######## ip_ycbcr444to422 ########
**ip_ycbcr444to422: cells coloured by class**

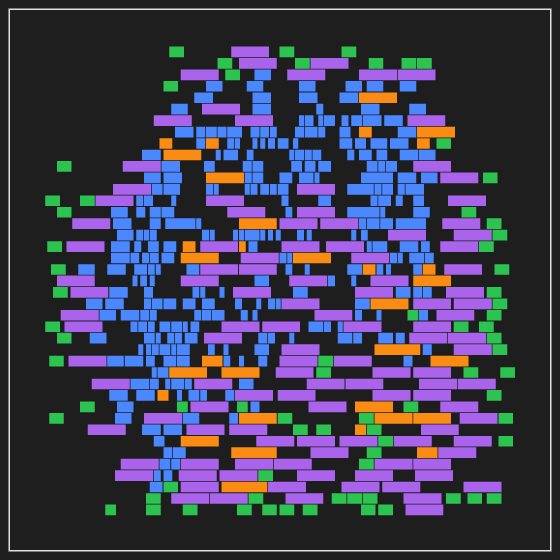
**ip_ycbcr444to422: routing congestion map**

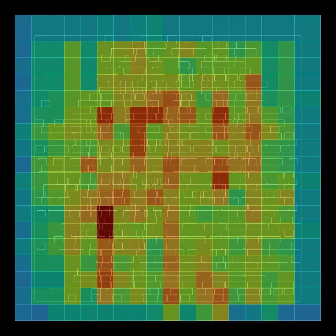
**ip_ycbcr444to422: cell sizes after repair**

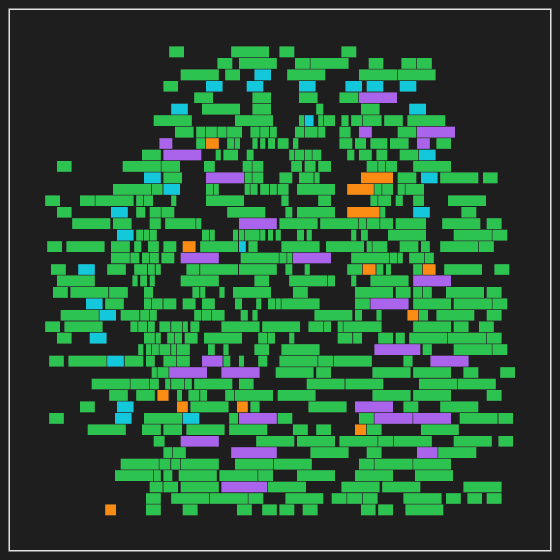
`src/rtl/ip_ycbcr_pkg.sv`:
```
// Shared constants and types for the 4:4:4 -> 4:2:2 chroma subsampler.
// Rounding constants are selected by the FIR_RND parameter of the top.
package ip_ycbcr_pkg;

    localparam int   LAT422   = 3;
    localparam logic C_SEL_CB = 1'b0;
    localparam logic C_SEL_CR = 1'b1;
    localparam int   RND_2TAP = 1;
    localparam int   RND_3TAP = 2;

    typedef struct packed {
        logic vld;
        logic hstr;
        logic hend;
        logic ph;
    } sync_t;

    function automatic int rnd_const(input int fir_rnd, input int taps_rnd);
        return (fir_rnd != 0) ? taps_rnd : 0;
    endfunction

endpackage

```
`src/rtl/ip_chroma_tap.sv`:
```
// Per-channel chroma window with edge replication and pair filter.
// Macro YCBCR422_FIR_EN selects the 3-tap [1 2 1]/4 filter instead of the 2-tap average.
module ip_chroma_tap
    import ip_ycbcr_pkg::*;
#(
    parameter int DCW     = 13,
    parameter int FIR_RND = 1
) (
    input  logic                  clk,
    input  logic                  rst_n,
    input  logic signed [DCW-1:0] c_i,
    input  logic                  ld_i,
    input  logic                  first_i,
    input  logic                  part_i,
    output logic signed [DCW-1:0] f_o
);

    logic signed [DCW-1:0] c1_q;
    logic signed [DCW-1:0] f_q;
    logic signed [DCW-1:0] f_d;
    logic signed [DCW-1:0] pair_s;

`ifdef YCBCR422_FIR_EN
    localparam int RND = rnd_const(FIR_RND, RND_3TAP);
    logic signed [DCW-1:0] c2_q;
    logic signed [DCW-1:0] left_s;
    logic signed [DCW+1:0] sum_s;
    logic                  unused_s;
    assign unused_s = ^sum_s[1:0];
`else
    localparam int RND = rnd_const(FIR_RND, RND_2TAP);
    logic signed [DCW:0]   sum_s;
    logic                  unused_s;
    assign unused_s = first_i ^ sum_s[0];
`endif

    // Filter the pair whose first pixel sits in c1_q; missing neighbours replicate c1_q.
    always_comb begin
        pair_s = part_i ? c_i : c1_q;
`ifdef YCBCR422_FIR_EN
        left_s = first_i ? c1_q : c2_q;
        sum_s  = (DCW+2)'(left_s) + ((DCW+2)'(c1_q) <<< 1) + (DCW+2)'(pair_s) + (DCW+2)'(RND);
        f_d    = ld_i ? sum_s[DCW+1:2] : f_q;
`else
        sum_s  = (DCW+1)'(c1_q) + (DCW+1)'(pair_s) + (DCW+1)'(RND);
        f_d    = ld_i ? sum_s[DCW:1] : f_q;
`endif
    end

    // Sample window and filtered-value registers.
    always_ff @(posedge clk or negedge rst_n) begin
        if (!rst_n) begin
            c1_q <= {DCW{1'b0}};
            f_q  <= {DCW{1'b0}};
`ifdef YCBCR422_FIR_EN
            c2_q <= {DCW{1'b0}};
`endif
        end else begin
            c1_q <= c_i;
            f_q  <= f_d;
`ifdef YCBCR422_FIR_EN
            c2_q <= c1_q;
`endif
        end
    end

    assign f_o = f_q;

endmodule

```
`src/rtl/ip_ycbcr444to422.sv`:
```
// 4:4:4 -> 4:2:2 chroma subsampler, fixed 3-cycle latency on data and framing.
// Optional macro YCBCR422_FIR_EN enables the 3-tap chroma filter in ip_chroma_tap.
module ip_ycbcr444to422
    import ip_ycbcr_pkg::*;
#(
    parameter int DYW     = 12,
    parameter int DCW     = 13,
    parameter int FIR_RND = 1
) (
    input  logic                  clk,
    input  logic                  rst_n,
    input  logic [DYW-1:0]        i_data_y,
    input  logic signed [DCW-1:0] i_data_cb,
    input  logic signed [DCW-1:0] i_data_cr,
    input  logic                  i_hstr,
    input  logic                  i_href,
    input  logic                  i_hend,
    output logic [DYW-1:0]        o_data_y,
    output logic signed [DCW-1:0] o_data_c,
    output logic                  o_c_sel,
    output logic                  o_hstr,
    output logic                  o_href,
    output logic                  o_hend
);

    logic                  ph_q, ph_d, act_q, act_d;
    sync_t                 s0_s, s1_q, s2_q;
    logic [DYW-1:0]        y1_q, y2_q, oy_q;
    logic signed [DCW-1:0] oc_q, oc_d, cb_f_s, cr_f_s;
    logic                  osel_q, osel_d, ohs_q, ohr_q, ohe_q;
    logic                  v0_s, ph0_s, part_s, ld_s;

    // Line tracking, phase, partner/load decisions and output mux.
    always_comb begin
        // Pixels are accepted only inside a line opened by hstr (also after a reset).
        v0_s   = i_href & (i_hstr | act_q);
        ph0_s  = i_hstr ? C_SEL_CB : ph_q;
        s0_s   = {v0_s, v0_s & i_hstr, v0_s & i_hend, ph0_s};
        ph_d   = v0_s ? ~ph0_s : ph_q;
        part_s = v0_s & ~i_hstr & ~s1_q.hend;
        ld_s   = s1_q.vld & (s1_q.ph == C_SEL_CB);
        if (v0_s & i_hstr) begin
            act_d = ~i_hend;
        end else if (v0_s & i_hend) begin
            act_d = 1'b0;
        end else begin
            act_d = act_q;
        end
        if (s2_q.vld) begin
            osel_d = s2_q.ph;
            oc_d   = (s2_q.ph == C_SEL_CR) ? cr_f_s : cb_f_s;
        end else begin
            osel_d = C_SEL_CB;
            oc_d   = {DCW{1'b0}};
        end
    end

    // Phase/line state, sync and Y delay line, registered outputs.
    always_ff @(posedge clk or negedge rst_n) begin
        if (!rst_n) begin
            ph_q   <= 1'b0;
            act_q  <= 1'b0;
            s1_q   <= '{vld: 1'b0, hstr: 1'b0, hend: 1'b0, ph: 1'b0};
            s2_q   <= '{vld: 1'b0, hstr: 1'b0, hend: 1'b0, ph: 1'b0};
            y1_q   <= {DYW{1'b0}};
            y2_q   <= {DYW{1'b0}};
            oy_q   <= {DYW{1'b0}};
            oc_q   <= {DCW{1'b0}};
            osel_q <= 1'b0;
            ohs_q  <= 1'b0;
            ohr_q  <= 1'b0;
            ohe_q  <= 1'b0;
        end else begin
            ph_q   <= ph_d;
            act_q  <= act_d;
            s1_q   <= s0_s;
            s2_q   <= s1_q;
            y1_q   <= i_data_y;
            y2_q   <= y1_q;
            oy_q   <= y2_q;
            oc_q   <= oc_d;
            osel_q <= osel_d;
            ohs_q  <= s2_q.hstr;
            ohr_q  <= s2_q.vld;
            ohe_q  <= s2_q.hend;
        end
    end

    ip_chroma_tap #(.DCW(DCW), .FIR_RND(FIR_RND)) u_tap_cb (
        .clk     (clk),
        .rst_n   (rst_n),
        .c_i     (i_data_cb),
        .ld_i    (ld_s),
        .first_i (s1_q.hstr),
        .part_i  (part_s),
        .f_o     (cb_f_s)
    );

    ip_chroma_tap #(.DCW(DCW), .FIR_RND(FIR_RND)) u_tap_cr (
        .clk     (clk),
        .rst_n   (rst_n),
        .c_i     (i_data_cr),
        .ld_i    (ld_s),
        .first_i (s1_q.hstr),
        .part_i  (part_s),
        .f_o     (cr_f_s)
    );

    assign o_data_y = oy_q;
    assign o_data_c = oc_q;
    assign o_c_sel  = osel_q;
    assign o_hstr   = ohs_q;
    assign o_href   = ohr_q;
    assign o_hend   = ohe_q;

endmodule

```
`config.mk`:
```
export PLATFORM = sky130hd
export DESIGN_NAME = ip_ycbcr444to422
export DESIGN_NICKNAME = d
export VERILOG_FILES = /design/src/rtl/ip_ycbcr_pkg.sv /design/src/rtl/ip_chroma_tap.sv /design/src/rtl/ip_ycbcr444to422.sv
export SDC_FILE = /design/constraint.sdc
export NUM_CORES = 1
export LEC_CHECK = 0
export CORE_MARGIN = 8
export CORE_UTILIZATION = 40
export DETAILED_ROUTE_END_ITERATION = 8
export GPL_TIMING_DRIVEN = 1
export SLEW_MARGIN = 20
export SYNTH_ARGS = -nofsm -noshare
export SYNTH_HDL_FRONTEND = slang
export SYNTH_SLANG_ARGS = --single-unit
```
`constraint.sdc`:
```
create_clock -name clk -period 5.52 [get_ports clk]
set_input_delay 0.828 -clock clk [delete_from_list [all_inputs] [get_ports clk]]
set_output_delay 0.828 -clock clk [all_outputs]
set_load 0.005 [all_outputs]
```
==> out/metrics.yaml <==
place:
  gp_congestion: 0.861
  place_ws_ns: 1.05
layout:
  n_clock_buffer: 19
  post-route-cell-area_sq_mm: 0.00655
  seqCellArea_sq_mm: 0.00288
timing:
  setup_tns_ns: 0
  tightest_slew_ns: 0.857
power_and_ir_drop:
  p_comb_frac: 0.160
  peakVddDrop_uv: 259
drt:
  routed.top_layer: "met4"
  first_iter_violations: 195
  dr_wl_met2_um: 4880
hold_path:
  hold_start: "y2_q[8]"
logic_synthesis:
  synth.top_cell.area_share: 0.571
setup_path:
  cp_max_fo: 17
  cp-startpoint: "i_href"
status:
  outcome: "complete, no violations"
Notes on 'cells coloured by class' of ip_ycbcr444to422 above:
all other logic -> blue  # cells 279, share of their area 33%
clock drivers and dummy loads -> orange  # cells 32, share of their area 9.9%
other buffers and delay cells -> green  # cells 74, share of their area 12%
flops -> purple  # cells 115, share of their area 45%

Notes on 'routing congestion map' of ip_ycbcr444to422 above:
post-DR wirelength/cell: 14.9 um
M2 GR Usage: 0.212
Top Usage Layer GRT: met2
met1 usage: 0.158
Tot GR Track Use: 0.133

Notes on 'cell sizes after repair' of ip_ycbcr444to422 above:
drive 6 and up -> purple  # cells 25, share 5.0%, most used clkbuf_16
drive 1 or less -> green  # cells 436, share 87%, most used dfrtp_1
drive 2 -> cyan  # cells 26, share 5.2%, most used mux2_2
drive 3 to 4 -> orange  # cells 13, share 2.6%

[sequential cells by signal (all words and copies together) (netlist names)]
name           cells
o_data_c          13
u_tap_cb.c1_q     13
u_tap_cb.f_o      13
u_tap_cr.c1_q     13
u_tap_cr.f_o      13
o_data_y          12
y1_q              12
y2_q              12
s1_q               4
s2_q               4
act_q              1
o_c_sel            1
o_hend             1
o_href             1
o_hstr             1
ph_q               1

######## ntt_sched_ctrl ########
**ntt_sched_ctrl: wiring heat map**

The bar under the picture is 50 um long. The die is cut into 33 by 33 equal tiles; dark blue is low, red is high, scaled to the fullest tile. Values are wire area over tile area, all layers added.
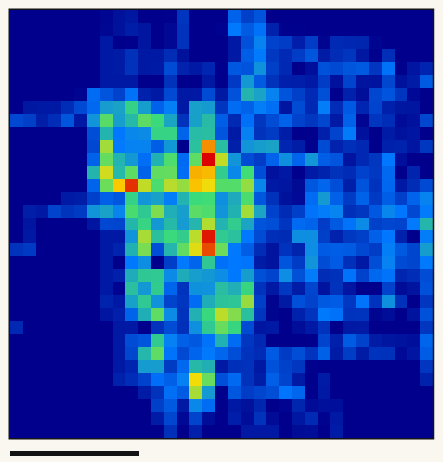
**ntt_sched_ctrl: local utilization**

The bar under the picture is 50 um long. The die is cut into 16 by 17 equal tiles; dark blue is low, red is high, 0 to 100% covered.
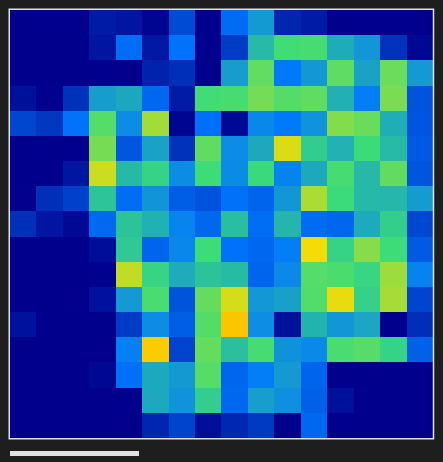
===== src/rtl/ntt_sched_ctrl.sv =====
// ntt_sched_ctrl: sequences a 256-point Kyber NTT/INTT (7 layers x 128
// butterflies). Each ISSUE cycle emits one coefficient-pair read plus a
// twiddle index. The read addresses are delayed by the RAM + butterfly latency
// to become in-place write addresses. Between layers the pipeline is drained
// so the next layer never reads stale data.
// Ports:
//   clk, rst (sync, active-low)     clock / reset
//   start, inv                      begin transform; 0 = NTT, 1 = INTT
//   busy, done                      running flag; one-cycle completion pulse
//   rd_en, rd_addr_a/b, tw_addr     poly RAM read pair and twiddle ROM index
//   bf_mode                         butterfly_core mode (0 NTT, 1 INTT)
//   wr_en, wr_addr_a/b              poly RAM write-back pair
module ntt_sched_ctrl (
    input  logic       clk,
    input  logic       rst,
    input  logic       start,
    input  logic       inv,
    output logic       busy,
    output logic       done,
    output logic       rd_en,
    output logic [7:0] rd_addr_a,
    output logic [7:0] rd_addr_b,
    output logic [6:0] tw_addr,
    output logic [1:0] bf_mode,
    output logic       wr_en,
    output logic [7:0] wr_addr_a,
    output logic [7:0] wr_addr_b
);
    localparam int unsigned RD_LAT = 1;
    localparam int unsigned BF_LAT = 5;
    localparam int unsigned PIPE   = RD_LAT + BF_LAT;
    localparam int unsigned AW     = 8;
    localparam int unsigned TWW    = 7;
    localparam int unsigned CW     = 7;
    localparam int unsigned LW     = 3;
    localparam int unsigned DW     = 3;

    typedef enum logic [1:0] {S_IDLE, S_ISSUE, S_DRAIN, S_DONE} state_t;

    state_t          r_state, w_state_nxt;
    logic [CW-1:0]   r_c, w_c_nxt;
    logic [LW-1:0]   r_layer, w_layer_nxt;
    logic [DW-1:0]   r_drain, w_drain_nxt;
    logic            r_inv, w_inv_nxt;

    logic [PIPE-1:0] r_pipe_en;
    logic [AW-1:0]   r_pipe_a [PIPE];
    logic [AW-1:0]   r_pipe_b [PIPE];

    // Next-state and counter control
    always_comb begin
        w_state_nxt = r_state;
        w_c_nxt     = r_c;
        w_layer_nxt = r_layer;
        w_drain_nxt = r_drain;
        w_inv_nxt   = r_inv;
        case (r_state)
            S_IDLE: begin
                if (start) begin
                    w_state_nxt = S_ISSUE;
                    w_inv_nxt   = inv;
                    w_layer_nxt = '0;
                    w_c_nxt     = '0;
                    w_drain_nxt = '0;
                end
            end
            S_ISSUE: begin
                w_c_nxt = CW'(r_c + CW'(1));
                if (r_c == CW'(127)) begin
                    w_state_nxt = S_DRAIN;
                    w_drain_nxt = '0;
                end
            end
            S_DRAIN: begin
                w_drain_nxt = DW'(r_drain + DW'(1));
                if (r_drain == DW'(PIPE - 1)) begin
                    if (r_layer == LW'(6)) begin
                        w_state_nxt = S_DONE;
                    end else begin
                        w_state_nxt = S_ISSUE;
                        w_layer_nxt = LW'(r_layer + LW'(1));
                        w_c_nxt     = '0;
                    end
                end
            end
            S_DONE:  w_state_nxt = S_IDLE;
            default: w_state_nxt = S_IDLE;
        endcase
    end

    // Pair address: insert a 0 bit at position s of c; partner is +len
    logic [LW-1:0]  w_s;
    logic [AW-1:0]  w_len, w_c8, w_g, w_i, w_a, w_b;
    logic [8:0]     w_tw9;
    logic           w_issue;

    always_comb begin
        w_s     = r_inv ? LW'(r_layer + LW'(1)) : LW'(LW'(7) - r_layer);
        w_len   = AW'(1) << w_s;
        w_c8    = {1'b0, r_c};
        w_g     = w_c8 >> w_s;
        w_i     = w_c8 & AW'(w_len - AW'(1));
        w_a     = AW'(w_g << ({1'b0, w_s} + 4'd1)) | w_i;
        w_b     = w_a | w_len;
        w_tw9   = r_inv ? 9'(9'(9'd256 >> w_s) - 9'd1 - {1'b0, w_g})
                        : 9'(9'(9'd128 >> w_s) + {1'b0, w_g});
        w_issue = (r_state == S_ISSUE);
    end

    // State, counters, registered outputs and write-back delay line
    always_ff @(posedge clk) begin
        if (!rst) begin
            r_state   <= S_IDLE;
            r_c       <= '0;
            r_layer   <= '0;
            r_drain   <= '0;
            r_inv     <= 1'b0;
            busy      <= 1'b0;
            done      <= 1'b0;
            rd_en     <= 1'b0;
            rd_addr_a <= '0;
            rd_addr_b <= '0;
            tw_addr   <= '0;
            bf_mode   <= '0;
            r_pipe_en <= '0;
            for (int k = 0; k < int'(PIPE); k++) begin
                r_pipe_a[k] <= '0;
                r_pipe_b[k] <= '0;
            end
        end else begin
            r_state   <= w_state_nxt;
            r_c       <= w_c_nxt;
            r_layer   <= w_layer_nxt;
            r_drain   <= w_drain_nxt;
            r_inv     <= w_inv_nxt;
            if (r_state == S_IDLE && start) begin
                bf_mode <= {1'b0, inv};
            end
            busy      <= (r_state == S_ISSUE) || (r_state == S_DRAIN);
            done      <= (r_state == S_DONE);
            rd_en     <= w_issue;
            rd_addr_a <= w_issue ? w_a : '0;
            rd_addr_b <= w_issue ? w_b : '0;
            tw_addr   <= w_issue ? TWW'(w_tw9) : '0;
            // rd_* are already zero when idle, so the line is fed 0 then
            r_pipe_en   <= {r_pipe_en[PIPE-2:0], rd_en};
            r_pipe_a[0] <= rd_addr_a;
            r_pipe_b[0] <= rd_addr_b;
            for (int k = 1; k < int'(PIPE); k++) begin
                r_pipe_a[k] <= r_pipe_a[k-1];
                r_pipe_b[k] <= r_pipe_b[k-1];
            end
        end
    end

    assign wr_en     = r_pipe_en[PIPE-1];
    assign wr_addr_a = r_pipe_a[PIPE-1];
    assign wr_addr_b = r_pipe_b[PIPE-1];

endmodule


===== config.mk =====
export PLATFORM = sky130hd
export DESIGN_NAME = ntt_sched_ctrl
export DESIGN_NICKNAME = d
export VERILOG_FILES = /design/src/rtl/ntt_sched_ctrl.sv
export SDC_FILE = /design/constraint.sdc
export NUM_CORES = 1
export LEC_CHECK = 0
export CAP_MARGIN = 25
export CORE_AREA = 2 2 162 164
export DETAILED_ROUTE_END_ITERATION = 6
export DIE_AREA = 0 0 164 166
export HOLD_SLACK_MARGIN = 0.05
export PLACE_DENSITY = 0.41
export SLEW_MARGIN = 5
export SYNTH_ARGS = -nofsm -noshare
export SYNTH_HDL_FRONTEND = slang
export SYNTH_SLANG_ARGS = --single-unit

===== constraint.sdc =====
create_clock -name clk -period 8.8 [get_ports clk]
set_input_delay 1.76 -clock clk [delete_from_list [all_inputs] [get_ports clk]]
set_output_delay 1.76 -clock clk [all_outputs]
set_load 0.01 [all_outputs]

==> out/metrics.yaml <==
logic_synthesis:
  simple_gate_area_frac: 0.216
  yosys_warnings: 0
  most_common_cell: "dfxtp_1"
  yosysTopAreaCell: "dfxtp_1"
  ys_chip_area_sq_mm: 0.00579
  netlist_instances: 596
  common_cells: "dfxtp_1 (144), and2_1 (109), nand2_1 (45)"
  synthTopLogicFamily: "simple AND/OR/NAND/NOR gates"
  ys_async_sr_fraction: 0
layout:
  bufAreaShareNonClock: 0.0743
  layout.cells.most_common_list: "dfxtp_1 (144), and2_1 (109), clkdlybuf4s50_1 (46)"
  lay_top_count: "dfxtp_1"
timing:
  relSlewSlack: 0.467
  tightest_slew_ns: 0.798
  post-route-period-util: 0.479
drt:
  route.layer.met1.wl_um: 5840
  vias: 3846
  wl_met3_um: 472
  drc: 0
place:
  io_buffers: 47
  placed_cells: 926
floorplan:
  core_sq_mm: 0.0256
  die_x_um: 164
  ios: 49
  chipArea_sq_mm: 0.0272
global_route:
  grt_pass1_vias: 3813
  use_met2: 0.156
setup_path:
  cp-start-kind: "flop"
  setup.worst_path.class: "reg -> reg"
  r2r_slack_ns: 4.59
  r2r_start: "r_layer[0]"
clock_tree:
  root_buffer: "clkbuf_16"
  numCtsBuffers: 17
status:
  outcome: "complete, no violations"
power_and_ir_drop:
  power_density_mw_per_mm2: 241
About 'wiring heat map' of ntt_sched_ctrl:
nearly empty tiles = 35%
tiles over half the peak = 4.9%
densest ninth of the die = centre
emptiest ninth of the die = lower left

About 'local utilization' of ntt_sched_ctrl:
nearly empty tiles = 27%
tiles over 75% full = 0.70%
mean over tiles = 24%
emptiest ninth of the die = lower left

worst max-delay path: stages (launching register included):
cell and delay, ns:
dfxtp_1 0.47, ha_1 0.43, nor2b_4 0.10, xnor2_4 0.52, mux4_2 0.42, a21oi_1 0.36, inv_1 0.15, ha_1 0.32
a21o_1 0.18, a21oi_1 0.31, a2111oi_2 0.10, a211oi_1 0.31, xnor2_1 0.16, nor2_1 0.05, a211oi_1 0.26
stage by stage:
step           utilization  worst slack [ns]
3_3_place_gp         0.250              4.08
5_1_grt              0.275              4.34
6_report             0.275              4.59
3_5_place_dp         0.250              3.91
2_1_floorplan            -              5.36
4_1_cts              0.273              3.86

######## sad_search_ctrl_flat ########
==> src/rtl/sad_pkg.sv <==
// Shared types and default constants for the SAD motion-search sequencer.
package sad_pkg;

   localparam int unsigned SAD_W_DEF    = 16;
   localparam int unsigned NUM_CAND_DEF = 16;
   localparam int unsigned IDX_W_DEF    = $clog2(NUM_CAND_DEF);
   localparam int unsigned TIMEOUT_DEF  = 1024;

   typedef enum logic [2:0] {
      IDLE   = 3'd0,
      LAUNCH = 3'd1,
      WAIT   = 3'd2,
      CMP    = 3'd3,
      FINISH = 3'd4
   } search_states;

endpackage

==> src/rtl/sad_search_ctrl_if.sv <==
// Host/engine-facing signal bundle of the search sequencer.
// master = host + SAD engine side, slave = sequencer side.
interface sad_search_ctrl_if #(
   parameter int unsigned SAD_W = sad_pkg::SAD_W_DEF,
   parameter int unsigned IDX_W = sad_pkg::IDX_W_DEF
);
   logic             start;
   logic             sad_done;
   logic [SAD_W-1:0] sad_value;
   logic             sad_go;
   logic [IDX_W-1:0] cand_idx;
   logic             busy;
   logic             done;
   logic [SAD_W-1:0] best_sad;
   logic [IDX_W-1:0] best_idx;
   logic             err;

   modport master (
      output start, sad_done, sad_value,
      input  sad_go, cand_idx, busy, done, best_sad, best_idx, err
   );

   modport slave (
      input  start, sad_done, sad_value,
      output sad_go, cand_idx, busy, done, best_sad, best_idx, err
   );
endinterface

==> src/rtl/sad_min_tracker.sv <==
// Holds the latest SAD result and the running minimum with its candidate index.
// Strict less-than compare keeps the earliest index on ties.
module sad_min_tracker
   import sad_pkg::*;
#(
   parameter int unsigned SAD_W = SAD_W_DEF,
   parameter int unsigned IDX_W = IDX_W_DEF
) (
   input  logic             clk,
   input  logic             rst,
   input  logic             i_init,
   input  logic             i_cap,
   input  logic             i_cmp_en,
   input  logic [SAD_W-1:0] i_res,
   input  logic [IDX_W-1:0] i_idx,
   output logic [SAD_W-1:0] o_best_sad,
   output logic [IDX_W-1:0] o_best_idx
);

   logic [SAD_W-1:0] r_res_q;
   logic [SAD_W-1:0] r_best_sad;
   logic [IDX_W-1:0] r_best_idx;
   logic             r_first;

   always_ff @(posedge clk or posedge rst) begin
      if (rst) begin
         r_res_q    <= '0;
         r_best_sad <= '0;
         r_best_idx <= '0;
         r_first    <= 1'b0;
      end else begin
         if (i_init) begin
            r_best_sad <= '1;
            r_best_idx <= '0;
            r_first    <= 1'b1;
         end
         if (i_cap) begin
            r_res_q <= i_res;
         end
         if (i_cmp_en) begin
            if (r_first || (r_res_q < r_best_sad)) begin
               r_best_sad <= r_res_q;
               r_best_idx <= i_idx;
            end
            r_first <= 1'b0;
         end
      end
   end

   assign o_best_sad = r_best_sad;
   assign o_best_idx = r_best_idx;

endmodule

==> src/rtl/sad_search_ctrl.sv <==
// Motion-search sequencer: launches one SAD job per candidate, waits with a
// hang timeout, and reports the minimum SAD and its index via start/done.
module sad_search_ctrl
   import sad_pkg::*;
#(
   parameter int unsigned NUM_CAND = NUM_CAND_DEF,
   parameter int unsigned SAD_W    = SAD_W_DEF,
   parameter int unsigned IDX_W    = $clog2(NUM_CAND),
   parameter int unsigned TIMEOUT  = TIMEOUT_DEF
) (
   input  logic               clk,
   input  logic               rst,
   sad_search_ctrl_if.slave   bus
);

   localparam int unsigned CNT_W = $clog2(TIMEOUT + 1);

   search_states     r_state;
   logic [IDX_W-1:0] r_cand_idx;
   logic [CNT_W-1:0] r_wait_cnt;
   logic             r_sad_go;
   logic             r_busy;
   logic             r_done;
   logic             r_err;

   logic             w_init;
   logic             w_cap;
   logic             w_cmp_en;
   logic             w_last_cand;
   logic             w_timeout;

   assign w_init      = (r_state == IDLE) && bus.start;
   assign w_cap       = (r_state == WAIT) && bus.sad_done;
   assign w_cmp_en    = (r_state == CMP);
   assign w_last_cand = (r_cand_idx == IDX_W'(NUM_CAND - 1));
   assign w_timeout   = (r_wait_cnt == CNT_W'(TIMEOUT - 1));

   // Moore outputs are registered by setting them on entry to their state.
   always_ff @(posedge clk or posedge rst) begin
      if (rst) begin
         r_state    <= IDLE;
         r_cand_idx <= '0;
         r_wait_cnt <= '0;
         r_sad_go   <= 1'b0;
         r_busy     <= 1'b0;
         r_done     <= 1'b0;
         r_err      <= 1'b0;
      end else begin
         r_sad_go <= 1'b0;
         r_done   <= 1'b0;
         case (r_state)
            IDLE: begin
               if (bus.start) begin
                  r_state    <= LAUNCH;
                  r_cand_idx <= '0;
                  r_err      <= 1'b0;
                  r_sad_go   <= 1'b1;
                  r_busy     <= 1'b1;
               end
            end
            LAUNCH: begin
               r_wait_cnt <= '0;
               r_state    <= WAIT;
            end
            WAIT: begin
               // A result arriving on the final timeout cycle is still accepted.
               if (bus.sad_done) begin
                  r_state <= CMP;
               end else if (w_timeout) begin
                  r_err   <= 1'b1;
                  r_done  <= 1'b1;
                  r_state <= FINISH;
               end else begin
                  r_wait_cnt <= r_wait_cnt + CNT_W'(1);
               end
            end
            CMP: begin
               if (w_last_cand) begin
                  r_done  <= 1'b1;
                  r_state <= FINISH;
               end else begin
                  r_cand_idx <= r_cand_idx + IDX_W'(1);
                  r_sad_go   <= 1'b1;
                  r_state    <= LAUNCH;
               end
            end
            FINISH: begin
               r_busy  <= 1'b0;
               r_state <= IDLE;
            end
            default: begin
               r_busy  <= 1'b0;
               r_state <= IDLE;
            end
         endcase
      end
   end

   sad_min_tracker #(
      .SAD_W (SAD_W),
      .IDX_W (IDX_W)
   ) u_min_tracker (
      .clk        (clk),
      .rst        (rst),
      .i_init     (w_init),
      .i_cap      (w_cap),
      .i_cmp_en   (w_cmp_en),
      .i_res      (bus.sad_value),
      .i_idx      (r_cand_idx),
      .o_best_sad (bus.best_sad),
      .o_best_idx (bus.best_idx)
   );

   assign bus.sad_go   = r_sad_go;
   assign bus.cand_idx = r_cand_idx;
   assign bus.busy     = r_busy;
   assign bus.done     = r_done;
   assign bus.err      = r_err;

endmodule

==> src/flat_wrapper.sv <==
// flat-port wrapper written by rule: the top's interface ports become plain ports
module sad_search_ctrl_flat import sad_pkg::*;
#(
   parameter int unsigned NUM_CAND = NUM_CAND_DEF,
   parameter int unsigned SAD_W    = SAD_W_DEF,
   parameter int unsigned IDX_W    = $clog2(NUM_CAND),
   parameter int unsigned TIMEOUT  = TIMEOUT_DEF
)
  (clk, rst, bus_start, bus_sad_done, bus_sad_value, bus_sad_go, bus_cand_idx, bus_busy, bus_done, bus_best_sad, bus_best_idx, bus_err);
  sad_search_ctrl_if #(.SAD_W(SAD_W), .IDX_W(IDX_W)) bus_i ();
  input  logic clk;
  input  logic rst;
  input wire logic [$bits(bus_i.start)-1:0] bus_start;
  input wire logic [$bits(bus_i.sad_done)-1:0] bus_sad_done;
  input wire logic [$bits(bus_i.sad_value)-1:0] bus_sad_value;
  output wire logic [$bits(bus_i.sad_go)-1:0] bus_sad_go;
  output wire logic [$bits(bus_i.cand_idx)-1:0] bus_cand_idx;
  output wire logic [$bits(bus_i.busy)-1:0] bus_busy;
  output wire logic [$bits(bus_i.done)-1:0] bus_done;
  output wire logic [$bits(bus_i.best_sad)-1:0] bus_best_sad;
  output wire logic [$bits(bus_i.best_idx)-1:0] bus_best_idx;
  output wire logic [$bits(bus_i.err)-1:0] bus_err;
  assign bus_i.start = bus_start;
  assign bus_i.sad_done = bus_sad_done;
  assign bus_i.sad_value = bus_sad_value;
  assign bus_sad_go = bus_i.sad_go;
  assign bus_cand_idx = bus_i.cand_idx;
  assign bus_busy = bus_i.busy;
  assign bus_done = bus_i.done;
  assign bus_best_sad = bus_i.best_sad;
  assign bus_best_idx = bus_i.best_idx;
  assign bus_err = bus_i.err;
  sad_search_ctrl #(.NUM_CAND(NUM_CAND), .SAD_W(SAD_W), .IDX_W(IDX_W), .TIMEOUT(TIMEOUT)) u_core (.clk(clk), .rst(rst), .bus(bus_i));
endmodule
==> config.mk <==
export PLATFORM = sky130hd
export DESIGN_NAME = sad_search_ctrl_flat
export DESIGN_NICKNAME = d
export VERILOG_FILES = /design/src/rtl/sad_pkg.sv /design/src/rtl/sad_search_ctrl_if.sv /design/src/rtl/sad_min_tracker.sv /design/src/rtl/sad_search_ctrl.sv /design/src/flat_wrapper.sv
export SDC_FILE = /design/constraint.sdc
export NUM_CORES = 1
export LEC_CHECK = 0
export CAP_MARGIN = 20
export CORE_ASPECT_RATIO = 2
export CORE_MARGIN = 2
export CORE_UTILIZATION = 47
export CTS_CLUSTER_DIAMETER = 80
export DETAILED_ROUTE_END_ITERATION = 7
export GPL_ROUTABILITY_DRIVEN = 0
export GPL_TIMING_DRIVEN = 1
export PLACE_DENSITY = 0.72
export SYNTH_ARGS = -nofsm -noshare
export SYNTH_HDL_FRONTEND = slang
export SYNTH_SLANG_ARGS = --single-unit
==> constraint.sdc <==
create_clock -name clk -period 2.5 [get_ports clk]
set_clock_uncertainty 0.2 [all_clocks]
set_input_delay 0.5 -clock clk [delete_from_list [all_inputs] [get_ports clk]]
set_output_delay 0.5 -clock clk [all_outputs]
set_load 0.02 [all_outputs]
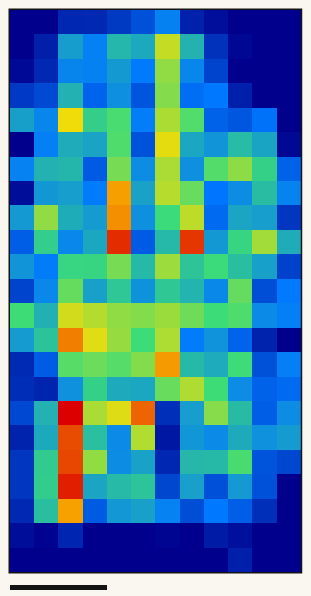
**Above:** sad_search_ctrl_flat (wiring heat map).
The bar under the picture is 20 um long. The die is cut into 12 by 23 equal tiles; dark blue is low, red is high, scaled to the fullest tile. Values are wire area over tile area, all layers added.
fullest tile = 0.41
densest ninth of the die = centre
mean over tiles = 0.13
nearly empty tiles = 14%

==> out/metrics.yaml <==
status:
  outcome: "complete, no violations"
clock_tree:
  clock_path_buffers: 2
  clk_latency_ns: 0.33
logic_synthesis:
  synth_area_sq_mm: 0.00296
  edf_count: 0
  yosys_warnings: 0
  avgSynthCellArea_sq_um: 10.8
  fa_ha_area_frac: 0.0718
  yosysTopAreaCell: "dfrtp_1"
  ys_async_sr_fraction: 1.00
  synth-seq-cells: 59
floorplan:
  rows: 41
  core_sq_mm: 0.00621
  chipArea_sq_mm: 0.00699
  ios: 48
place:
  dpl-instance-area_sq_mm: 0.00358
setup_path:
  r2r_end: "u_core.u_min_tracker.o_best_idx[3]"
  cp_slowest_cell: "dfrtp_1"
  r2r_slack_ns: 0.26
  cp-startpoint: "u_core.u_min_tracker.o_best_sad[14]"
  rr_worst_depth: 9
  endpoint_kind: "flop"
  cp-endpoint: "u_core.u_min_tracker.o_best_idx[3]"
  cp-start-kind: "flop"
layout:
  area_growth_pct: 30.5
  largestClassByArea: "sequential cells"
  bufAreaShareNonClock: 0.149
  comb_cells: 182
  seq_cells: 59
timing:
  relSlewSlack: 0.654
  timing.final.ws_setup_ns: 0.261
  min_period_ns: 2.24
hold_path:
  hold_start: "u_core.r_wait_cnt[4]"
global_route:
  grt_pass1_wl_um: 9950
  grt_overflow: 0
power_and_ir_drop:
  peakVddDrop_uv: 852
  seqPwrFrac: 0.317
drt:
  vias: 2186
  avgRoutedWirePerCell_um: 13.6
  ant_nets: 0
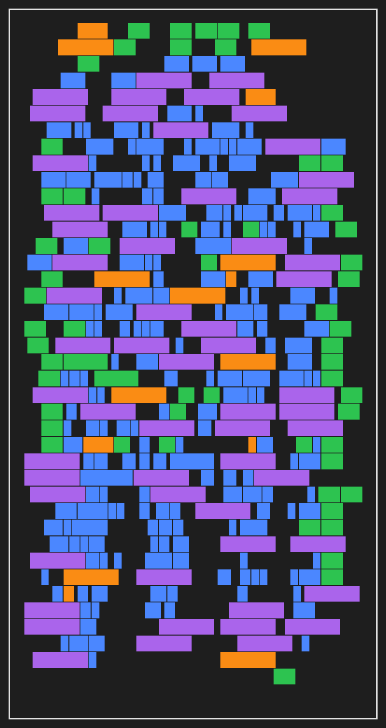
**Above:** sad_search_ctrl_flat (cells coloured by class).
flops -> purple  # cells 59, share of their area 39%
other buffers and delay cells -> green  # cells 58, share of their area 15%
clock drivers and dummy loads -> orange  # cells 15, share of their area 7.5%
all other logic -> blue  # cells 204, share of their area 38%

==> sequential cells by signal, indices dropped and copies added, names as in the netlist <==
signal	flops
u_core.r_wait_cnt	11
u_core.bus.sad_go	1
u_core.u_min_tracker.o_best_idx	4
u_core.bus.busy	1
u_core.u_min_tracker.r_res_q	16
u_core.r_state	3
u_core.u_min_tracker.o_best_sad	16
u_core.bus.err	1
u_core.bus.done	1
u_core.u_min_tracker.r_first	1
u_core.bus.cand_idx	4

######## bp_update_scheduler ########
File: src/rtl/bp_update_scheduler.sv
// ============================================================================
// Module      : bp_update_scheduler
// Description : Single write-port scheduler for a branch predictor pattern
//               history table (PHT). After reset it sweeps every table entry
//               to CNT_INIT_VALUE, then serves two write sources:
//                 - flush rollback restores (highest priority, never queued)
//                 - commit-time counter updates, buffered in a small queue
//               A rollback also squashes queued updates to the same index so
//               the restored value cannot be overwritten by stale updates.
//
// Ports       : clk, rst                 clock, synchronous active-high reset
//               PL_stall                 blocks enqueue only
//               upd_valid/index/count/taken  resolved-branch update request
//               rb_valid/index/count     rollback restore request
//               upd_ready                queue accepts an update this cycle
//               tbl_we/waddr/wdata       registered PHT write port
//               init_busy                clear sweep in progress
//               queue_level              occupied queue entries
//               overflow                 sticky; an update was dropped
//               stat_upd_cnt, stat_rb_cnt, stat_squash_cnt
//                                        32-bit event counters, present only
//                                        when BP_SCHED_STAT_EN is defined
//
// Options     : `define BP_SCHED_STAT_EN to add the statistics counters.
//
// Revision    : 1.0  initial release
// ============================================================================
`default_nettype none

module bp_update_scheduler #(
    parameter int INDEX_WIDTH      = 12,
    parameter int CNT_WIDTH        = 2,
    parameter int QUEUE_ADDR_WIDTH = 2,
    parameter int CNT_INIT_VALUE   = 0
) (
    input  logic                        clk,
    input  logic                        rst,
    input  logic                        PL_stall,
    input  logic                        upd_valid,
    input  logic [INDEX_WIDTH-1:0]      upd_index,
    input  logic [CNT_WIDTH-1:0]        upd_count,
    input  logic                        upd_taken,
    input  logic                        rb_valid,
    input  logic [INDEX_WIDTH-1:0]      rb_index,
    input  logic [CNT_WIDTH-1:0]        rb_count,
    output logic                        upd_ready,
    output logic                        tbl_we,
    output logic [INDEX_WIDTH-1:0]      tbl_waddr,
    output logic [CNT_WIDTH-1:0]        tbl_wdata,
    output logic                        init_busy,
    output logic [QUEUE_ADDR_WIDTH:0]   queue_level,
    output logic                        overflow
`ifdef BP_SCHED_STAT_EN
    ,
    output logic [31:0]                 stat_upd_cnt,
    output logic [31:0]                 stat_rb_cnt,
    output logic [31:0]                 stat_squash_cnt
`endif
);

    localparam int                      c_depth     = 1 << QUEUE_ADDR_WIDTH;
    localparam int                      c_lvl_w     = QUEUE_ADDR_WIDTH + 1;
    localparam int                      c_sq_w      = QUEUE_ADDR_WIDTH + 2;
    localparam logic [c_lvl_w-1:0]      c_lvl_full  = c_lvl_w'(c_depth);
    localparam logic [c_lvl_w-1:0]      c_lvl_one   = c_lvl_w'(1);
    localparam logic [CNT_WIDTH-1:0]    c_cnt_max   = '1;
    localparam logic [CNT_WIDTH-1:0]    c_cnt_one   = CNT_WIDTH'(1);
    localparam logic [CNT_WIDTH-1:0]    c_cnt_init  = CNT_WIDTH'(CNT_INIT_VALUE);
    localparam logic [INDEX_WIDTH-1:0]  c_last_idx  = '1;
    localparam logic [INDEX_WIDTH-1:0]  c_idx_one   = INDEX_WIDTH'(1);

    typedef enum logic [0:0] {
        ST_CLEAR = 1'b0,
        ST_RUN   = 1'b1
    } state_t;

    // ------------------------------------------------------------------
    // State
    // ------------------------------------------------------------------
    state_t                     r_state;
    state_t                     w_state_nxt;
    logic [INDEX_WIDTH-1:0]     r_clear_ptr;

    logic                       r_tbl_we;
    logic [INDEX_WIDTH-1:0]     r_tbl_waddr;
    logic [CNT_WIDTH-1:0]       r_tbl_wdata;
    logic                       r_overflow;

    // Queue is kept compacted: live entries always occupy slots
    // 0..r_level-1 in age order, so the head is slot 0 and squashed
    // entries vanish in the same cycle they are invalidated.
    logic [INDEX_WIDTH-1:0]     r_q_idx [c_depth];
    logic [CNT_WIDTH-1:0]       r_q_cnt [c_depth];
    logic [c_lvl_w-1:0]         r_level;

    logic [INDEX_WIDTH-1:0]     w_nxt_idx [c_depth];
    logic [CNT_WIDTH-1:0]       w_nxt_cnt [c_depth];
    logic [c_lvl_w-1:0]         w_lvl_nxt;

    logic                       w_run;
    logic                       w_rb;
    logic                       w_ready;
    logic                       w_accept;
    logic                       w_drop;
    logic                       w_pop;
    logic                       w_push_squash;
    logic                       w_store;
    logic [CNT_WIDTH-1:0]       w_upd_next;
    logic [c_depth-1:0]         w_occ;
    logic [c_depth-1:0]         w_hit;
    logic [c_depth-1:0]         w_keep;

    // ------------------------------------------------------------------
    // Control decode
    // ------------------------------------------------------------------
    assign w_run    = (r_state == ST_RUN);
    assign w_rb     = w_run && rb_valid;
    assign w_ready  = w_run && (r_level < c_lvl_full);
    assign w_accept = upd_valid && w_ready && !PL_stall;
    assign w_drop   = w_run && upd_valid && !PL_stall && !w_ready;
    // A rollback owns the write port, so the head stays put that cycle.
    assign w_pop    = w_run && !rb_valid && (r_level != '0);

    // An update arriving alongside a rollback to the same index is older
    // than the restore in program order, so it must not land after it.
    assign w_push_squash = w_accept && w_rb && (upd_index == rb_index);
    assign w_store       = w_accept && !w_push_squash;

    always_comb begin
        w_upd_next = upd_count;
        if (upd_taken) begin
            if (upd_count != c_cnt_max) begin
                w_upd_next = upd_count + c_cnt_one;
            end
        end else begin
            if (upd_count != '0) begin
                w_upd_next = upd_count - c_cnt_one;
            end
        end
    end

    generate
        for (genvar gi = 0; gi < c_depth; gi++) begin : g_entry_mask
            assign w_occ[gi]  = (r_level > c_lvl_w'(gi));
            assign w_hit[gi]  = w_occ[gi] && w_rb && (r_q_idx[gi] == rb_index);
            assign w_keep[gi] = w_occ[gi] && !w_hit[gi] && !(w_pop && (gi == 0));
        end
    endgenerate

    // Compact surviving entries toward slot 0, then append the new one.
    // Pop and append in the same cycle therefore leave the level unchanged.
    always_comb begin
        w_nxt_idx = r_q_idx;
        w_nxt_cnt = r_q_cnt;
        w_lvl_nxt = '0;
        for (int i = 0; i < c_depth; i++) begin
            if (w_keep[i]) begin
                w_nxt_idx[w_lvl_nxt[QUEUE_ADDR_WIDTH-1:0]] = r_q_idx[i];
                w_nxt_cnt[w_lvl_nxt[QUEUE_ADDR_WIDTH-1:0]] = r_q_cnt[i];
                w_lvl_nxt = w_lvl_nxt + c_lvl_one;
            end
        end
        // w_store implies the queue had a free slot, so the slot is in range.
        if (w_store) begin
            w_nxt_idx[w_lvl_nxt[QUEUE_ADDR_WIDTH-1:0]] = upd_index;
            w_nxt_cnt[w_lvl_nxt[QUEUE_ADDR_WIDTH-1:0]] = w_upd_next;
            w_lvl_nxt = w_lvl_nxt + c_lvl_one;
        end
    end

    // ------------------------------------------------------------------
    // FSM
    // ------------------------------------------------------------------
    always_ff @(posedge clk) begin
        if (rst) begin
            r_state <= ST_CLEAR;
        end else begin
            r_state <= w_state_nxt;
        end
    end

    always_comb begin
        w_state_nxt = r_state;
        case (r_state)
            ST_CLEAR: begin
                if (r_clear_ptr == c_last_idx) begin
                    w_state_nxt = ST_RUN;
                end
            end
            ST_RUN:  w_state_nxt = ST_RUN;
            default: w_state_nxt = ST_CLEAR;
        endcase
    end

    // ------------------------------------------------------------------
    // Write port and clear sweep
    // ------------------------------------------------------------------
    always_ff @(posedge clk) begin
        if (rst) begin
            r_clear_ptr <= '0;
            r_tbl_we    <= 1'b0;
            r_tbl_waddr <= '0;
            r_tbl_wdata <= '0;
        end else if (!w_run) begin
            r_tbl_we    <= 1'b1;
            r_tbl_waddr <= r_clear_ptr;
            r_tbl_wdata <= c_cnt_init;
            r_clear_ptr <= r_clear_ptr + c_idx_one;
        end else if (rb_valid) begin
            r_tbl_we    <= 1'b1;
            r_tbl_waddr <= rb_index;
            r_tbl_wdata <= rb_count;
        end else if (r_level != '0) begin
            r_tbl_we    <= 1'b1;
            r_tbl_waddr <= r_q_idx[0];
            r_tbl_wdata <= r_q_cnt[0];
        end else begin
            r_tbl_we    <= 1'b0;
        end
    end

    // ------------------------------------------------------------------
    // Queue storage and overflow flag
    // ------------------------------------------------------------------
    always_ff @(posedge clk) begin
        if (rst) begin
            for (int i = 0; i < c_depth; i++) begin
                r_q_idx[i] <= '0;
                r_q_cnt[i] <= '0;
            end
            r_level    <= '0;
            r_overflow <= 1'b0;
        end else begin
            r_q_idx <= w_nxt_idx;
            r_q_cnt <= w_nxt_cnt;
            r_level <= w_lvl_nxt;
            if (w_drop) begin
                r_overflow <= 1'b1;
            end
        end
    end

`ifdef BP_SCHED_STAT_EN
    // ------------------------------------------------------------------
    // Statistics
    // ------------------------------------------------------------------
    logic [c_sq_w-1:0]  w_sq_num;
    logic [31:0]        r_stat_upd;
    logic [31:0]        r_stat_rb;
    logic [31:0]        r_stat_sq;

    always_comb begin
        w_sq_num = '0;
        for (int i = 0; i < c_depth; i++) begin
            if (w_hit[i]) begin
                w_sq_num = w_sq_num + c_sq_w'(1);
            end
        end
        if (w_push_squash) begin
            w_sq_num = w_sq_num + c_sq_w'(1);
        end
    end

    always_ff @(posedge clk) begin
        if (rst) begin
            r_stat_upd <= '0;
            r_stat_rb  <= '0;
            r_stat_sq  <= '0;
        end else begin
            if (w_accept) begin
                r_stat_upd <= r_stat_upd + 32'd1;
            end
            if (w_rb) begin
                r_stat_rb <= r_stat_rb + 32'd1;
            end
            r_stat_sq <= r_stat_sq + 32'(w_sq_num);
        end
    end

    assign stat_upd_cnt    = r_stat_upd;
    assign stat_rb_cnt     = r_stat_rb;
    assign stat_squash_cnt = r_stat_sq;
`endif

    // ------------------------------------------------------------------
    // Outputs
    // ------------------------------------------------------------------
    assign upd_ready   = w_ready;
    assign tbl_we      = r_tbl_we;
    assign tbl_waddr   = r_tbl_waddr;
    assign tbl_wdata   = r_tbl_wdata;
    assign init_busy   = !w_run;
    assign queue_level = r_level;
    assign overflow    = r_overflow;

endmodule

`default_nettype wire

File: config.mk
export PLATFORM = sky130hd
export DESIGN_NAME = bp_update_scheduler
export DESIGN_NICKNAME = d
export VERILOG_FILES = /design/src/rtl/bp_update_scheduler.sv
export SDC_FILE = /design/constraint.sdc
export NUM_CORES = 1
export LEC_CHECK = 0
export CAP_MARGIN = 15
export CORE_MARGIN = 2
export CORE_UTILIZATION = 32
export CTS_CLUSTER_SIZE = 40
export DETAILED_ROUTE_END_ITERATION = 16
export MAX_ROUTING_LAYER = met4
export PLACE_DENSITY = 0.51
export SLEW_MARGIN = 20
export SYNTH_ARGS = -nofsm -noshare
export SYNTH_HDL_FRONTEND = slang
export SYNTH_SLANG_ARGS = --single-unit
File: constraint.sdc
create_clock -name clk -period 7.3 [get_ports clk]
set_input_delay 1.825 -clock clk [delete_from_list [all_inputs] [get_ports clk]]
set_output_delay 1.825 -clock clk [all_outputs]
set_load 0.01 [all_outputs]
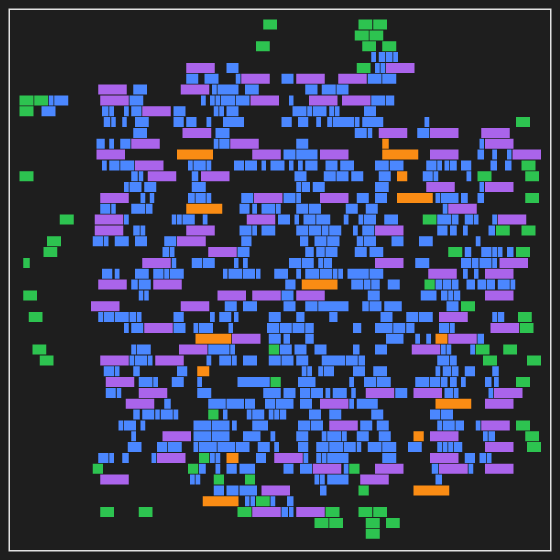
**Above:** bp_update_scheduler (cells coloured by class).
clock drivers and dummy loads -> orange  # cells 15, share of their area 4.4%
flops -> purple  # cells 88, share of their area 29%
all other logic -> blue  # cells 502, share of their area 57%
other buffers and delay cells -> green  # cells 65, share of their area 10%

==> out/metrics.yaml <==
logic_synthesis:
  netlist_instances: 646
  synth.area.top_cells: "dfxtp_1 (32%), mux2i_1 (11%), xnor2_1 (7.6%), nor2_1 (7.0%), nand2_1 (3.7%)"
  synth.top_cell.area_share: 0.318
  yosysSeqAreaShare: 0.318
global_route:
  use_met2: 0.296
  grt_overflow: 0
  antenna_found_initial: 0
  grtUsageMet3: 0.0273
  grtUsageTotal: 0.191
power_and_ir_drop:
  peakVddDrop_uv: 102
  powerClk_mw: 0.440
  power_density_mw_per_mm2: 158
  comb-power_mw: 0.0904
  finalPower_mw: 1.02
  p_clk_frac: 0.434
  p_comb_frac: 0.089
place:
  hpwl_um: 12100
  placed_cells: 880
drt:
  dr_wl_met2_um: 7470
  routed_wirelength_um: 16600
  wl_met3_um: 699
  avgRoutedWirePerCell_um: 18.5
  drc: 0
  vias: 4709
clock_tree:
  ctsHtreeMaxLevel: 3
  cts.sinks: 88
  cts_setup_buffers: 0
  clk_latency_ns: 0.35
  clkTransAtPathRegs_ns: 0.07
timing:
  fin_skew_ns: 0.00811
  slew_viol_final: 0
  setup_violations: 0
  rsz0062_at_grt: "no"
  whs_ns: 0.487
  min_period_ns: 6.21
  timing.final.ws_setup_ns: 1.09
  finalHoldViolCount: 0
  max_freq_ghz: 0.161
status:
  outcome: "complete, no violations"
setup_path:
  rr_worst_depth: 14
  cp_slowest_cell: "nand2_1"
  cp.buffers_inverters: 4
  path_depth: 16
  cp-endpoint: "r_q_idx[13]"
  cp-startpoint: "rb_index[9]"
  crit_arrival_ns: 6.46
  crit_path_max_incr_delay_ns: 0.65
  cp_cell_sequence: "clkdlybuf4s50_1 -> xnor2_1 -> nand3_1 -> nor4_1 -> nor2_1 -> inv_1 -> ha_1 -> xnor2_1 -> inv_1 -> ha_1 -> mux2i_1 -> inv_1 -> ha_1 -> nand2_1 -> nor2_1 -> a311oi_1"
layout:
  lay_top_count: "nor2_1"
  fin_cells: 895
  drive_above_1_share: 0.0687
  seq_area_frac: 0.275
  largestClassByArea: "logic gates"
  logic_area_sq_mm: 0.00345
  clock_cell_area_share: 0.0423
  final_util: 0.375
  non_clock_inverter_count: 9
floorplan:
  core_util_floorplan: 0.324
  ios: 55
hold_path:
  hold_depth: 2
  hold_path_end: "tbl_waddr[3]"
flip-flops by register name, summed over array words and instances, names as in the netlist:
signal and flops:
r_q_idx 48, r_clear_ptr 12, tbl_waddr 12, r_q_cnt 8, queue_level 3, tbl_wdata 2
overflow 1, r_state 1, tbl_we 1
kinds of logic after synthesis:
family          after synthesis  synth area share
simple gates                219             0.181
compound gates              129             0.186
flops                        88             0.318
xor+xnor                     71             0.115
buf+inv                      65            0.0610
mux                          60             0.109
fa+ha+maj                    14            0.0307

######## pipe_hazard_ctrl ########
**pipe_hazard_ctrl: routing congestion map**

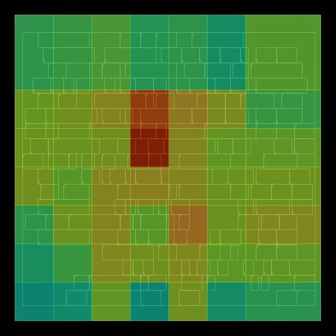
**pipe_hazard_ctrl: local utilization**

The bar under the picture is 20 um long. The die is cut into 11 by 11 equal tiles; dark blue is low, red is high, 0 to 100% covered.
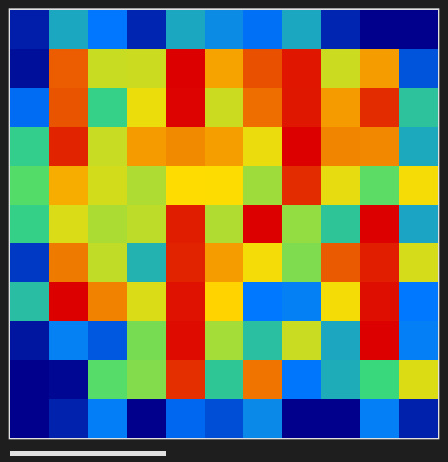
[config.mk]
export PLATFORM = sky130hd
export DESIGN_NAME = pipe_hazard_ctrl
export DESIGN_NICKNAME = d
export VERILOG_FILES = /design/src/rtl/pipe_hazard_ctrl.sv
export SDC_FILE = /design/constraint.sdc
export NUM_CORES = 1
export LEC_CHECK = 0
export CAP_MARGIN = 20
export CORE_UTILIZATION = 45
export DETAILED_ROUTE_END_ITERATION = 12
export PLACE_DENSITY = 0.79
export SYNTH_ARGS = -nofsm -noshare
export SYNTH_HDL_FRONTEND = slang
export SYNTH_SLANG_ARGS = --single-unit
export TNS_END_PERCENT = 50
[constraint.sdc]
create_clock -name clk2 -period 2.43 [get_ports clk2]
set_input_delay 0.243 -clock clk2 [delete_from_list [all_inputs] [get_ports clk2]]
set_output_delay 0.243 -clock clk2 [all_outputs]
set_load 0.02 [all_outputs]
[src/rtl/pipe_hazard_ctrl.sv]
// pipe_hazard_ctrl
// Pipeline control for the 8-bit core. It drives the PC, L1 (IF/ID), L2 (ID/EX)
// and L3 (EX/MEM) register controls from the decode, execute and memory hazard
// inputs. It handles load-use stalls, taken-branch squashes and data-memory waits,
// and provides a timeout watchdog and a saturating stall counter.
// Controls are combinational from the state and the current inputs, with zero latency.

module pipe_hazard_ctrl #(
   parameter int REG_AW      = 3,
   parameter int MEM_TIMEOUT = 15,
   parameter int CNT_W       = 16
) (
   input  logic              clk2,
   input  logic              rst_n,
   input  logic [REG_AW-1:0] id_rs1,
   input  logic [REG_AW-1:0] id_rs2,
   input  logic              id_uses_rs2,
   input  logic              ex_memread,
   input  logic [REG_AW-1:0] ex_rd,
   input  logic              ex_branch_taken,
   input  logic              mem_access,
   input  logic              mem_ready,
   output logic              mem_req,
   output logic              pc_en,
   output logic              l1_en,
   output logic              l1_flush,
   output logic              l2_en,
   output logic              l2_bubble,
   output logic              l3_en,
   output logic              l3_bubble,
   output logic [CNT_W-1:0]  stall_cnt,
   output logic              timeout_err
);

   // The wait counter must be able to hold MEM_TIMEOUT-1.
   localparam int WW = (MEM_TIMEOUT > 1) ? $clog2(MEM_TIMEOUT) : 1;

   typedef enum logic [1:0] {
      RUN      = 2'd0,
      MEM_WAIT = 2'd1,
      ERR      = 2'd2
   } state_t;

   state_t          state;
   logic [WW-1:0]   wait_cnt;

   logic load_use;
   logic mem_miss;
   logic wait_release;
   logic wait_last;

   // Hazard qualifiers. Register 0 is hard-wired, so it never causes a load-use hazard.
   always_comb begin
      load_use     = ex_memread && (ex_rd != '0) &&
                     ((ex_rd == id_rs1) || (id_uses_rs2 && (ex_rd == id_rs2)));
      mem_miss     = mem_access && !mem_ready;
      wait_release = mem_ready || !mem_access;
      wait_last    = (wait_cnt == WW'(MEM_TIMEOUT - 1));
   end

   // Per-stage controls, with the reset values forced while rst_n is low.
   always_comb begin
      // NOTE: every output gets a default first, so no path through this block leaves a value held; that is what keeps it free of latches.
      mem_req   = 1'b0;
      pc_en     = 1'b0;
      l1_en     = 1'b0;
      l1_flush  = 1'b0;
      l2_en     = 1'b0;
      l2_bubble = 1'b0;
      l3_en     = 1'b0;
      l3_bubble = 1'b0;

      if (!rst_n) begin
         l1_flush  = 1'b1;
         l2_bubble = 1'b1;
         l3_bubble = 1'b1;
      end else begin
         unique case (state)
            RUN: begin
               mem_req = mem_access;
               if (mem_miss) begin
                  // Freeze everything, including the memory-stage instruction itself.
               end else if (ex_branch_taken) begin
                  pc_en     = 1'b1;
                  l1_en     = 1'b1;
                  l1_flush  = 1'b1;
                  l2_en     = 1'b1;
                  l2_bubble = 1'b1;
                  l3_en     = 1'b1;
               end else if (load_use) begin
                  l2_en     = 1'b1;
                  l2_bubble = 1'b1;
                  l3_en     = 1'b1;
               end else begin
                  pc_en = 1'b1;
                  l1_en = 1'b1;
                  l2_en = 1'b1;
                  l3_en = 1'b1;
               end
            end
            MEM_WAIT: begin
               mem_req = mem_access;
               // On the release cycle, branch and load-use are not evaluated.
               if (wait_release) begin
                  pc_en = 1'b1;
                  l1_en = 1'b1;
                  l2_en = 1'b1;
                  l3_en = 1'b1;
               end
            end
            default: begin
               // ERR: the pipe stays frozen and memory is left alone until reset.
            end
         endcase
      end
   end

   // FSM, wait counter and sticky timeout flag.
   always_ff @(posedge clk2 or negedge rst_n) begin
      if (!rst_n) begin
         state       <= RUN;
         wait_cnt    <= '0;
         timeout_err <= 1'b0;
      end else begin
         // NOTE: non-blocking assignments, so every register samples the pre-edge values of the others.
         unique case (state)
            RUN: begin
               if (mem_miss) begin
                  state    <= MEM_WAIT;
                  wait_cnt <= '0;
               end
            end
            MEM_WAIT: begin
               if (wait_release) begin
                  state <= RUN;
               end else if (wait_last) begin
                  state       <= ERR;
                  timeout_err <= 1'b1;
               end else begin
                  wait_cnt <= wait_cnt + WW'(1);
               end
            end
            default: begin
               state <= ERR;
            end
         endcase
      end
   end

   // Saturating count of cycles in which the PC was held.
   always_ff @(posedge clk2 or negedge rst_n) begin
      if (!rst_n) begin
         stall_cnt <= '0;
      end else if (!pc_en && (stall_cnt != '1)) begin
         stall_cnt <= stall_cnt + CNT_W'(1);
      end
   end

endmodule
==> out/metrics.yaml <==
clock_tree:
  cts_tree: "done"
  cts.sinks: 23
  hold_buffers: 0
  numCtsBuffers: 3
  clkTransAtPathRegs_ns: 0.13
status:
  outcome: "complete, no violations"
logic_synthesis:
  fa_ha_area_frac: 0.0299
  ff_type: "dfrtp_1"
  edf_count: 0
  common_cells: "dfrtp_1 (23), xnor2_1 (14), nand2_1 (12)"
  most_common_cell: "dfrtp_1"
  synth.area.top_cells: "dfrtp_1 (46%), xnor2_1 (9.8%), nand2_1 (3.6%), nand4_1 (3.5%), xor2_1 (3.5%)"
  yosys_warnings: 0
  synth-seq-cells: 23
  synthTopLogicFamily: "simple AND/OR/NAND/NOR gates"
  avgSynthCellArea_sq_um: 10.7
flow_run:
  cap_violations: 0
layout:
  n_antenna_cell: 0
  post-route-cell-area_sq_mm: 0.00174
  clock_cell_area_share: 0.0159
  fin_cells: 189
  area_growth_pct: 38.2
  drive_above_1_share: 0.145
  comb_share: 0.379
  non_clock_inverter_count: 2
  seqCellArea_sq_um: 576
power_and_ir_drop:
  power.static_leakage_nw: 0.754
  power_leader: "registers"
  peakVddDrop_uv: 638
  powerSeq_mw: 0.533
  power_density_mw_per_mm2: 645
drt:
  dr.pass1.iters: 4
  wl_met3_um: 173
  drc: 0
floorplan:
  die_x_um: 54.8
  die_h_um: 54.8
  core_util_floorplan: 0.489
setup_path:
  cp_slowest_cell: "dfrtp_1"
  setup.worst_path.class: "reg -> reg"
  cp_max_fo: 13
  critPathRequiredTime_ns: 2.64
  crit_path_max_incr_delay_ns: 0.45
  cp-start-kind: "flop"
timing:
  whs_ns: 0.351
  min_period_ns: 2.14
  post-route-period-util: 0.879
  setup_tns_ns: 0
  max_freq_ghz: 0.468
  setup_violations: 0
global_route:
  grtUsageTotal: 0.192
hold_path:
  hold_class: "in -> async"
About 'routing congestion map' of pipe_hazard_ctrl:
Layout Utilization: 0.676
Top Usage Layer GRT: met2
met1 usage: 0.247

About 'local utilization' of pipe_hazard_ctrl:
emptiest ninth of the die = lower left
nearly empty tiles = 6.6%
fullest tile = 100%

flip-flops by register name, indices dropped and copies added (netlist names):
name	cells
stall_cnt	16
timeout_err	1
state	2
wait_cnt	4
worst paths after layout:
path | startpoint | end | slack [ns] | cells past startpoint
setup / recovery | stall_cnt[0] | stall_cnt[1] | 0.29 | 7
hold / removal | rst_n | stall_cnt[7] | 0.35 | 2
setup reg to reg | stall_cnt[0] | stall_cnt[1] | 0.29 | 7
hold reg to reg | timeout_err | timeout_err | 0.49 | 1
max in group asynchronous | rst_n | wait_cnt[0] | 1.83 | 2
min in group clk2 | timeout_err | timeout_err | 0.49 | 1

######## alu_ctrl_seq ########
**alu_ctrl_seq: cell sizes after repair**

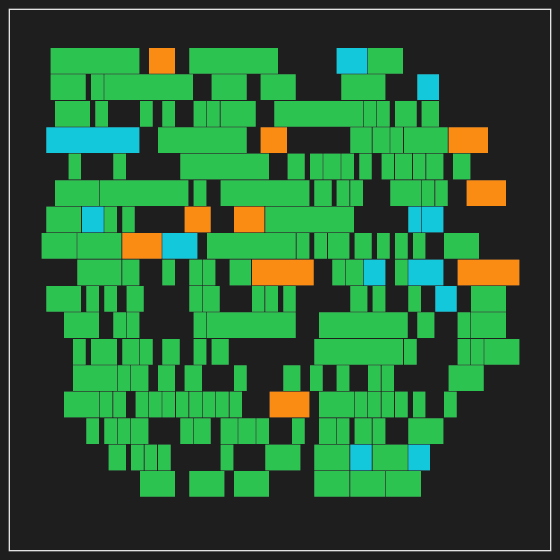
**alu_ctrl_seq: cells coloured by class**

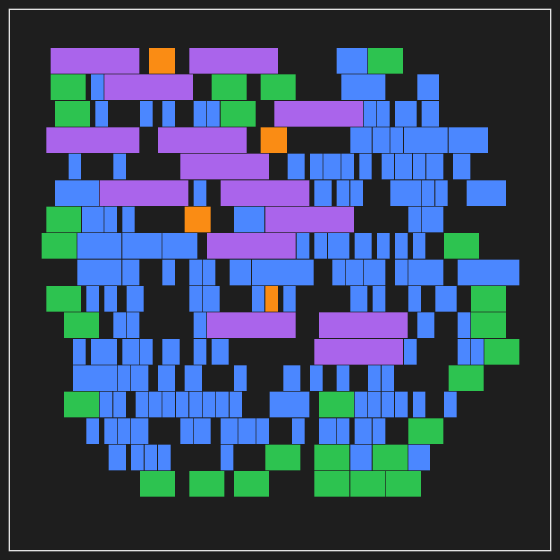
===== config.mk =====
export PLATFORM = sky130hd
export DESIGN_NAME = alu_ctrl_seq
export DESIGN_NICKNAME = d
export VERILOG_FILES = /design/src/rtl/alu_ctrl_pkg.sv /design/src/rtl/alu_op_decode.sv /design/src/rtl/alu_ctrl_seq.sv
export SDC_FILE = /design/constraint.sdc
export NUM_CORES = 1
export LEC_CHECK = 0
export ABC_AREA = 1
export CAP_MARGIN = 10
export CORE_MARGIN = 3
export CORE_UTILIZATION = 45
export DETAILED_ROUTE_END_ITERATION = 8
export PLACE_DENSITY = 0.74
export SYNTH_ARGS = -nofsm -noshare
export SYNTH_HDL_FRONTEND = slang
export SYNTH_SLANG_ARGS = --single-unit

===== constraint.sdc =====
create_clock -name clk -period 3.8 [get_ports clk]
set_clock_uncertainty 0.2 [all_clocks]
set_input_delay 0.76 -clock clk [delete_from_list [all_inputs] [get_ports clk]]
set_output_delay 0.76 -clock clk [all_outputs]
set_load 0.05 [all_outputs]

===== src/rtl/alu_ctrl_pkg.sv =====
// alu_ctrl_pkg: shared ALU operation codes, ALUOp/funct7 constants and FSM states
package alu_ctrl_pkg;
  typedef enum logic [4:0] {
    OP_AND    = 5'b00000,
    OP_OR     = 5'b00001,
    OP_ADD    = 5'b00010,
    OP_XOR    = 5'b00011,
    OP_SUB    = 5'b00110,
    OP_SLL    = 5'b00111,
    OP_SRL    = 5'b01000,
    OP_SRA    = 5'b01001,
    OP_SLT    = 5'b01010,
    OP_SLTU   = 5'b01011,
    OP_LUI    = 5'b01100,
    OP_BEQ    = 5'b10000,
    OP_BNE    = 5'b10001,
    OP_BLT    = 5'b10100,
    OP_BGE    = 5'b10101,
    OP_BLTU   = 5'b10110,
    OP_BGEU   = 5'b10111,
    OP_MUL    = 5'b11000,
    OP_MULH   = 5'b11001,
    OP_MULHSU = 5'b11010,
    OP_MULHU  = 5'b11011,
    OP_DIV    = 5'b11100,
    OP_DIVU   = 5'b11101,
    OP_REM    = 5'b11110,
    OP_REMU   = 5'b11111
  } alu_op_e;
  localparam logic [1:0] ALUOP_MEM   = 2'b00;
  localparam logic [1:0] ALUOP_BR    = 2'b01;
  localparam logic [1:0] ALUOP_ARITH = 2'b10;
  localparam logic [1:0] ALUOP_JL    = 2'b11;
  localparam logic [6:0] F7_BASE   = 7'b0000000;
  localparam logic [6:0] F7_ALT    = 7'b0100000;
  localparam logic [6:0] F7_MULDIV = 7'b0000001;
  typedef enum logic [1:0] {S_IDLE, S_HOLD, S_BUSY} state_e;
endpackage


===== src/rtl/alu_op_decode.sv =====
// alu_op_decode: combinational ALUOp/funct3/funct7 -> ALU operation, class and legality
// ports: alu_op/is_imm/funct7/funct3 in; operation, multicycle (MUL/DIV), illegal, is_div out
module alu_op_decode
  import alu_ctrl_pkg::*;
#(
  parameter bit ENABLE_M = 1'b1
) (
  input  logic [1:0] alu_op,
  input  logic       is_imm,
  input  logic [6:0] funct7,
  input  logic [2:0] funct3,
  output alu_op_e    operation,
  output logic       multicycle,
  output logic       illegal,
  output logic       is_div
);
  logic std_f7;
  assign std_f7 = funct7 == F7_BASE || funct7 == F7_ALT;
  always_comb begin
    operation = OP_ADD;
    multicycle = 1'b0;
    illegal = 1'b0;
    is_div = 1'b0;
    case (alu_op)
      ALUOP_JL: operation = OP_LUI;
      ALUOP_BR: begin
        // branch codes are 10 followed by funct3; 010/011 have no branch
        if (funct3[2:1] == 2'b01) illegal = 1'b1;
        else operation = alu_op_e'({2'b10, funct3});
      end
      ALUOP_ARITH: begin
        if (!is_imm && funct7 == F7_MULDIV) begin
          if (ENABLE_M) begin
            operation = alu_op_e'({2'b11, funct3});
            multicycle = 1'b1;
            is_div = funct3[2];
          end else illegal = 1'b1;
        end else if ((!is_imm || funct3[1:0] == 2'b01) && !std_f7) illegal = 1'b1;
        else case (funct3)
          3'b000: operation = (!is_imm && funct7 == F7_ALT) ? OP_SUB : OP_ADD;
          3'b001: operation = OP_SLL;
          3'b010: operation = OP_SLT;
          3'b011: operation = OP_SLTU;
          3'b100: operation = OP_XOR;
          3'b101: operation = (funct7 == F7_ALT) ? OP_SRA : OP_SRL;
          3'b110: operation = OP_OR;
          3'b111: operation = OP_AND;
        endcase
      end
      default: operation = OP_ADD;
    endcase
  end
endmodule


===== src/rtl/alu_ctrl_seq.sv =====
// alu_ctrl_seq: registered RV32I/M ALU-operation decoder behind valid/ready with multi-cycle MUL/DIV hold
// ports: clk, rst_n (async active-low), flush (sync, drops held/in-flight op);
//        in_valid/in_ready with alu_op/is_imm/funct7/funct3 from decode;
//        out_valid/out_ready with operation/multicycle/illegal to execute; mc_start pulses after MUL/DIV accept
module alu_ctrl_seq
  import alu_ctrl_pkg::*;
#(
  parameter int OP_W     = 5,
  parameter bit ENABLE_M = 1'b1,
  parameter int MUL_LAT  = 3,
  parameter int DIV_LAT  = 8
) (
  input  logic            clk,
  input  logic            rst_n,
  input  logic            flush,
  input  logic            in_valid,
  output logic            in_ready,
  input  logic [1:0]      alu_op,
  input  logic            is_imm,
  input  logic [6:0]      funct7,
  input  logic [2:0]      funct3,
  output logic            out_valid,
  input  logic            out_ready,
  output logic [OP_W-1:0] operation,
  output logic            multicycle,
  output logic            illegal,
  output logic            mc_start
);
  alu_op_e d_op, op_q;
  logic d_mc, d_ill, d_div, acc;
  logic [3:0] lat, cnt;
  state_e st;
  alu_op_decode #(.ENABLE_M(ENABLE_M)) u_dec (
    .alu_op(alu_op),
    .is_imm(is_imm),
    .funct7(funct7),
    .funct3(funct3),
    .operation(d_op),
    .multicycle(d_mc),
    .illegal(d_ill),
    .is_div(d_div)
  );
  assign lat = d_div ? 4'(DIV_LAT) : 4'(MUL_LAT);
  assign in_ready = !flush && (st == S_IDLE || (st == S_HOLD && out_ready));
  assign acc = in_valid && in_ready;
  assign operation = OP_W'(op_q);
  // cnt is loaded with LAT-2 so BUSY lasts LAT-1 cycles and out_valid rises LAT cycles after accept
  always_ff @(posedge clk or negedge rst_n) begin
    if (!rst_n) begin
      st <= S_IDLE;
      cnt <= 4'd0;
      op_q <= OP_ADD;
      out_valid <= 1'b0;
      multicycle <= 1'b0;
      illegal <= 1'b0;
      mc_start <= 1'b0;
    end else begin
      mc_start <= 1'b0;
      if (flush) begin
        st <= S_IDLE;
        cnt <= 4'd0;
        out_valid <= 1'b0;
      end else if (acc) begin
        op_q <= d_op;
        multicycle <= d_mc;
        illegal <= d_ill;
        if (d_mc && lat > 4'd1) begin
          st <= S_BUSY;
          cnt <= lat - 4'd2;
          out_valid <= 1'b0;
          mc_start <= 1'b1;
        end else begin
          st <= S_HOLD;
          out_valid <= 1'b1;
        end
      end else if (st == S_BUSY) begin
        if (cnt == 4'd0) begin
          st <= S_HOLD;
          out_valid <= 1'b1;
        end else cnt <= cnt - 4'd1;
      end else if (st == S_HOLD && out_ready) begin
        st <= S_IDLE;
        out_valid <= 1'b0;
      end
    end
  end
endmodule


==> out/metrics.yaml <==
logic_synthesis:
  fa_ha_area_frac: 0.0680
  yosysSeqAreaShare: 0.318
  simple_gate_area_frac: 0.438
  mux_share: 0
  ys_async_sr_fraction: 1.00
  yosysCellCount: 158
  yosysTopAreaCell: "dfrtp_1"
  netlist_instances: 158
  synth-seq-cells: 14
drt:
  dr_wl_met2_um: 1270
  drc: 0
  wl_met3_um: 135
  vias: 1094
  dr.pass1.iters: 4
setup_path:
  cp_cell_sequence: "clkdlybuf4s50_1 -> nor2_2 -> nand2_1 -> inv_1 -> clkdlybuf4s50_1"
  crit_arrival_ns: 2.31
  cp_max_fo: 3
  setup.worst_path.class: "in -> out"
  cp-start-kind: "input pin"
timing:
  relSlewSlack: 0.594
  post-route-period-util: 0.862
  slew_viol_final: 0
  finalHoldViolCount: 0
  whs_ns: 0.284
power_and_ir_drop:
  peakVddDrop_uv: 276
  power_density_mw_per_mm2: 353
  p_switching_mw: 0.199
  comb-power_mw: 0.226
  powerSeq_mw: 0.189
  powerClk_mw: 0.0879
layout:
  seq_cells: 14
  largestClassByArea: "logic gates"
  signal_buffers: 27
  n_antenna_cell: 0
  n_clock_buffer: 4
  post-route-cell-area_sq_mm: 0.00143
  bufAreaShareNonClock: 0.190
  final_nets: 213
  seq_area_frac: 0.247
  area_growth_pct: 29.0
floorplan:
  die_x_um: 55.6
  rows: 17
  taps: 28
global_route:
  grt_pass1_wl_um: 4500
clock_tree:
  root_buffer: "clkbuf_4"
  numCtsBuffers: 3
  cts_resized: 0
  cts_setup_buffers: 0
place:
  placed_cells: 212
  dpl-instance-area_sq_mm: 0.00140
status:
  outcome: "complete, no violations"
flow_run:
  cap_violations: 0
Notes on 'cell sizes after repair' of alu_ctrl_seq above:
drive 2 -> cyan  # cells 12, share 6.4%
drive 3 to 4 -> orange  # cells 10, share 5.3%, most used clkbuf_4
drive 1 or less -> green  # cells 166, share 88%, most used nand2_1

Notes on 'cells coloured by class' of alu_ctrl_seq above:
all other logic -> blue  # cells 143, share of their area 53%
other buffers and delay cells -> green  # cells 27, share of their area 19%
clock drivers and dummy loads -> orange  # cells 4, share of their area 1.9%
flops -> purple  # cells 14, share of their area 25%

path summary, 6_finish.rpt:
| kind | from | endpoint | slack (ns) | depth (start not counted) |
|---|---|---|---|---|
| max | flush | in_ready | 0.53 | 5 |
| min | multicycle | multicycle | 0.28 | 2 |
| max reg2reg | st[1] | cnt[3] | 2.10 | 8 |
| min reg2reg | multicycle | multicycle | 0.28 | 2 |
| max in group asynchronous | rst_n | multicycle | 2.35 | 1 |
| min in group asynchronous | rst_n | operation[4] | 0.66 | 1 |
registers in the layout, indices dropped and copies added (netlist names):
register / count
cnt: 4
operation: 5
st: 2
mc_start: 1
multicycle: 1
illegal: 1

######## sram_fifo_ctrl ########
**sram_fifo_ctrl: cells coloured by class**

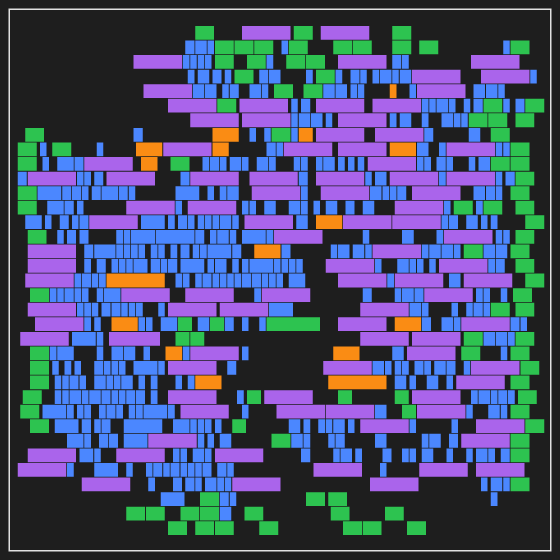
**sram_fifo_ctrl: routing congestion map**

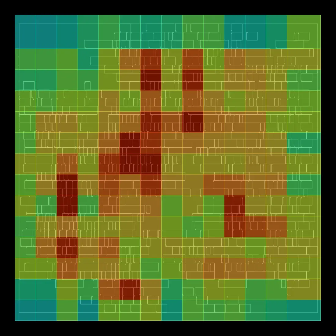
### config.mk
export PLATFORM = sky130hd
export DESIGN_NAME = sram_fifo_ctrl
export DESIGN_NICKNAME = d
export VERILOG_FILES = /design/src/rtl/sram_fifo_ctrl.sv
export SDC_FILE = /design/constraint.sdc
export NUM_CORES = 1
export LEC_CHECK = 0
export ABC_AREA = 1
export CAP_MARGIN = 20
export CORE_UTILIZATION = 51
export DETAILED_ROUTE_END_ITERATION = 7
export MAX_ROUTING_LAYER = met4
export PLACE_DENSITY = 0.87
export SLEW_MARGIN = 10
export SYNTH_ARGS = -nofsm -noshare
export SYNTH_HDL_FRONTEND = slang
export SYNTH_SLANG_ARGS = --single-unit
### constraint.sdc
create_clock -name clock -period 4.1 [get_ports clock]
set_input_delay 0.615 -clock clock [delete_from_list [all_inputs] [get_ports clock]]
set_output_delay 0.615 -clock clock [all_outputs]
set_load 0.02 [all_outputs]
### src/rtl/sram_fifo_ctrl.sv
// sram_fifo_ctrl: FIFO controller over an external 1R1W SRAM.
// Reads prefetch into a 2-entry register buffer for full throughput.
module sram_fifo_ctrl #(
  parameter int DEPTH      = 64,
  parameter int DATA_WIDTH = 32,
  parameter int ADDR_WIDTH = $clog2(DEPTH)
) (
  input  logic                  clock,
  input  logic                  resetn,
  input  logic                  flush,
  input  logic                  in_valid,
  output logic                  in_ready,
  input  logic [DATA_WIDTH-1:0] in_data,
  output logic                  out_valid,
  input  logic                  out_ready,
  output logic [DATA_WIDTH-1:0] out_data,
  output logic [ADDR_WIDTH:0]   count,
  output logic                  sram_wr_enable,
  output logic [ADDR_WIDTH-1:0] sram_wr_addr,
  output logic [DATA_WIDTH-1:0] sram_wr_dataIn,
  output logic                  sram_rd_enable,
  output logic [ADDR_WIDTH-1:0] sram_rd_addr,
  input  logic [DATA_WIDTH-1:0] sram_rd_dataOut
);

  localparam logic [ADDR_WIDTH:0] DEPTH_C = (ADDR_WIDTH+1)'(DEPTH);

  logic [ADDR_WIDTH-1:0] wr_ptr_q, wr_ptr_d;
  logic [ADDR_WIDTH-1:0] rd_ptr_q, rd_ptr_d;
  logic [ADDR_WIDTH:0]   sram_cnt_q, sram_cnt_d;
  logic [ADDR_WIDTH:0]   count_q, count_d;
  logic [1:0]            buf_cnt_q, buf_cnt_d;
  logic                  head_q, head_d;
  logic                  inflight_q, inflight_d;
  logic [DATA_WIDTH-1:0] buf_q [2];
  logic [DATA_WIDTH-1:0] buf_d [2];

  logic       push;
  logic       pop;
  logic       rd_issue;
  logic [1:0] occ;
  logic       wslot;

  // Handshakes and read-issue decision from registered state
  always_comb begin
    in_ready  = resetn && !flush && (count_q < DEPTH_C);
    push      = in_valid && in_ready;
    out_valid = (buf_cnt_q != 2'd0);
    pop       = out_valid && out_ready;
    occ       = buf_cnt_q + {1'b0, inflight_q} - {1'b0, pop};
    rd_issue  = resetn && !flush
                && (sram_cnt_q != '0) && (occ < 2'd2);
    wslot     = head_q ^ buf_cnt_q[0];
  end

  // Port drive: SRAM accesses and output head
  always_comb begin
    sram_wr_enable = push;
    sram_wr_addr   = wr_ptr_q;
    sram_wr_dataIn = in_data;
    sram_rd_enable = rd_issue;
    sram_rd_addr   = rd_ptr_q;
    out_data       = buf_q[head_q];
    count          = count_q;
  end

  // Next-state: pointers, counters, buffer fill; flush clears all
  always_comb begin
    wr_ptr_d   = wr_ptr_q;
    rd_ptr_d   = rd_ptr_q;
    sram_cnt_d = sram_cnt_q;
    count_d    = count_q;
    buf_cnt_d  = occ;
    head_d     = head_q ^ pop;
    inflight_d = rd_issue;
    buf_d      = buf_q;
    if (push) wr_ptr_d = wr_ptr_q + ADDR_WIDTH'(1);
    if (rd_issue) rd_ptr_d = rd_ptr_q + ADDR_WIDTH'(1);
    sram_cnt_d = sram_cnt_q
                 + (ADDR_WIDTH+1)'(push)
                 - (ADDR_WIDTH+1)'(rd_issue);
    count_d    = count_q
                 + (ADDR_WIDTH+1)'(push)
                 - (ADDR_WIDTH+1)'(pop);
    if (inflight_q) buf_d[wslot] = sram_rd_dataOut;
    if (flush) begin
      wr_ptr_d   = '0;
      rd_ptr_d   = '0;
      sram_cnt_d = '0;
      count_d    = '0;
      buf_cnt_d  = '0;
      head_d     = 1'b0;
      inflight_d = 1'b0;
      buf_d[0]   = '0;
      buf_d[1]   = '0;
    end
  end

  // State registers with asynchronous clear
  always_ff @(posedge clock or negedge resetn) begin
    if (!resetn) begin
      wr_ptr_q   <= '0;
      rd_ptr_q   <= '0;
      sram_cnt_q <= '0;
      count_q    <= '0;
      buf_cnt_q  <= '0;
      head_q     <= 1'b0;
      inflight_q <= 1'b0;
      buf_q[0]   <= '0;
      buf_q[1]   <= '0;
    end else begin
      wr_ptr_q   <= wr_ptr_d;
      rd_ptr_q   <= rd_ptr_d;
      sram_cnt_q <= sram_cnt_d;
      count_q    <= count_d;
      buf_cnt_q  <= buf_cnt_d;
      head_q     <= head_d;
      inflight_q <= inflight_d;
      buf_q[0]   <= buf_d[0];
      buf_q[1]   <= buf_d[1];
    end
  end

endmodule

==> out/metrics.yaml <==
setup_path:
  cp-endpoint: "sram_rd_enable"
  rr_worst_depth: 23
floorplan:
  core_util_floorplan: 0.532
  taps: 129
  ios: 156
logic_synthesis:
  netlist_instances: 616
  synthTopLogicFamily: "simple AND/OR/NAND/NOR gates"
  yosysCellCount: 616
  synth-seq-cells: 94
  ys_sh_aoi: 0.139
  fa_ha_area_frac: 0.0507
drt:
  dr_wl_met2_um: 5750
  vias: 4338
  ant_nets: 0
layout:
  logic_area_sq_mm: 0.00184
  comb_cells: 346
  n_clock_buffer: 10
  layout.cells.most_common_list: "nand2_1 (118), inv_1 (114), dfrtp_1 (93)"
timing:
  post-route-period-util: 0.910
clock_tree:
  cts_setup_buffers: 0
status:
  outcome: "complete, no violations"
Notes on 'cells coloured by class' of sram_fifo_ctrl above:
other buffers and delay cells -> green  # cells 100, share of their area 17%
clock drivers and dummy loads -> orange  # cells 16, share of their area 3.8%
all other logic -> blue  # cells 463, share of their area 39%
flops -> purple  # cells 94, share of their area 40%

Notes on 'routing congestion map' of sram_fifo_ctrl above:
M2 GR Usage: 0.413
met1 usage: 0.309
post-DR wirelength/cell: 14.7 um

-- where the power goes --
group	total (mW)	internal, mW	switching, mW
registers	1.23	1.09	0.146
clock network	0.679	0.348	0.331
logic	1.64	0.632	1.01
-- stage by stage --
step	hold slack, ns	setup WS, ns	total power, mW	std cells	cell area (sq um)
finish	0.309	0.370	3.56	802	6010
CTS	0.314	0.429	3.56	802	6010
global route	0.339	0.207	3.81	802	6010
global placement	0.501	0.453	2.77	785	5770
detailed placement	0.509	0.245	2.87	786	5790
floorplan	0.319	1.02	2.35	616	4980

######## hazard_scheduler ########
**hazard_scheduler: cell sizes after repair**

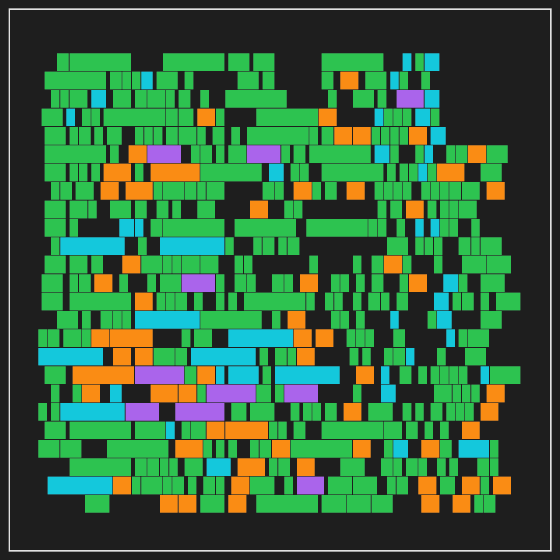
`config.mk`:
```
export PLATFORM = sky130hd
export DESIGN_NAME = hazard_scheduler
export DESIGN_NICKNAME = d
export VERILOG_FILES = /design/src/rtl/mips_pkg.sv /design/src/rtl/dest_decoder.sv /design/src/rtl/hazard_scheduler.sv
export SDC_FILE = /design/constraint.sdc
export NUM_CORES = 1
export LEC_CHECK = 0
export ABC_AREA = 1
export CORE_MARGIN = 4
export CORE_UTILIZATION = 46
export CTS_BUF_LIST = sky130_fd_sc_hd__clkbuf_8 sky130_fd_sc_hd__clkbuf_16
export DETAILED_ROUTE_END_ITERATION = 8
export PLACE_DENSITY = 0.77
export SETUP_SLACK_MARGIN = 0.05
export SYNTH_ARGS = -nofsm -noshare
export SYNTH_HDL_FRONTEND = slang
export SYNTH_SLANG_ARGS = --single-unit
export TNS_END_PERCENT = 50
```
`constraint.sdc`:
```
create_clock -name clock -period 1.8 [get_ports clock]
set_clock_uncertainty 0.15 [all_clocks]
set_input_delay 0.27 -clock clock [delete_from_list [all_inputs] [get_ports clock]]
set_output_delay 0.27 -clock clock [all_outputs]
set_load 0.03 [all_outputs]
```
`src/rtl/mips_pkg.sv`:
```
// Shared opcode constants, field widths, FSM encoding and issue-shadow entry
// type for the hazard scheduler.
package mips_pkg;

    localparam int OP_W         = 6;
    localparam int REG_W        = 5;
    localparam int CNT_W        = 16;
    localparam int SHADOW_DEPTH = 3;

    localparam logic [OP_W-1:0] OP_RTYPE = 6'b000000;
    localparam logic [OP_W-1:0] OP_JAL   = 6'b000011;
    localparam logic [OP_W-1:0] OP_BEQ   = 6'b000100;
    localparam logic [OP_W-1:0] OP_BNE   = 6'b000101;
    localparam logic [OP_W-1:0] OP_HALT  = 6'b111111;

    // Opcode groups keyed on operation[5:3]
    localparam logic [2:0] GRP_IMM   = 3'b001;
    localparam logic [2:0] GRP_LOAD  = 3'b100;
    localparam logic [2:0] GRP_STORE = 3'b101;

    localparam logic [REG_W-1:0] LINK_REG   = 5'd31;
    localparam logic [1:0]       DRAIN_LAST = 2'd2;

    typedef enum logic [1:0] {
        ST_RUN,
        ST_STALL,
        ST_DRAIN,
        ST_HALT
    } state_t;

    typedef struct packed {
        logic [REG_W-1:0] dst;
        logic             wr;
        logic             is_load;
    } shadow_t;

    // True when a used, non-zero source register is written by a shadow entry
    function automatic logic reg_match(input logic [REG_W-1:0] src,
                                       input logic             use_src,
                                       input shadow_t          entry);
        return use_src && (src != '0) && entry.wr && (entry.dst == src);
    endfunction

endpackage

```
`src/rtl/dest_decoder.sv`:
```
// Combinational decode of an instruction into its shadow entry (destination,
// write flag, load flag) and which of rs/rt it reads.
module dest_decoder
    import mips_pkg::*;
(
    input  logic [OP_W-1:0]  operation,
    input  logic [REG_W-1:0] rs,
    input  logic [REG_W-1:0] rt,
    input  logic [REG_W-1:0] rd,
    output shadow_t          entry,
    output logic             use_rs,
    output logic             use_rt
);

    always_comb begin
        entry  = '0;
        use_rs = 1'b0;
        use_rt = 1'b0;

        if (operation == OP_RTYPE) begin
            entry.dst = rd;
            entry.wr  = 1'b1;
        end else if (operation[5:3] == GRP_IMM) begin
            entry.dst = rt;
            entry.wr  = 1'b1;
        end else if (operation[5:3] == GRP_LOAD) begin
            entry.dst     = rt;
            entry.wr      = 1'b1;
            entry.is_load = 1'b1;
        end else if (operation == OP_JAL) begin
            entry.dst = LINK_REG;
            entry.wr  = 1'b1;
        end

        // $0 is hardwired, so a write to it never produces a value to wait for
        if (entry.dst == '0) begin
            entry.wr      = 1'b0;
            entry.is_load = 1'b0;
        end

        if ((operation == OP_RTYPE) || (operation == OP_BEQ) ||
            (operation == OP_BNE) || (operation[5:3] == GRP_STORE)) begin
            use_rs = 1'b1;
            use_rt = 1'b1;
        end else if ((operation[5:3] == GRP_IMM) || (operation[5:3] == GRP_LOAD)) begin
            use_rs = 1'b1;
        end
    end

endmodule

```
`src/rtl/hazard_scheduler.sv`:
```
// Pipeline hazard scheduler: stall/flush/halt control with a 3-stage issue shadow.
// Define HAZARD_FORWARD_EN to restrict hazards to the 1-cycle load-use case.
module hazard_scheduler
    import mips_pkg::*;
(
    input  logic             clock,
    input  logic             reset,
    input  logic             i_valid,
    input  logic [OP_W-1:0]  operation,
    input  logic [5:0]       funct,
    input  logic [REG_W-1:0] wire_A,
    input  logic [REG_W-1:0] wire_B,
    input  logic [REG_W-1:0] wire_dest,
    input  logic             i_branch_taken,
    input  logic             i_step_en,
    output logic             o_pc_write,
    output logic             o_ifid_write,
    output logic             o_ifid_flush,
    output logic             o_idex_bubble,
    output logic             o_halted,
    output logic [CNT_W-1:0] o_stall_count
);

    shadow_t                 id_entry;
    shadow_t                 issue_entry;
    shadow_t                 shadow_reg [SHADOW_DEPTH];
    logic [SHADOW_DEPTH-1:0] shadow_wr;
    logic                    use_a;
    logic                    use_b;
    logic                    hazard;
    logic                    stall;
    logic                    pc_write;
    logic                    ifid_write;
    logic                    ifid_flush;
    logic                    idex_bubble;
    state_t                  state_reg;
    state_t                  state_next;
    logic [1:0]              drain_cnt_reg;
    logic [1:0]              drain_cnt_next;
    logic [CNT_W-1:0]        stall_count_reg;
    logic                    unused_bits;

    assign unused_bits = ^{funct, shadow_reg[0], shadow_reg[1], shadow_reg[2]};

    dest_decoder u_id_decoder (
        .operation (operation),
        .rs        (wire_A),
        .rt        (wire_B),
        .rd        (wire_dest),
        .entry     (id_entry),
        .use_rs    (use_a),
        .use_rt    (use_b)
    );

`ifdef HAZARD_FORWARD_EN
    // Only a load in EX cannot be forwarded in time
    assign hazard = shadow_reg[0].is_load &&
                    (reg_match(wire_A, use_a, shadow_reg[0]) ||
                     reg_match(wire_B, use_b, shadow_reg[0]));
`else
    // WB is excluded: the register file writes in the first half-cycle
    assign hazard = reg_match(wire_A, use_a, shadow_reg[0]) ||
                    reg_match(wire_B, use_b, shadow_reg[0]) ||
                    reg_match(wire_A, use_a, shadow_reg[1]) ||
                    reg_match(wire_B, use_b, shadow_reg[1]);
`endif

    genvar gi;
    generate
        for (gi = 0; gi < SHADOW_DEPTH; gi++) begin : g_shadow_wr
            assign shadow_wr[gi] = shadow_reg[gi].wr;
        end
    endgenerate

    always_comb begin
        state_next     = state_reg;
        drain_cnt_next = drain_cnt_reg;
        pc_write       = 1'b1;
        ifid_write     = 1'b1;
        ifid_flush     = 1'b0;
        idex_bubble    = 1'b0;
        stall          = 1'b0;

        case (state_reg)
            ST_RUN, ST_STALL: begin
                drain_cnt_next = '0;
                if (i_branch_taken) begin
                    ifid_flush  = 1'b1;
                    idex_bubble = 1'b1;
                    state_next  = ST_RUN;
                end else if (i_valid && hazard) begin
                    pc_write    = 1'b0;
                    ifid_write  = 1'b0;
                    idex_bubble = 1'b1;
                    stall       = 1'b1;
                    state_next  = ST_STALL;
                end else if (i_valid && (operation == OP_HALT)) begin
                    state_next = ST_DRAIN;
                end else begin
                    state_next = ST_RUN;
                end
            end
            ST_DRAIN: begin
                pc_write    = 1'b0;
                ifid_write  = 1'b0;
                idex_bubble = 1'b1;
                // Third drain cycle: the halt sits in WB and nothing ahead still writes
                if ((drain_cnt_reg == DRAIN_LAST) && (shadow_wr == '0)) begin
                    state_next = ST_HALT;
                end else if (drain_cnt_reg != DRAIN_LAST) begin
                    drain_cnt_next = drain_cnt_reg + 2'd1;
                end
            end
            ST_HALT: begin
                pc_write    = 1'b0;
                ifid_write  = 1'b0;
                idex_bubble = 1'b1;
            end
            default: begin
                state_next = ST_RUN;
            end
        endcase
    end

    assign issue_entry = (i_valid && !idex_bubble) ? id_entry : '0;

    always_comb begin
        o_pc_write    = pc_write;
        o_ifid_write  = ifid_write;
        o_ifid_flush  = ifid_flush;
        o_idex_bubble = idex_bubble;
        o_halted      = (state_reg == ST_HALT);
        if (!i_step_en) begin
            o_pc_write    = 1'b0;
            o_ifid_write  = 1'b0;
            o_ifid_flush  = 1'b0;
            o_idex_bubble = 1'b0;
        end
        if (!reset) begin
            o_pc_write    = 1'b0;
            o_ifid_write  = 1'b0;
            o_ifid_flush  = 1'b0;
            o_idex_bubble = 1'b1;
            o_halted      = 1'b0;
        end
    end

    assign o_stall_count = stall_count_reg;

    always_ff @(posedge clock or negedge reset) begin
        if (!reset) begin
            state_reg       <= ST_RUN;
            drain_cnt_reg   <= '0;
            stall_count_reg <= '0;
            for (int i = 0; i < SHADOW_DEPTH; i++) begin
                shadow_reg[i] <= '0;
            end
        end else if (i_step_en) begin
            state_reg     <= state_next;
            drain_cnt_reg <= drain_cnt_next;
            if (stall && (stall_count_reg != '1)) begin
                stall_count_reg <= stall_count_reg + CNT_W'(1);
            end
            shadow_reg[0] <= issue_entry;
            for (int i = 1; i < SHADOW_DEPTH; i++) begin
                shadow_reg[i] <= shadow_reg[i-1];
            end
        end
    end

endmodule
```
==> out/metrics.yaml <==
drt:
  vias: 2532
  avgRoutedWirePerCell_um: 12.3
  viasPerCell: 4.82
setup_path:
  cp.buffers_inverters: 2
  critPathTopFamily: "simple AND/OR/NAND/NOR gates"
  cp_cell_sequence: "buf_6 -> nand2_4 -> nand2_2 -> nor2_2 -> nand3_1 -> nand2_1 -> nand2_1 -> nand2_2 -> nand2_1 -> nand2_1 -> o21ai_1 -> nand2_1 -> buf_6"
  r2r_slack_ns: -0.25
logic_synthesis:
  mux_share: 0
  simple_gate_area_frac: 0.390
  synthTopLogicFamily: "simple AND/OR/NAND/NOR gates"
  edf_count: 0
  yosysTopAreaCell: "dfrtp_1"
place:
  place_ws_ns: -0.560
layout:
  comb_share: 0.398
  n_clock_buffer: 5
  seqCellArea_sq_um: 837
  comb_cells: 259
  seq_area_frac: 0.245
global_route:
  grt_overflow: 0
  grt_pass1_vias: 2521
timing:
  setup_violations: 25
  rsz0062_at_grt: "yes"
  tightest_slew_ns: 0.413
  timing.final.ws_setup_ns: -0.407
clock_tree:
  cts.sinks: 33
  cts_setup_buffers: 1
status:
  outcome: "complete, but fails checks"
  violations: "setup timing"
floorplan:
  chipArea_sq_mm: 0.00636
About 'cell sizes after repair' of hazard_scheduler:
drive 1 or less -> green  # cells 345, share 75%, most used nand2_1
drive 2 -> cyan  # cells 43, share 9.4%, most used inv_2
drive 6 and up -> purple  # cells 10, share 2.2%, most used clkbuf_8
drive 3 to 4 -> orange  # cells 60, share 13%, most used buf_4

[where the power goes]
group          internal, mW  leakage (nW)  switching, mW
logic                 0.135          1.36          0.179
clock network         0.262        0.0491          0.276
registers             0.769         0.367         0.0182
[metal layers]
metal / vias to the layer above / global-route usage / share of wire
met1: 1137 / 0.276 / 0.45
met4: 0 / 0.0878 / 0.033
met5: - / 0 / 0
li1: 1329 / - / -
met3: 13 / 0.0395 / 0.035
met2: 53 / 0.372 / 0.48

######## fifo_rd_arbiter_flat ########
**fifo_rd_arbiter_flat: local utilization**

The bar under the picture is 20 um long. The die is cut into 8 by 8 equal tiles; dark blue is low, red is high, 0 to 100% covered.
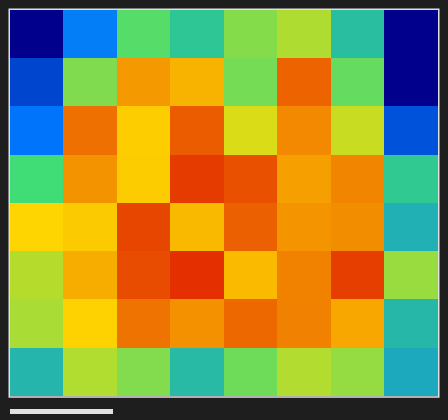
**fifo_rd_arbiter_flat: wiring heat map**

The bar under the picture is 20 um long. The die is cut into 17 by 15 equal tiles; dark blue is low, red is high, scaled to the fullest tile. Values are wire area over tile area, all layers added.
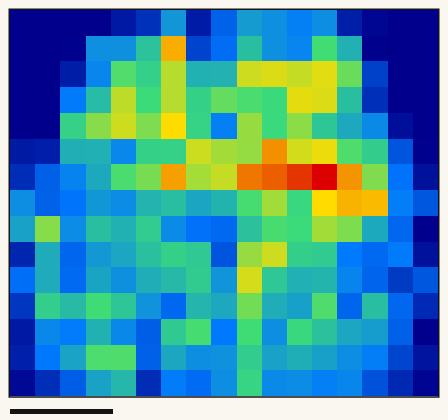
--- src/rtl/fifo_rd_arbiter_if.sv ---
`default_nettype none
// ---------------------------------------------------------------------------
// fifo_rd_arbiter_if : requester/FIFO-side bundle of the PE FIFO read arbiter
// Rev 1.0
// ---------------------------------------------------------------------------
interface fifo_rd_arbiter_if #(
  parameter int NUM_REQ     = 3,
  parameter int BURST_WIDTH = 8,
  parameter int DATA_WIDTH  = 16
);
  logic [NUM_REQ-1:0]             req;
  logic [NUM_REQ*BURST_WIDTH-1:0] burst_len;
  logic                           fifo_empty;
  logic [DATA_WIDTH-1:0]          fifo_rd_data;
  logic                           fifo_rd_request;
  logic [NUM_REQ-1:0]             grant;
  logic [NUM_REQ-1:0]             rd_valid;
  logic [DATA_WIDTH-1:0]          rd_data;
  logic [NUM_REQ-1:0]             done;
  logic                           busy;

  modport master (
    input  req, burst_len, fifo_empty, fifo_rd_data,
    output fifo_rd_request, grant, rd_valid, rd_data, done, busy
  );

  modport slave (
    output req, burst_len, fifo_empty, fifo_rd_data,
    input  fifo_rd_request, grant, rd_valid, rd_data, done, busy
  );
endinterface
`default_nettype wire

--- src/rtl/fifo_rd_arbiter.sv ---
`default_nettype none
// ---------------------------------------------------------------------------
// fifo_rd_arbiter : round-robin locked-burst arbiter for the PE FIFO read port
// Rev 1.0
// ---------------------------------------------------------------------------
module fifo_rd_arbiter #(
  parameter int NUM_REQ     = 3,
  parameter int BURST_WIDTH = 8,
  parameter int DATA_WIDTH  = 16
) (
  input wire                clk,
  input wire                reset,
  fifo_rd_arbiter_if.master bus
);

  localparam int PTR_W = (NUM_REQ > 1) ? $clog2(NUM_REQ) : 1;

  typedef enum logic [0:0] {
    IDLE  = 1'b0,
    BURST = 1'b1
  } state_t;

  state_t                  state_q, state_d;
  logic [PTR_W-1:0]        rr_ptr_q, rr_ptr_d;
  logic [PTR_W-1:0]        owner_q, owner_d;
  logic [NUM_REQ-1:0]      grant_q, grant_d;
  logic [BURST_WIDTH-1:0]  count_q, count_d;
  logic [NUM_REQ-1:0]      rd_valid_q, rd_valid_d;
  logic [NUM_REQ-1:0]      done_q, done_d;
  logic [DATA_WIDTH-1:0]   rd_data_q, rd_data_d;
  logic                    beat_q, beat_d;
  logic [DATA_WIDTH-1:0]   hold_q, hold_d;

  logic                    win_found;
  logic [PTR_W-1:0]        win_idx;
  logic [BURST_WIDTH-1:0]  win_len;
  logic [PTR_W-1:0]        next_ptr;
  logic                    busy;

  assign busy = (state_q == BURST);

  // First requester at or after rr_ptr, wrapping modulo NUM_REQ.
  always_comb begin : p_arb
    int cand;
    win_found = 1'b0;
    win_idx   = '0;
    cand      = 0;
    for (int k = 0; k < NUM_REQ; k++) begin
      cand = int'(rr_ptr_q) + k;
      if (cand >= NUM_REQ) begin
        cand = cand - NUM_REQ;
      end
      if (!win_found && bus.req[cand]) begin
        win_found = 1'b1;
        win_idx   = PTR_W'(cand);
      end
    end
  end

  assign win_len  = bus.burst_len[int'(win_idx)*BURST_WIDTH +: BURST_WIDTH];
  assign next_ptr = (int'(owner_q) == NUM_REQ - 1) ? '0 : owner_q + PTR_W'(1);

  always_comb begin : p_next
    state_d    = state_q;
    rr_ptr_d   = rr_ptr_q;
    owner_d    = owner_q;
    grant_d    = grant_q;
    count_d    = count_q;
    rd_data_d  = rd_data_q;
    rd_valid_d = '0;
    done_d     = '0;
    case (state_q)
      IDLE: begin
        if (win_found) begin
          state_d = BURST;
          owner_d = win_idx;
          grant_d = NUM_REQ'(1) << win_idx;
          count_d = (win_len == '0) ? BURST_WIDTH'(1) : win_len;
        end
      end
      BURST: begin
        // A word popped on the previous falling edge is delivered even on abort.
        if (beat_q) begin
          rd_data_d  = hold_q;
          rd_valid_d = grant_q;
          count_d    = count_q - BURST_WIDTH'(1);
        end
        if ((beat_q && (count_q == BURST_WIDTH'(1))) || !bus.req[owner_q]) begin
          state_d  = IDLE;
          grant_d  = '0;
          done_d   = grant_q;
          rr_ptr_d = next_ptr;
        end
      end
      default: state_d = IDLE;
    endcase
  end

  always_ff @(posedge clk or posedge reset) begin
    if (reset) begin
      state_q    <= IDLE;
      rr_ptr_q   <= '0;
      owner_q    <= '0;
      grant_q    <= '0;
      count_q    <= '0;
      rd_valid_q <= '0;
      done_q     <= '0;
      rd_data_q  <= '0;
    end else begin
      state_q    <= state_d;
      rr_ptr_q   <= rr_ptr_d;
      owner_q    <= owner_d;
      grant_q    <= grant_d;
      count_q    <= count_d;
      rd_valid_q <= rd_valid_d;
      done_q     <= done_d;
      rd_data_q  <= rd_data_d;
    end
  end

  // The FIFO pops on the falling edge, so the head word is captured there too.
  assign beat_d = busy && !bus.fifo_empty;
  assign hold_d = beat_d ? bus.fifo_rd_data : hold_q;

  always_ff @(negedge clk or posedge reset) begin
    if (reset) begin
      beat_q <= 1'b0;
      hold_q <= '0;
    end else begin
      beat_q <= beat_d;
      hold_q <= hold_d;
    end
  end

  assign bus.fifo_rd_request = busy;
  assign bus.busy            = busy;
  assign bus.grant           = grant_q;
  assign bus.rd_valid        = rd_valid_q;
  assign bus.rd_data         = rd_data_q;
  assign bus.done            = done_q;

endmodule
`default_nettype wire

--- src/flat_wrapper.sv ---
// flat-port wrapper written by rule: the top's interface ports become plain ports
module fifo_rd_arbiter_flat 
#(
  parameter int NUM_REQ     = 3,
  parameter int BURST_WIDTH = 8,
  parameter int DATA_WIDTH  = 16
)
  (clk, reset, bus_req, bus_burst_len, bus_fifo_empty, bus_fifo_rd_data, bus_fifo_rd_request, bus_grant, bus_rd_valid, bus_rd_data, bus_done, bus_busy);
  fifo_rd_arbiter_if #(.NUM_REQ(NUM_REQ), .BURST_WIDTH(BURST_WIDTH), .DATA_WIDTH(DATA_WIDTH)) bus_i ();
  input wire clk;
  input wire reset;
  input wire logic [$bits(bus_i.req)-1:0] bus_req;
  input wire logic [$bits(bus_i.burst_len)-1:0] bus_burst_len;
  input wire logic [$bits(bus_i.fifo_empty)-1:0] bus_fifo_empty;
  input wire logic [$bits(bus_i.fifo_rd_data)-1:0] bus_fifo_rd_data;
  output wire logic [$bits(bus_i.fifo_rd_request)-1:0] bus_fifo_rd_request;
  output wire logic [$bits(bus_i.grant)-1:0] bus_grant;
  output wire logic [$bits(bus_i.rd_valid)-1:0] bus_rd_valid;
  output wire logic [$bits(bus_i.rd_data)-1:0] bus_rd_data;
  output wire logic [$bits(bus_i.done)-1:0] bus_done;
  output wire logic [$bits(bus_i.busy)-1:0] bus_busy;
  assign bus_i.req = bus_req;
  assign bus_i.burst_len = bus_burst_len;
  assign bus_i.fifo_empty = bus_fifo_empty;
  assign bus_i.fifo_rd_data = bus_fifo_rd_data;
  assign bus_fifo_rd_request = bus_i.fifo_rd_request;
  assign bus_grant = bus_i.grant;
  assign bus_rd_valid = bus_i.rd_valid;
  assign bus_rd_data = bus_i.rd_data;
  assign bus_done = bus_i.done;
  assign bus_busy = bus_i.busy;
  fifo_rd_arbiter #(.NUM_REQ(NUM_REQ), .BURST_WIDTH(BURST_WIDTH), .DATA_WIDTH(DATA_WIDTH)) u_core (.clk(clk), .reset(reset), .bus(bus_i));
endmodule
--- config.mk ---
export PLATFORM = sky130hd
export DESIGN_NAME = fifo_rd_arbiter_flat
export DESIGN_NICKNAME = d
export VERILOG_FILES = /design/src/rtl/fifo_rd_arbiter_if.sv /design/src/rtl/fifo_rd_arbiter.sv /design/src/flat_wrapper.sv
export SDC_FILE = /design/constraint.sdc
export NUM_CORES = 1
export LEC_CHECK = 0
export CORE_ASPECT_RATIO = 0.9
export CORE_UTILIZATION = 49
export CTS_BUF_LIST = sky130_fd_sc_hd__clkbuf_16
export CTS_CLUSTER_DIAMETER = 120
export DETAILED_ROUTE_END_ITERATION = 8
export GPL_TIMING_DRIVEN = 1
export PLACE_DENSITY = 0.8
export SYNTH_ARGS = -nofsm -noshare
export SYNTH_HDL_FRONTEND = slang
export SYNTH_SLANG_ARGS = --single-unit
--- constraint.sdc ---
create_clock -name clk -period 2.5 [get_ports clk]
set_input_delay 0.5 -clock clk [delete_from_list [all_inputs] [get_ports clk]]
set_output_delay 0.5 -clock clk [all_outputs]
set_load 0.005 [all_outputs]
==> out/metrics.yaml <==
setup_path:
  r2r_end: "u_core.count_q[1]"
  cp-endpoint: "u_core.count_q[1]"
power_and_ir_drop:
  power_leader: "combinational logic"
  p_clk_frac: 0.124
  powerClk_mw: 0.659
  sw_frac_of_total: 0.371
  powerSeq_mw: 1.61
floorplan:
  chipArea_sq_mm: 0.00628
  die_x_um: 83.4
timing:
  tightest_slew_ns: 0.593
  rsz0062_at_grt: "yes"
  timing.final.ws_setup_ns: -0.109
  fin_skew_ns: 0.0243
  setup_violations: 29
clock_tree:
  clkTransAtPathRegs_ns: 0.06
  numCtsBuffers: 5
  cts_tree: "done"
  cts_resized: 10
layout:
  seq_cells: 55
  bufAreaShareNonClock: 0.242
  seqCellArea_sq_mm: 0.00138
  area_growth_pct: 42.4
  drive_above_1_share: 0.235
  seq_area_frac: 0.331
  lay_top_count: "clkdlybuf4s50_1"
  final_nets: 422
  comb_share: 0.362
place:
  gp_congestion: 0.885
  io_buffers: 72
  place_ws_ns: -0.591
  dpl-instance-area_sq_mm: 0.00396
drt:
  wl_met3_um: 273
  avgRoutedWirePerCell_um: 16.8
  vias: 2499
hold_path:
  hold_depth: 1
  hold_class: "reg -> reg"
global_route:
  use_met1: 0.309
  grt_pass1_vias: 2418
logic_synthesis:
  yosysTopAreaCell: "dfrtp_1"
  common_cells: "dfrtp_1 (38), mux2_2 (32), dfrtn_1 (17)"
  fp_nets: 323
  edf_count: 0
  netlist_instances: 271
  yosys_warnings: 0
  ys_chip_area_sq_mm: 0.00292
status:
  outcome: "complete, but fails checks"
  violations: "setup timing"
## Picture notes: 'local utilization' of fifo_rd_arbiter_flat
tiles over 75% full = 50%
mean over tiles = 65%
fullest tile = 95%
nearly empty tiles = 4.7%
densest ninth of the die = centre

## Picture notes: 'wiring heat map' of fifo_rd_arbiter_flat
tiles over half the peak = 23%
nearly empty tiles = 11%
emptiest ninth of the die = upper left
fullest tile = 0.53
densest ninth of the die = centre

[logic make-up (layout without fill, tap and decap cells)]
| family | after synthesis | count (layout) | synth area share |
|---|---|---|---|
| flops | 55 | 55 | 0.471 |
| buf+inv | 24 | 124 | 0.0398 |
| mux | 37 | 37 | 0.144 |
| simple gates | 85 | 85 | 0.162 |
| fa+ha+maj | 6 | 6 | 0.0257 |
| xor+xnor | 3 | 3 | 0.00900 |
| compound gates | 61 | 61 | 0.149 |
[critical path, stage by stage, from the launching register on]
cell	delay (ns)
dfrtn_1	0.41
buf_4	0.19
nand2b_1	0.15
o41a_4	0.21
nor2_1	0.06
a31o_2	0.21

######## tone_i2s_tx ########
**tone_i2s_tx: cells coloured by class**

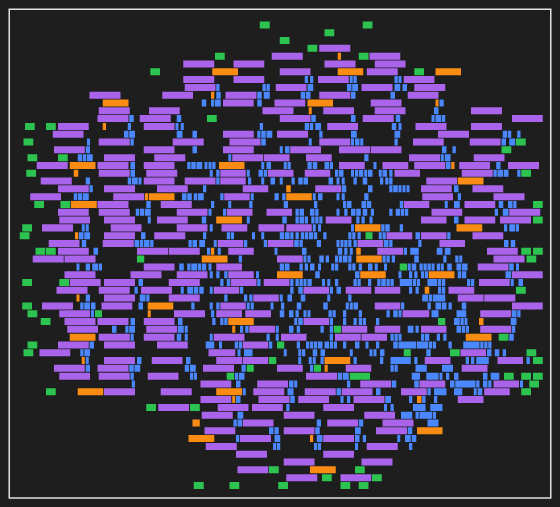
**tone_i2s_tx: routing congestion map**

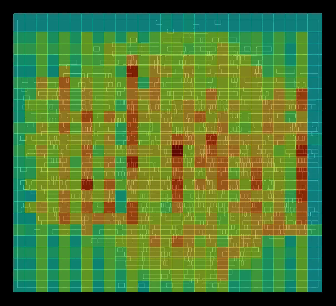
--- config.mk ---
export PLATFORM = sky130hd
export DESIGN_NAME = tone_i2s_tx
export DESIGN_NICKNAME = d
export VERILOG_FILES = /design/src/rtl/tone_i2s_tx.sv
export SDC_FILE = /design/constraint.sdc
export NUM_CORES = 1
export LEC_CHECK = 0
export ABC_AREA = 1
export CAP_MARGIN = 20
export CORE_ASPECT_RATIO = 0.9
export CORE_MARGIN = 2
export CORE_UTILIZATION = 35
export CTS_BUF_LIST = sky130_fd_sc_hd__clkbuf_16
export DETAILED_ROUTE_END_ITERATION = 16
export HOLD_SLACK_MARGIN = 0.05
export PLACE_DENSITY = 0.56
export SETUP_SLACK_MARGIN = 0.02
export SLEW_MARGIN = 30
export SYNTH_ARGS = -nofsm -noshare
export SYNTH_HDL_FRONTEND = slang
export SYNTH_SLANG_ARGS = --single-unit
--- constraint.sdc ---
create_clock -name clk -period 6.2 [get_ports clk]
set_input_delay 1.86 -clock clk [delete_from_list [all_inputs] [get_ports clk]]
set_output_delay 1.86 -clock clk [all_outputs]
set_load 0.1 [all_outputs]
--- src/rtl/tone_i2s_tx.sv ---
// Stereo sample FIFO feeding an I2S (or, with I2S_LJ_FORMAT_EN, left-justified) serialiser.
// Bit clock is derived from clk; an empty FIFO at frame start sends silence and pulses underrun.
module tone_i2s_tx #(
   parameter int unsigned WIDTH      = 24,
   parameter int unsigned BCLK_DIV   = 4,
   parameter int unsigned FIFO_DEPTH = 4
) (
   input  logic                          clk,
   input  logic                          rst,
   input  logic                          enable,
   input  logic                          s_valid,
   output logic                          s_ready,
   input  logic [WIDTH-1:0]              s_left,
   input  logic [WIDTH-1:0]              s_right,
   output logic                          i2s_bclk,
   output logic                          i2s_lrclk,
   output logic                          i2s_sdata,
   output logic [$clog2(FIFO_DEPTH):0]   fifo_level,
   output logic                          underrun
);

   localparam int unsigned AW = $clog2(FIFO_DEPTH);
   localparam int unsigned LW = AW + 1;
   localparam int unsigned DW = (BCLK_DIV > 1) ? $clog2(BCLK_DIV) : 1;
   localparam logic [DW-1:0] DivMax    = DW'(BCLK_DIV - 1);
   localparam logic [LW-1:0] FullLevel = LW'(FIFO_DEPTH);

   typedef enum logic {StIdle, StRun} state_e;

   state_e               state_q;
   logic                 first_q;
   logic [5:0]           slot_q;
   logic [DW-1:0]        div_q;
   logic                 bclk_q, lrclk_q, sdata_q, underrun_q;
   logic [2*WIDTH-1:0]   frame_q;

   logic [2*WIDTH-1:0]   mem [FIFO_DEPTH];
   logic [AW-1:0]        wr_q, rd_q;
   logic [LW-1:0]        level_q;

   logic                 push, pop, fifo_empty;
   logic                 tick, fall, frame_start, load, stop;
   logic [5:0]           slot_nxt;
   logic [2*WIDTH-1:0]   frame_src;
   logic [WIDTH-1:0]     sample, shifted;
   logic                 sdata_nxt, lrclk_nxt;

   assign s_ready    = (level_q != FullLevel);
   assign fifo_empty = (level_q == '0);
   assign push       = s_valid && s_ready;

   assign tick        = (div_q == DivMax);
   assign fall        = (state_q == StRun) && tick && bclk_q;
   // The first falling edge after RUN entry opens slot 0 instead of advancing.
   assign slot_nxt    = first_q ? 6'd0 : slot_q + 6'd1;
   assign frame_start = (slot_nxt == 6'd0);
   assign load        = fall && frame_start && enable;
   assign stop        = fall && frame_start && !enable;
   assign pop         = load && !fifo_empty;
   assign frame_src   = load ? (fifo_empty ? '0 : mem[rd_q]) : frame_q;

   always_comb begin
      sample = slot_nxt[5] ? frame_src[WIDTH-1:0] : frame_src[2*WIDTH-1:WIDTH];
`ifdef I2S_LJ_FORMAT_EN
      shifted   = sample << slot_nxt[4:0];
      sdata_nxt = shifted[WIDTH-1];
      lrclk_nxt = ~slot_nxt[5];
`else
      // One-bit delay: position 0 is blank, MSB lands on position 1.
      shifted   = sample << (slot_nxt[4:0] - 5'd1);
      sdata_nxt = (slot_nxt[4:0] != 5'd0) && shifted[WIDTH-1];
      lrclk_nxt = slot_nxt[5];
`endif
   end

   always_ff @(posedge clk) begin
      if (push) mem[wr_q] <= {s_left, s_right};
   end

   always_ff @(posedge clk or posedge rst) begin
      if (rst) begin
         wr_q    <= '0;
         rd_q    <= '0;
         level_q <= '0;
      end else begin
         if (push) wr_q <= wr_q + 1'b1;
         if (pop)  rd_q <= rd_q + 1'b1;
         case ({push, pop})
            2'b10:   level_q <= level_q + 1'b1;
            2'b01:   level_q <= level_q - 1'b1;
            default: level_q <= level_q;
         endcase
      end
   end

   always_ff @(posedge clk or posedge rst) begin
      if (rst) begin
         state_q    <= StIdle;
         first_q    <= 1'b1;
         slot_q     <= '0;
         div_q      <= '0;
         bclk_q     <= 1'b0;
         lrclk_q    <= 1'b0;
         sdata_q    <= 1'b0;
         underrun_q <= 1'b0;
         frame_q    <= '0;
      end else begin
         underrun_q <= 1'b0;
         case (state_q)
            StIdle: begin
               first_q <= 1'b1;
               slot_q  <= '0;
               div_q   <= '0;
               bclk_q  <= 1'b0;
               lrclk_q <= 1'b0;
               sdata_q <= 1'b0;
               if (enable) state_q <= StRun;
            end
            StRun: begin
               if (tick) begin
                  div_q  <= '0;
                  bclk_q <= ~bclk_q;
               end else begin
                  div_q <= div_q + 1'b1;
               end
               if (stop) begin
                  state_q <= StIdle;
                  first_q <= 1'b1;
                  slot_q  <= '0;
                  lrclk_q <= 1'b0;
                  sdata_q <= 1'b0;
               end else if (fall) begin
                  first_q <= 1'b0;
                  slot_q  <= slot_nxt;
                  lrclk_q <= lrclk_nxt;
                  sdata_q <= sdata_nxt;
                  if (load) begin
                     frame_q    <= frame_src;
                     underrun_q <= fifo_empty;
                  end
               end
            end
            default: state_q <= StIdle;
         endcase
      end
   end

   assign i2s_bclk   = bclk_q;
   assign i2s_lrclk  = lrclk_q;
   assign i2s_sdata  = sdata_q;
   assign underrun   = underrun_q;
   assign fifo_level = level_q;

endmodule

==> out/metrics.yaml <==
hold_path:
  hold_class: "reg -> reg"
  hold_path_end: "div_q[0]"
setup_path:
  cp-endpoint: "i2s_sdata"
  cp.buffers_inverters: 3
  cp_cell_sequence: "clkdlybuf4s50_1 -> nand3_4 -> nor2_8 -> buf_4 -> nand2_1 -> nand2_1 -> nand2_1 -> nand3_1 -> nand2_1 -> nand2_1 -> nand2_1 -> nand2_1 -> nand2_1 -> inv_1 -> nand2_1 -> nand2_1"
  cp-start-kind: "input pin"
  path_depth: 16
floorplan:
  taps: 403
  core_sq_mm: 0.0300
status:
  outcome: "complete, no violations"
logic_synthesis:
  mux_share: 0
  netlist_instances: 962
  yosys_warnings: 0
  ff_type: "edfxtp_1"
  synthTopLogicFamily: "simple AND/OR/NAND/NOR gates"
drt:
  drc: 0
timing:
  tightest_slew_ns: 0.977
layout:
  area_growth_pct: 17.2
  n_fill_cell: 2842
  seq_area_frac: 0.596
global_route:
  antenna_found_initial: 0
About 'cells coloured by class' of tone_i2s_tx:
flops -> purple  # cells 260, share of their area 62%
clock drivers and dummy loads -> orange  # cells 52, share of their area 6.8%
all other logic -> blue  # cells 652, share of their area 25%
other buffers and delay cells -> green  # cells 72, share of their area 5.8%

About 'routing congestion map' of tone_i2s_tx:
M2 GR Usage: 0.235
Layout Utilization: 0.418
met3 usage: 0.0242

[metal layers]
metal / vias to the layer above / wire [um]
met5: - / 0
met4: 0 / 519
met3: 40 / 1010
met2: 126 / 10500
met1: 3356 / 11800
li1: 3434 / -
[report_power, final]
part | switching [mW] | internal (mW)
sequential | 0.162 | 2.34
combinational | 1.49 | 0.628
clock | 0.649 | 0.837
total | 2.31 | 3.81
[registers in the layout, summed over array words and instances (netlist names), 2 cells and up]
register	flops
frame_q	48
slot_q	6
div_q	2
rd_q	2
wr_q	2
fifo_level	3
mem	192

######## mem_loader ########
[config.mk]
export PLATFORM = sky130hd
export DESIGN_NAME = mem_loader
export DESIGN_NICKNAME = d
export VERILOG_FILES = /design/src/rtl/mem_loader.sv
export SDC_FILE = /design/constraint.sdc
export NUM_CORES = 1
export LEC_CHECK = 0
export CELL_PAD_IN_SITES_DETAIL_PLACEMENT = 0
export CELL_PAD_IN_SITES_GLOBAL_PLACEMENT = 2
export CORE_ASPECT_RATIO = 0.7
export CORE_MARGIN = 2
export CORE_UTILIZATION = 33
export CTS_CLUSTER_DIAMETER = 60
export DETAILED_ROUTE_END_ITERATION = 6
export PLACE_DENSITY_LB_ADDON = 0.1
export SYNTH_ARGS = -nofsm -noshare
export SYNTH_HDL_FRONTEND = slang
export SYNTH_SLANG_ARGS = --single-unit
[constraint.sdc]
create_clock -name clk -period 2.7 [get_ports clk]
set_input_delay 0.405 -clock clk [delete_from_list [all_inputs] [get_ports clk]]
set_output_delay 0.405 -clock clk [all_outputs]
set_load 0.05 [all_outputs]
[src/rtl/mem_loader.sv]
// rtl/mem_loader.sv - framed byte-stream loader that fills the processor RAM
// Accepts length, payload, checksum; emits one registered RAM write per payload byte.
module mem_loader #(
  parameter int address_length = 6,
  parameter int data_length    = 8
) (
  input  logic                      clk,
  input  logic                      rst,
  input  logic                      start,
  input  logic                      in_valid,
  input  logic [data_length-1:0]    in_data,
  output logic                      in_ready,
  output logic                      mem_wren,
  output logic [address_length-1:0] mem_address,
  output logic [data_length-1:0]    mem_write_data,
  output logic                      busy,
  output logic                      done,
  output logic                      error
);

  localparam int CAP = 2 ** address_length;

  typedef enum logic [2:0] {IDLE, LEN, DATA, CSUM, DONE, ERR} state_t;

  state_t                    r_state;
  state_t                    w_next;
  logic [address_length:0]   r_count;
  logic [address_length:0]   r_len;
  logic [data_length-1:0]    r_sum;
  logic                      r_wren;
  logic [address_length-1:0] r_addr;
  logic [data_length-1:0]    r_wdata;
  logic                      r_done;
  logic                      r_error;

  logic                      w_accept;
  logic                      w_len_bad;
  logic                      w_last;
  logic [address_length:0]   w_count_inc;
  logic [data_length-1:0]    w_sum_next;

  assign w_accept    = in_valid & in_ready;
  assign w_len_bad   = (in_data == '0) || (int'(in_data) > CAP);
  assign w_count_inc = r_count + (address_length + 1)'(1);
  assign w_last      = (w_count_inc == r_len);
  assign w_sum_next  = r_sum + in_data;

  // in_ready and busy depend on state only, so reset clears them immediately
  always_comb begin
    w_next   = r_state;
    in_ready = 1'b0;
    busy     = 1'b0;
    case (r_state)
      IDLE, DONE, ERR: begin
        if (start) w_next = LEN;
      end
      LEN: begin
        in_ready = 1'b1;
        busy     = 1'b1;
        if (w_accept) w_next = w_len_bad ? ERR : DATA;
      end
      DATA: begin
        in_ready = 1'b1;
        busy     = 1'b1;
        if (w_accept && w_last) w_next = CSUM;
      end
      CSUM: begin
        in_ready = 1'b1;
        busy     = 1'b1;
        if (w_accept) w_next = (in_data == r_sum) ? DONE : ERR;
      end
      default: w_next = IDLE;
    endcase
  end

  always_ff @(posedge clk or posedge rst) begin
    if (rst) begin
      r_state <= IDLE;
      r_count <= '0;
      r_len   <= '0;
      r_sum   <= '0;
      r_wren  <= 1'b0;
      r_addr  <= '0;
      r_wdata <= '0;
      r_done  <= 1'b0;
      r_error <= 1'b0;
    end else begin
      r_state <= w_next;
      r_wren  <= 1'b0;
      case (r_state)
        IDLE, DONE, ERR: begin
          if (start) begin
            r_done  <= 1'b0;
            r_error <= 1'b0;
            r_count <= '0;
            r_sum   <= '0;
          end
        end
        LEN: begin
          if (w_accept) begin
            if (w_len_bad) r_error <= 1'b1;
            else           r_len   <= (address_length + 1)'(in_data);
          end
        end
        DATA: begin
          if (w_accept) begin
            r_wren  <= 1'b1;
            r_addr  <= r_count[address_length-1:0];
            r_wdata <= in_data;
            r_sum   <= w_sum_next;
            r_count <= w_count_inc;
          end
        end
        CSUM: begin
          if (w_accept) begin
            if (in_data == r_sum) r_done  <= 1'b1;
            else                  r_error <= 1'b1;
          end
        end
        default: ;
      endcase
    end
  end

  assign mem_wren       = r_wren;
  assign mem_address    = r_addr;
  assign mem_write_data = r_wdata;
  assign done           = r_done;
  assign error          = r_error;

endmodule

==> out/metrics.yaml <==
status:
  outcome: "complete, no violations"
clock_tree:
  cts_resized: 0
  numCtsBuffers: 5
  root_buffer: "clkbuf_8"
logic_synthesis:
  fp_nets: 249
  yosysTopAreaCell: "dfrtp_1"
  common_cells: "nand2_1 (64), dfrtp_1 (42), o21ai_0 (16)"
  synth.area.top_cells: "dfrtp_1 (49%), nand2_1 (11%), ha_1 (4.6%), xnor2_1 (4.5%), o21ai_0 (3.7%)"
  yosys_warnings: 0
  ff_type: "dfrtp_1"
  avgSynthCellArea_sq_um: 9.47
  fa_ha_area_frac: 0.0557
  synth_area_sq_mm: 0.00216
  ys_async_sr_fraction: 1.00
layout:
  seqCellArea_sq_mm: 0.00105
  seq_area_frac: 0.388
  non_clock_inverter_count: 4
  logic_area_sq_mm: 0.00106
  layout.cells.most_common_list: "nand2_1 (64), dfrtp_1 (42), clkdlybuf4s50_1 (30)"
  signal_buffers: 41
  n_fill_cell: 625
  n_antenna_cell: 0
  comb_cells: 174
  lay_top_count: "nand2_1"
power_and_ir_drop:
  finalPower_mw: 2.23
  peakVddDrop_uv: 360
  power.static_leakage_nw: 1.26
  seqPwrFrac: 0.392
hold_path:
  hold_class: "reg -> reg"
  hold_path_end: "mem_address[3]"
setup_path:
  cp_max_fo: 9
  cp-start-kind: "flop"
  rr_worst_depth: 8
  endpoint_kind: "output pin"
  setup.worst_path.class: "reg -> out"
  cp-startpoint: "r_state[1]"
  critPathRequiredTime_ns: 2.30
global_route:
  grt_pass1_vias: 1774
  grt_max_degree: 43
  use_met2: 0.236
timing:
  relSlewSlack: 0.633
  fin_skew_ns: 0.00680
  slew_viol_final: 0
  min_period_ns: 2.44
drt:
  routed_wirelength_um: 5230
  avgRoutedWirePerCell_um: 15.1
  drc: 0
  route.layer.met1.wl_um: 2830
  ant_nets: 0
flow_run:
  cap_violations: 0
floorplan:
  taps: 78
## worst max-delay path, stage by stage, from the launching register on
cell	delay, ns
dfrtp_1	0.56
nor2_1	0.09
nor2_1	0.23
clkdlybuf4s50_1	0.85
## power by group through the flow
stage	registers, mW	clock network, mW	logic (mW)
detailed placement	0.887	0	0.856
CTS	0.877	0.529	0.861
global placement	0.887	0	0.857
finish	0.874	0.504	0.850
global route	0.899	0.554	0.928
floorplan	1.00	0	0.469
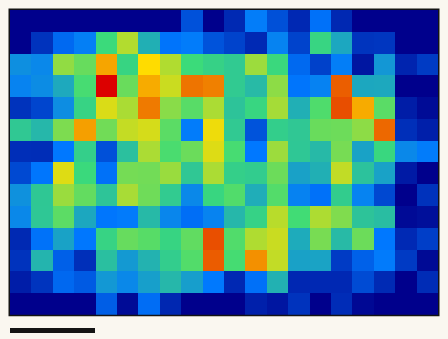
**Above:** mem_loader (wiring heat map).
The bar under the picture is 20 um long. The die is cut into 20 by 14 equal tiles; dark blue is low, red is high, scaled to the fullest tile. Values are wire area over tile area, all layers added.
mean over tiles = 0.11
nearly empty tiles = 12%
fullest tile = 0.33
densest ninth of the die = centre
tiles over half the peak = 28%

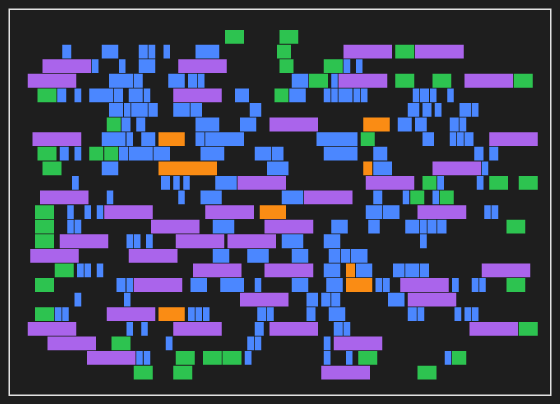
**Above:** mem_loader (cells coloured by class).
clock drivers and dummy loads -> orange  # cells 8, share of their area 4.2%
all other logic -> blue  # cells 178, share of their area 41%
other buffers and delay cells -> green  # cells 41, share of their area 15%
flops -> purple  # cells 42, share of their area 40%



## Gallery

Cells coloured by class.
image #1
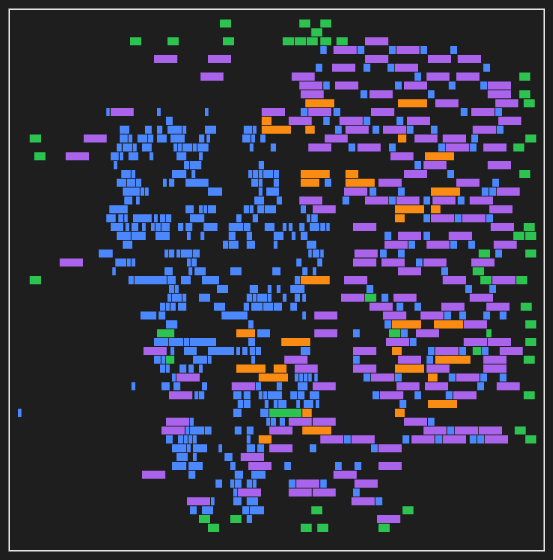
image #2
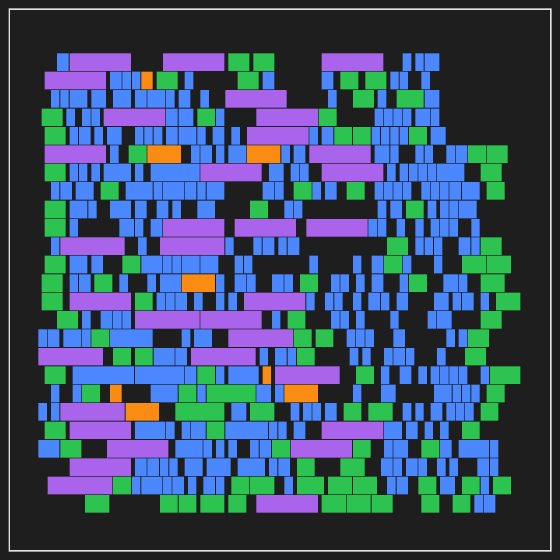
image #3
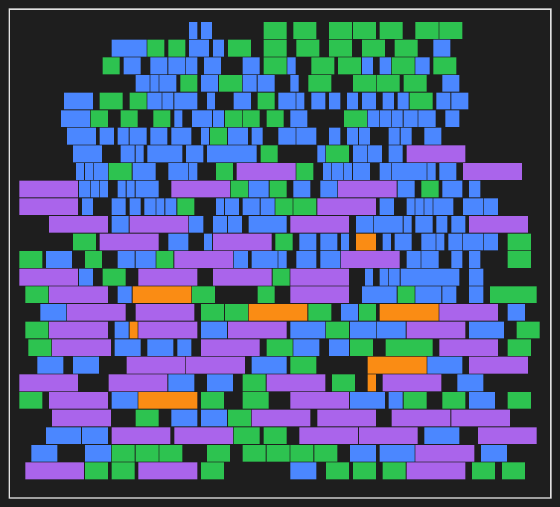
image #4
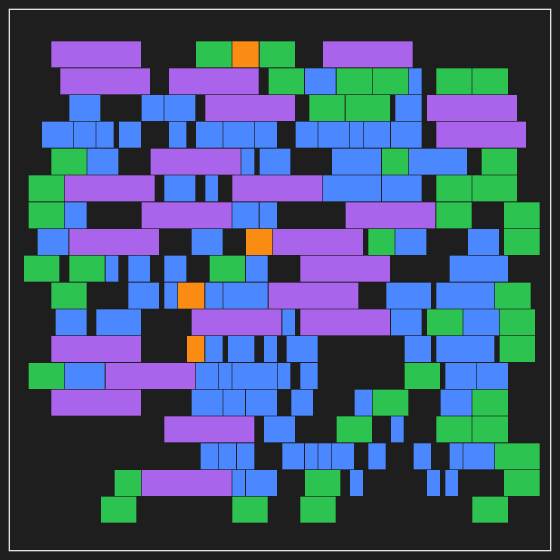
Of these, fewest cells: image #4
- image #2 = hazard_scheduler
- image #3 = fifo_rd_arbiter_flat
- image #4 = pipe_hazard_ctrl
- image #1 = ntt_sched_ctrl


==> notes/layouts.md <==
Pictures saved along the way, in no particular order.

Routing congestion map.
Plate I
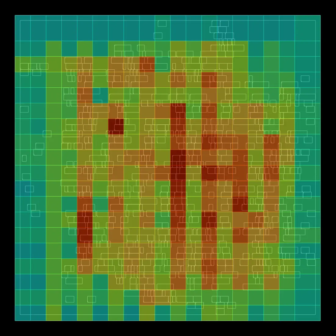
Plate II
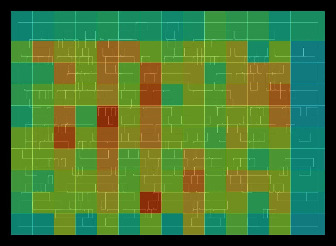
Plate III
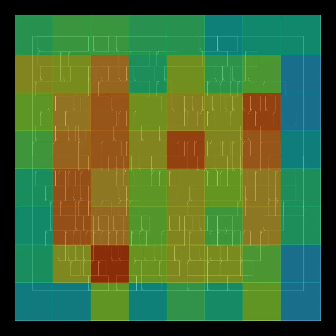
Plate IV
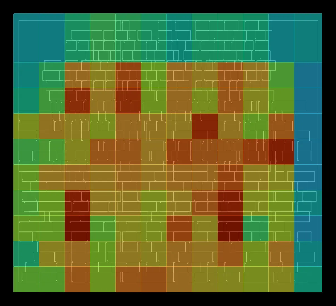
Plate V
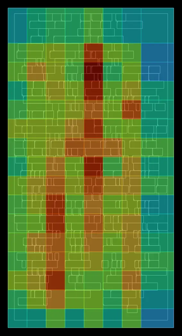
Plate VI
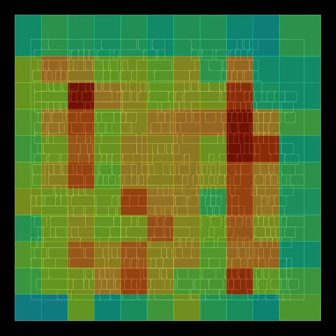
- mem_loader = Plate II
- hazard_scheduler = Plate VI
- sad_search_ctrl_flat = Plate V
- bp_update_scheduler = Plate I
- fifo_rd_arbiter_flat = Plate IV
- alu_ctrl_seq = Plate III

Power figures rest on the tool's default switching activity, not on a simulated workload.
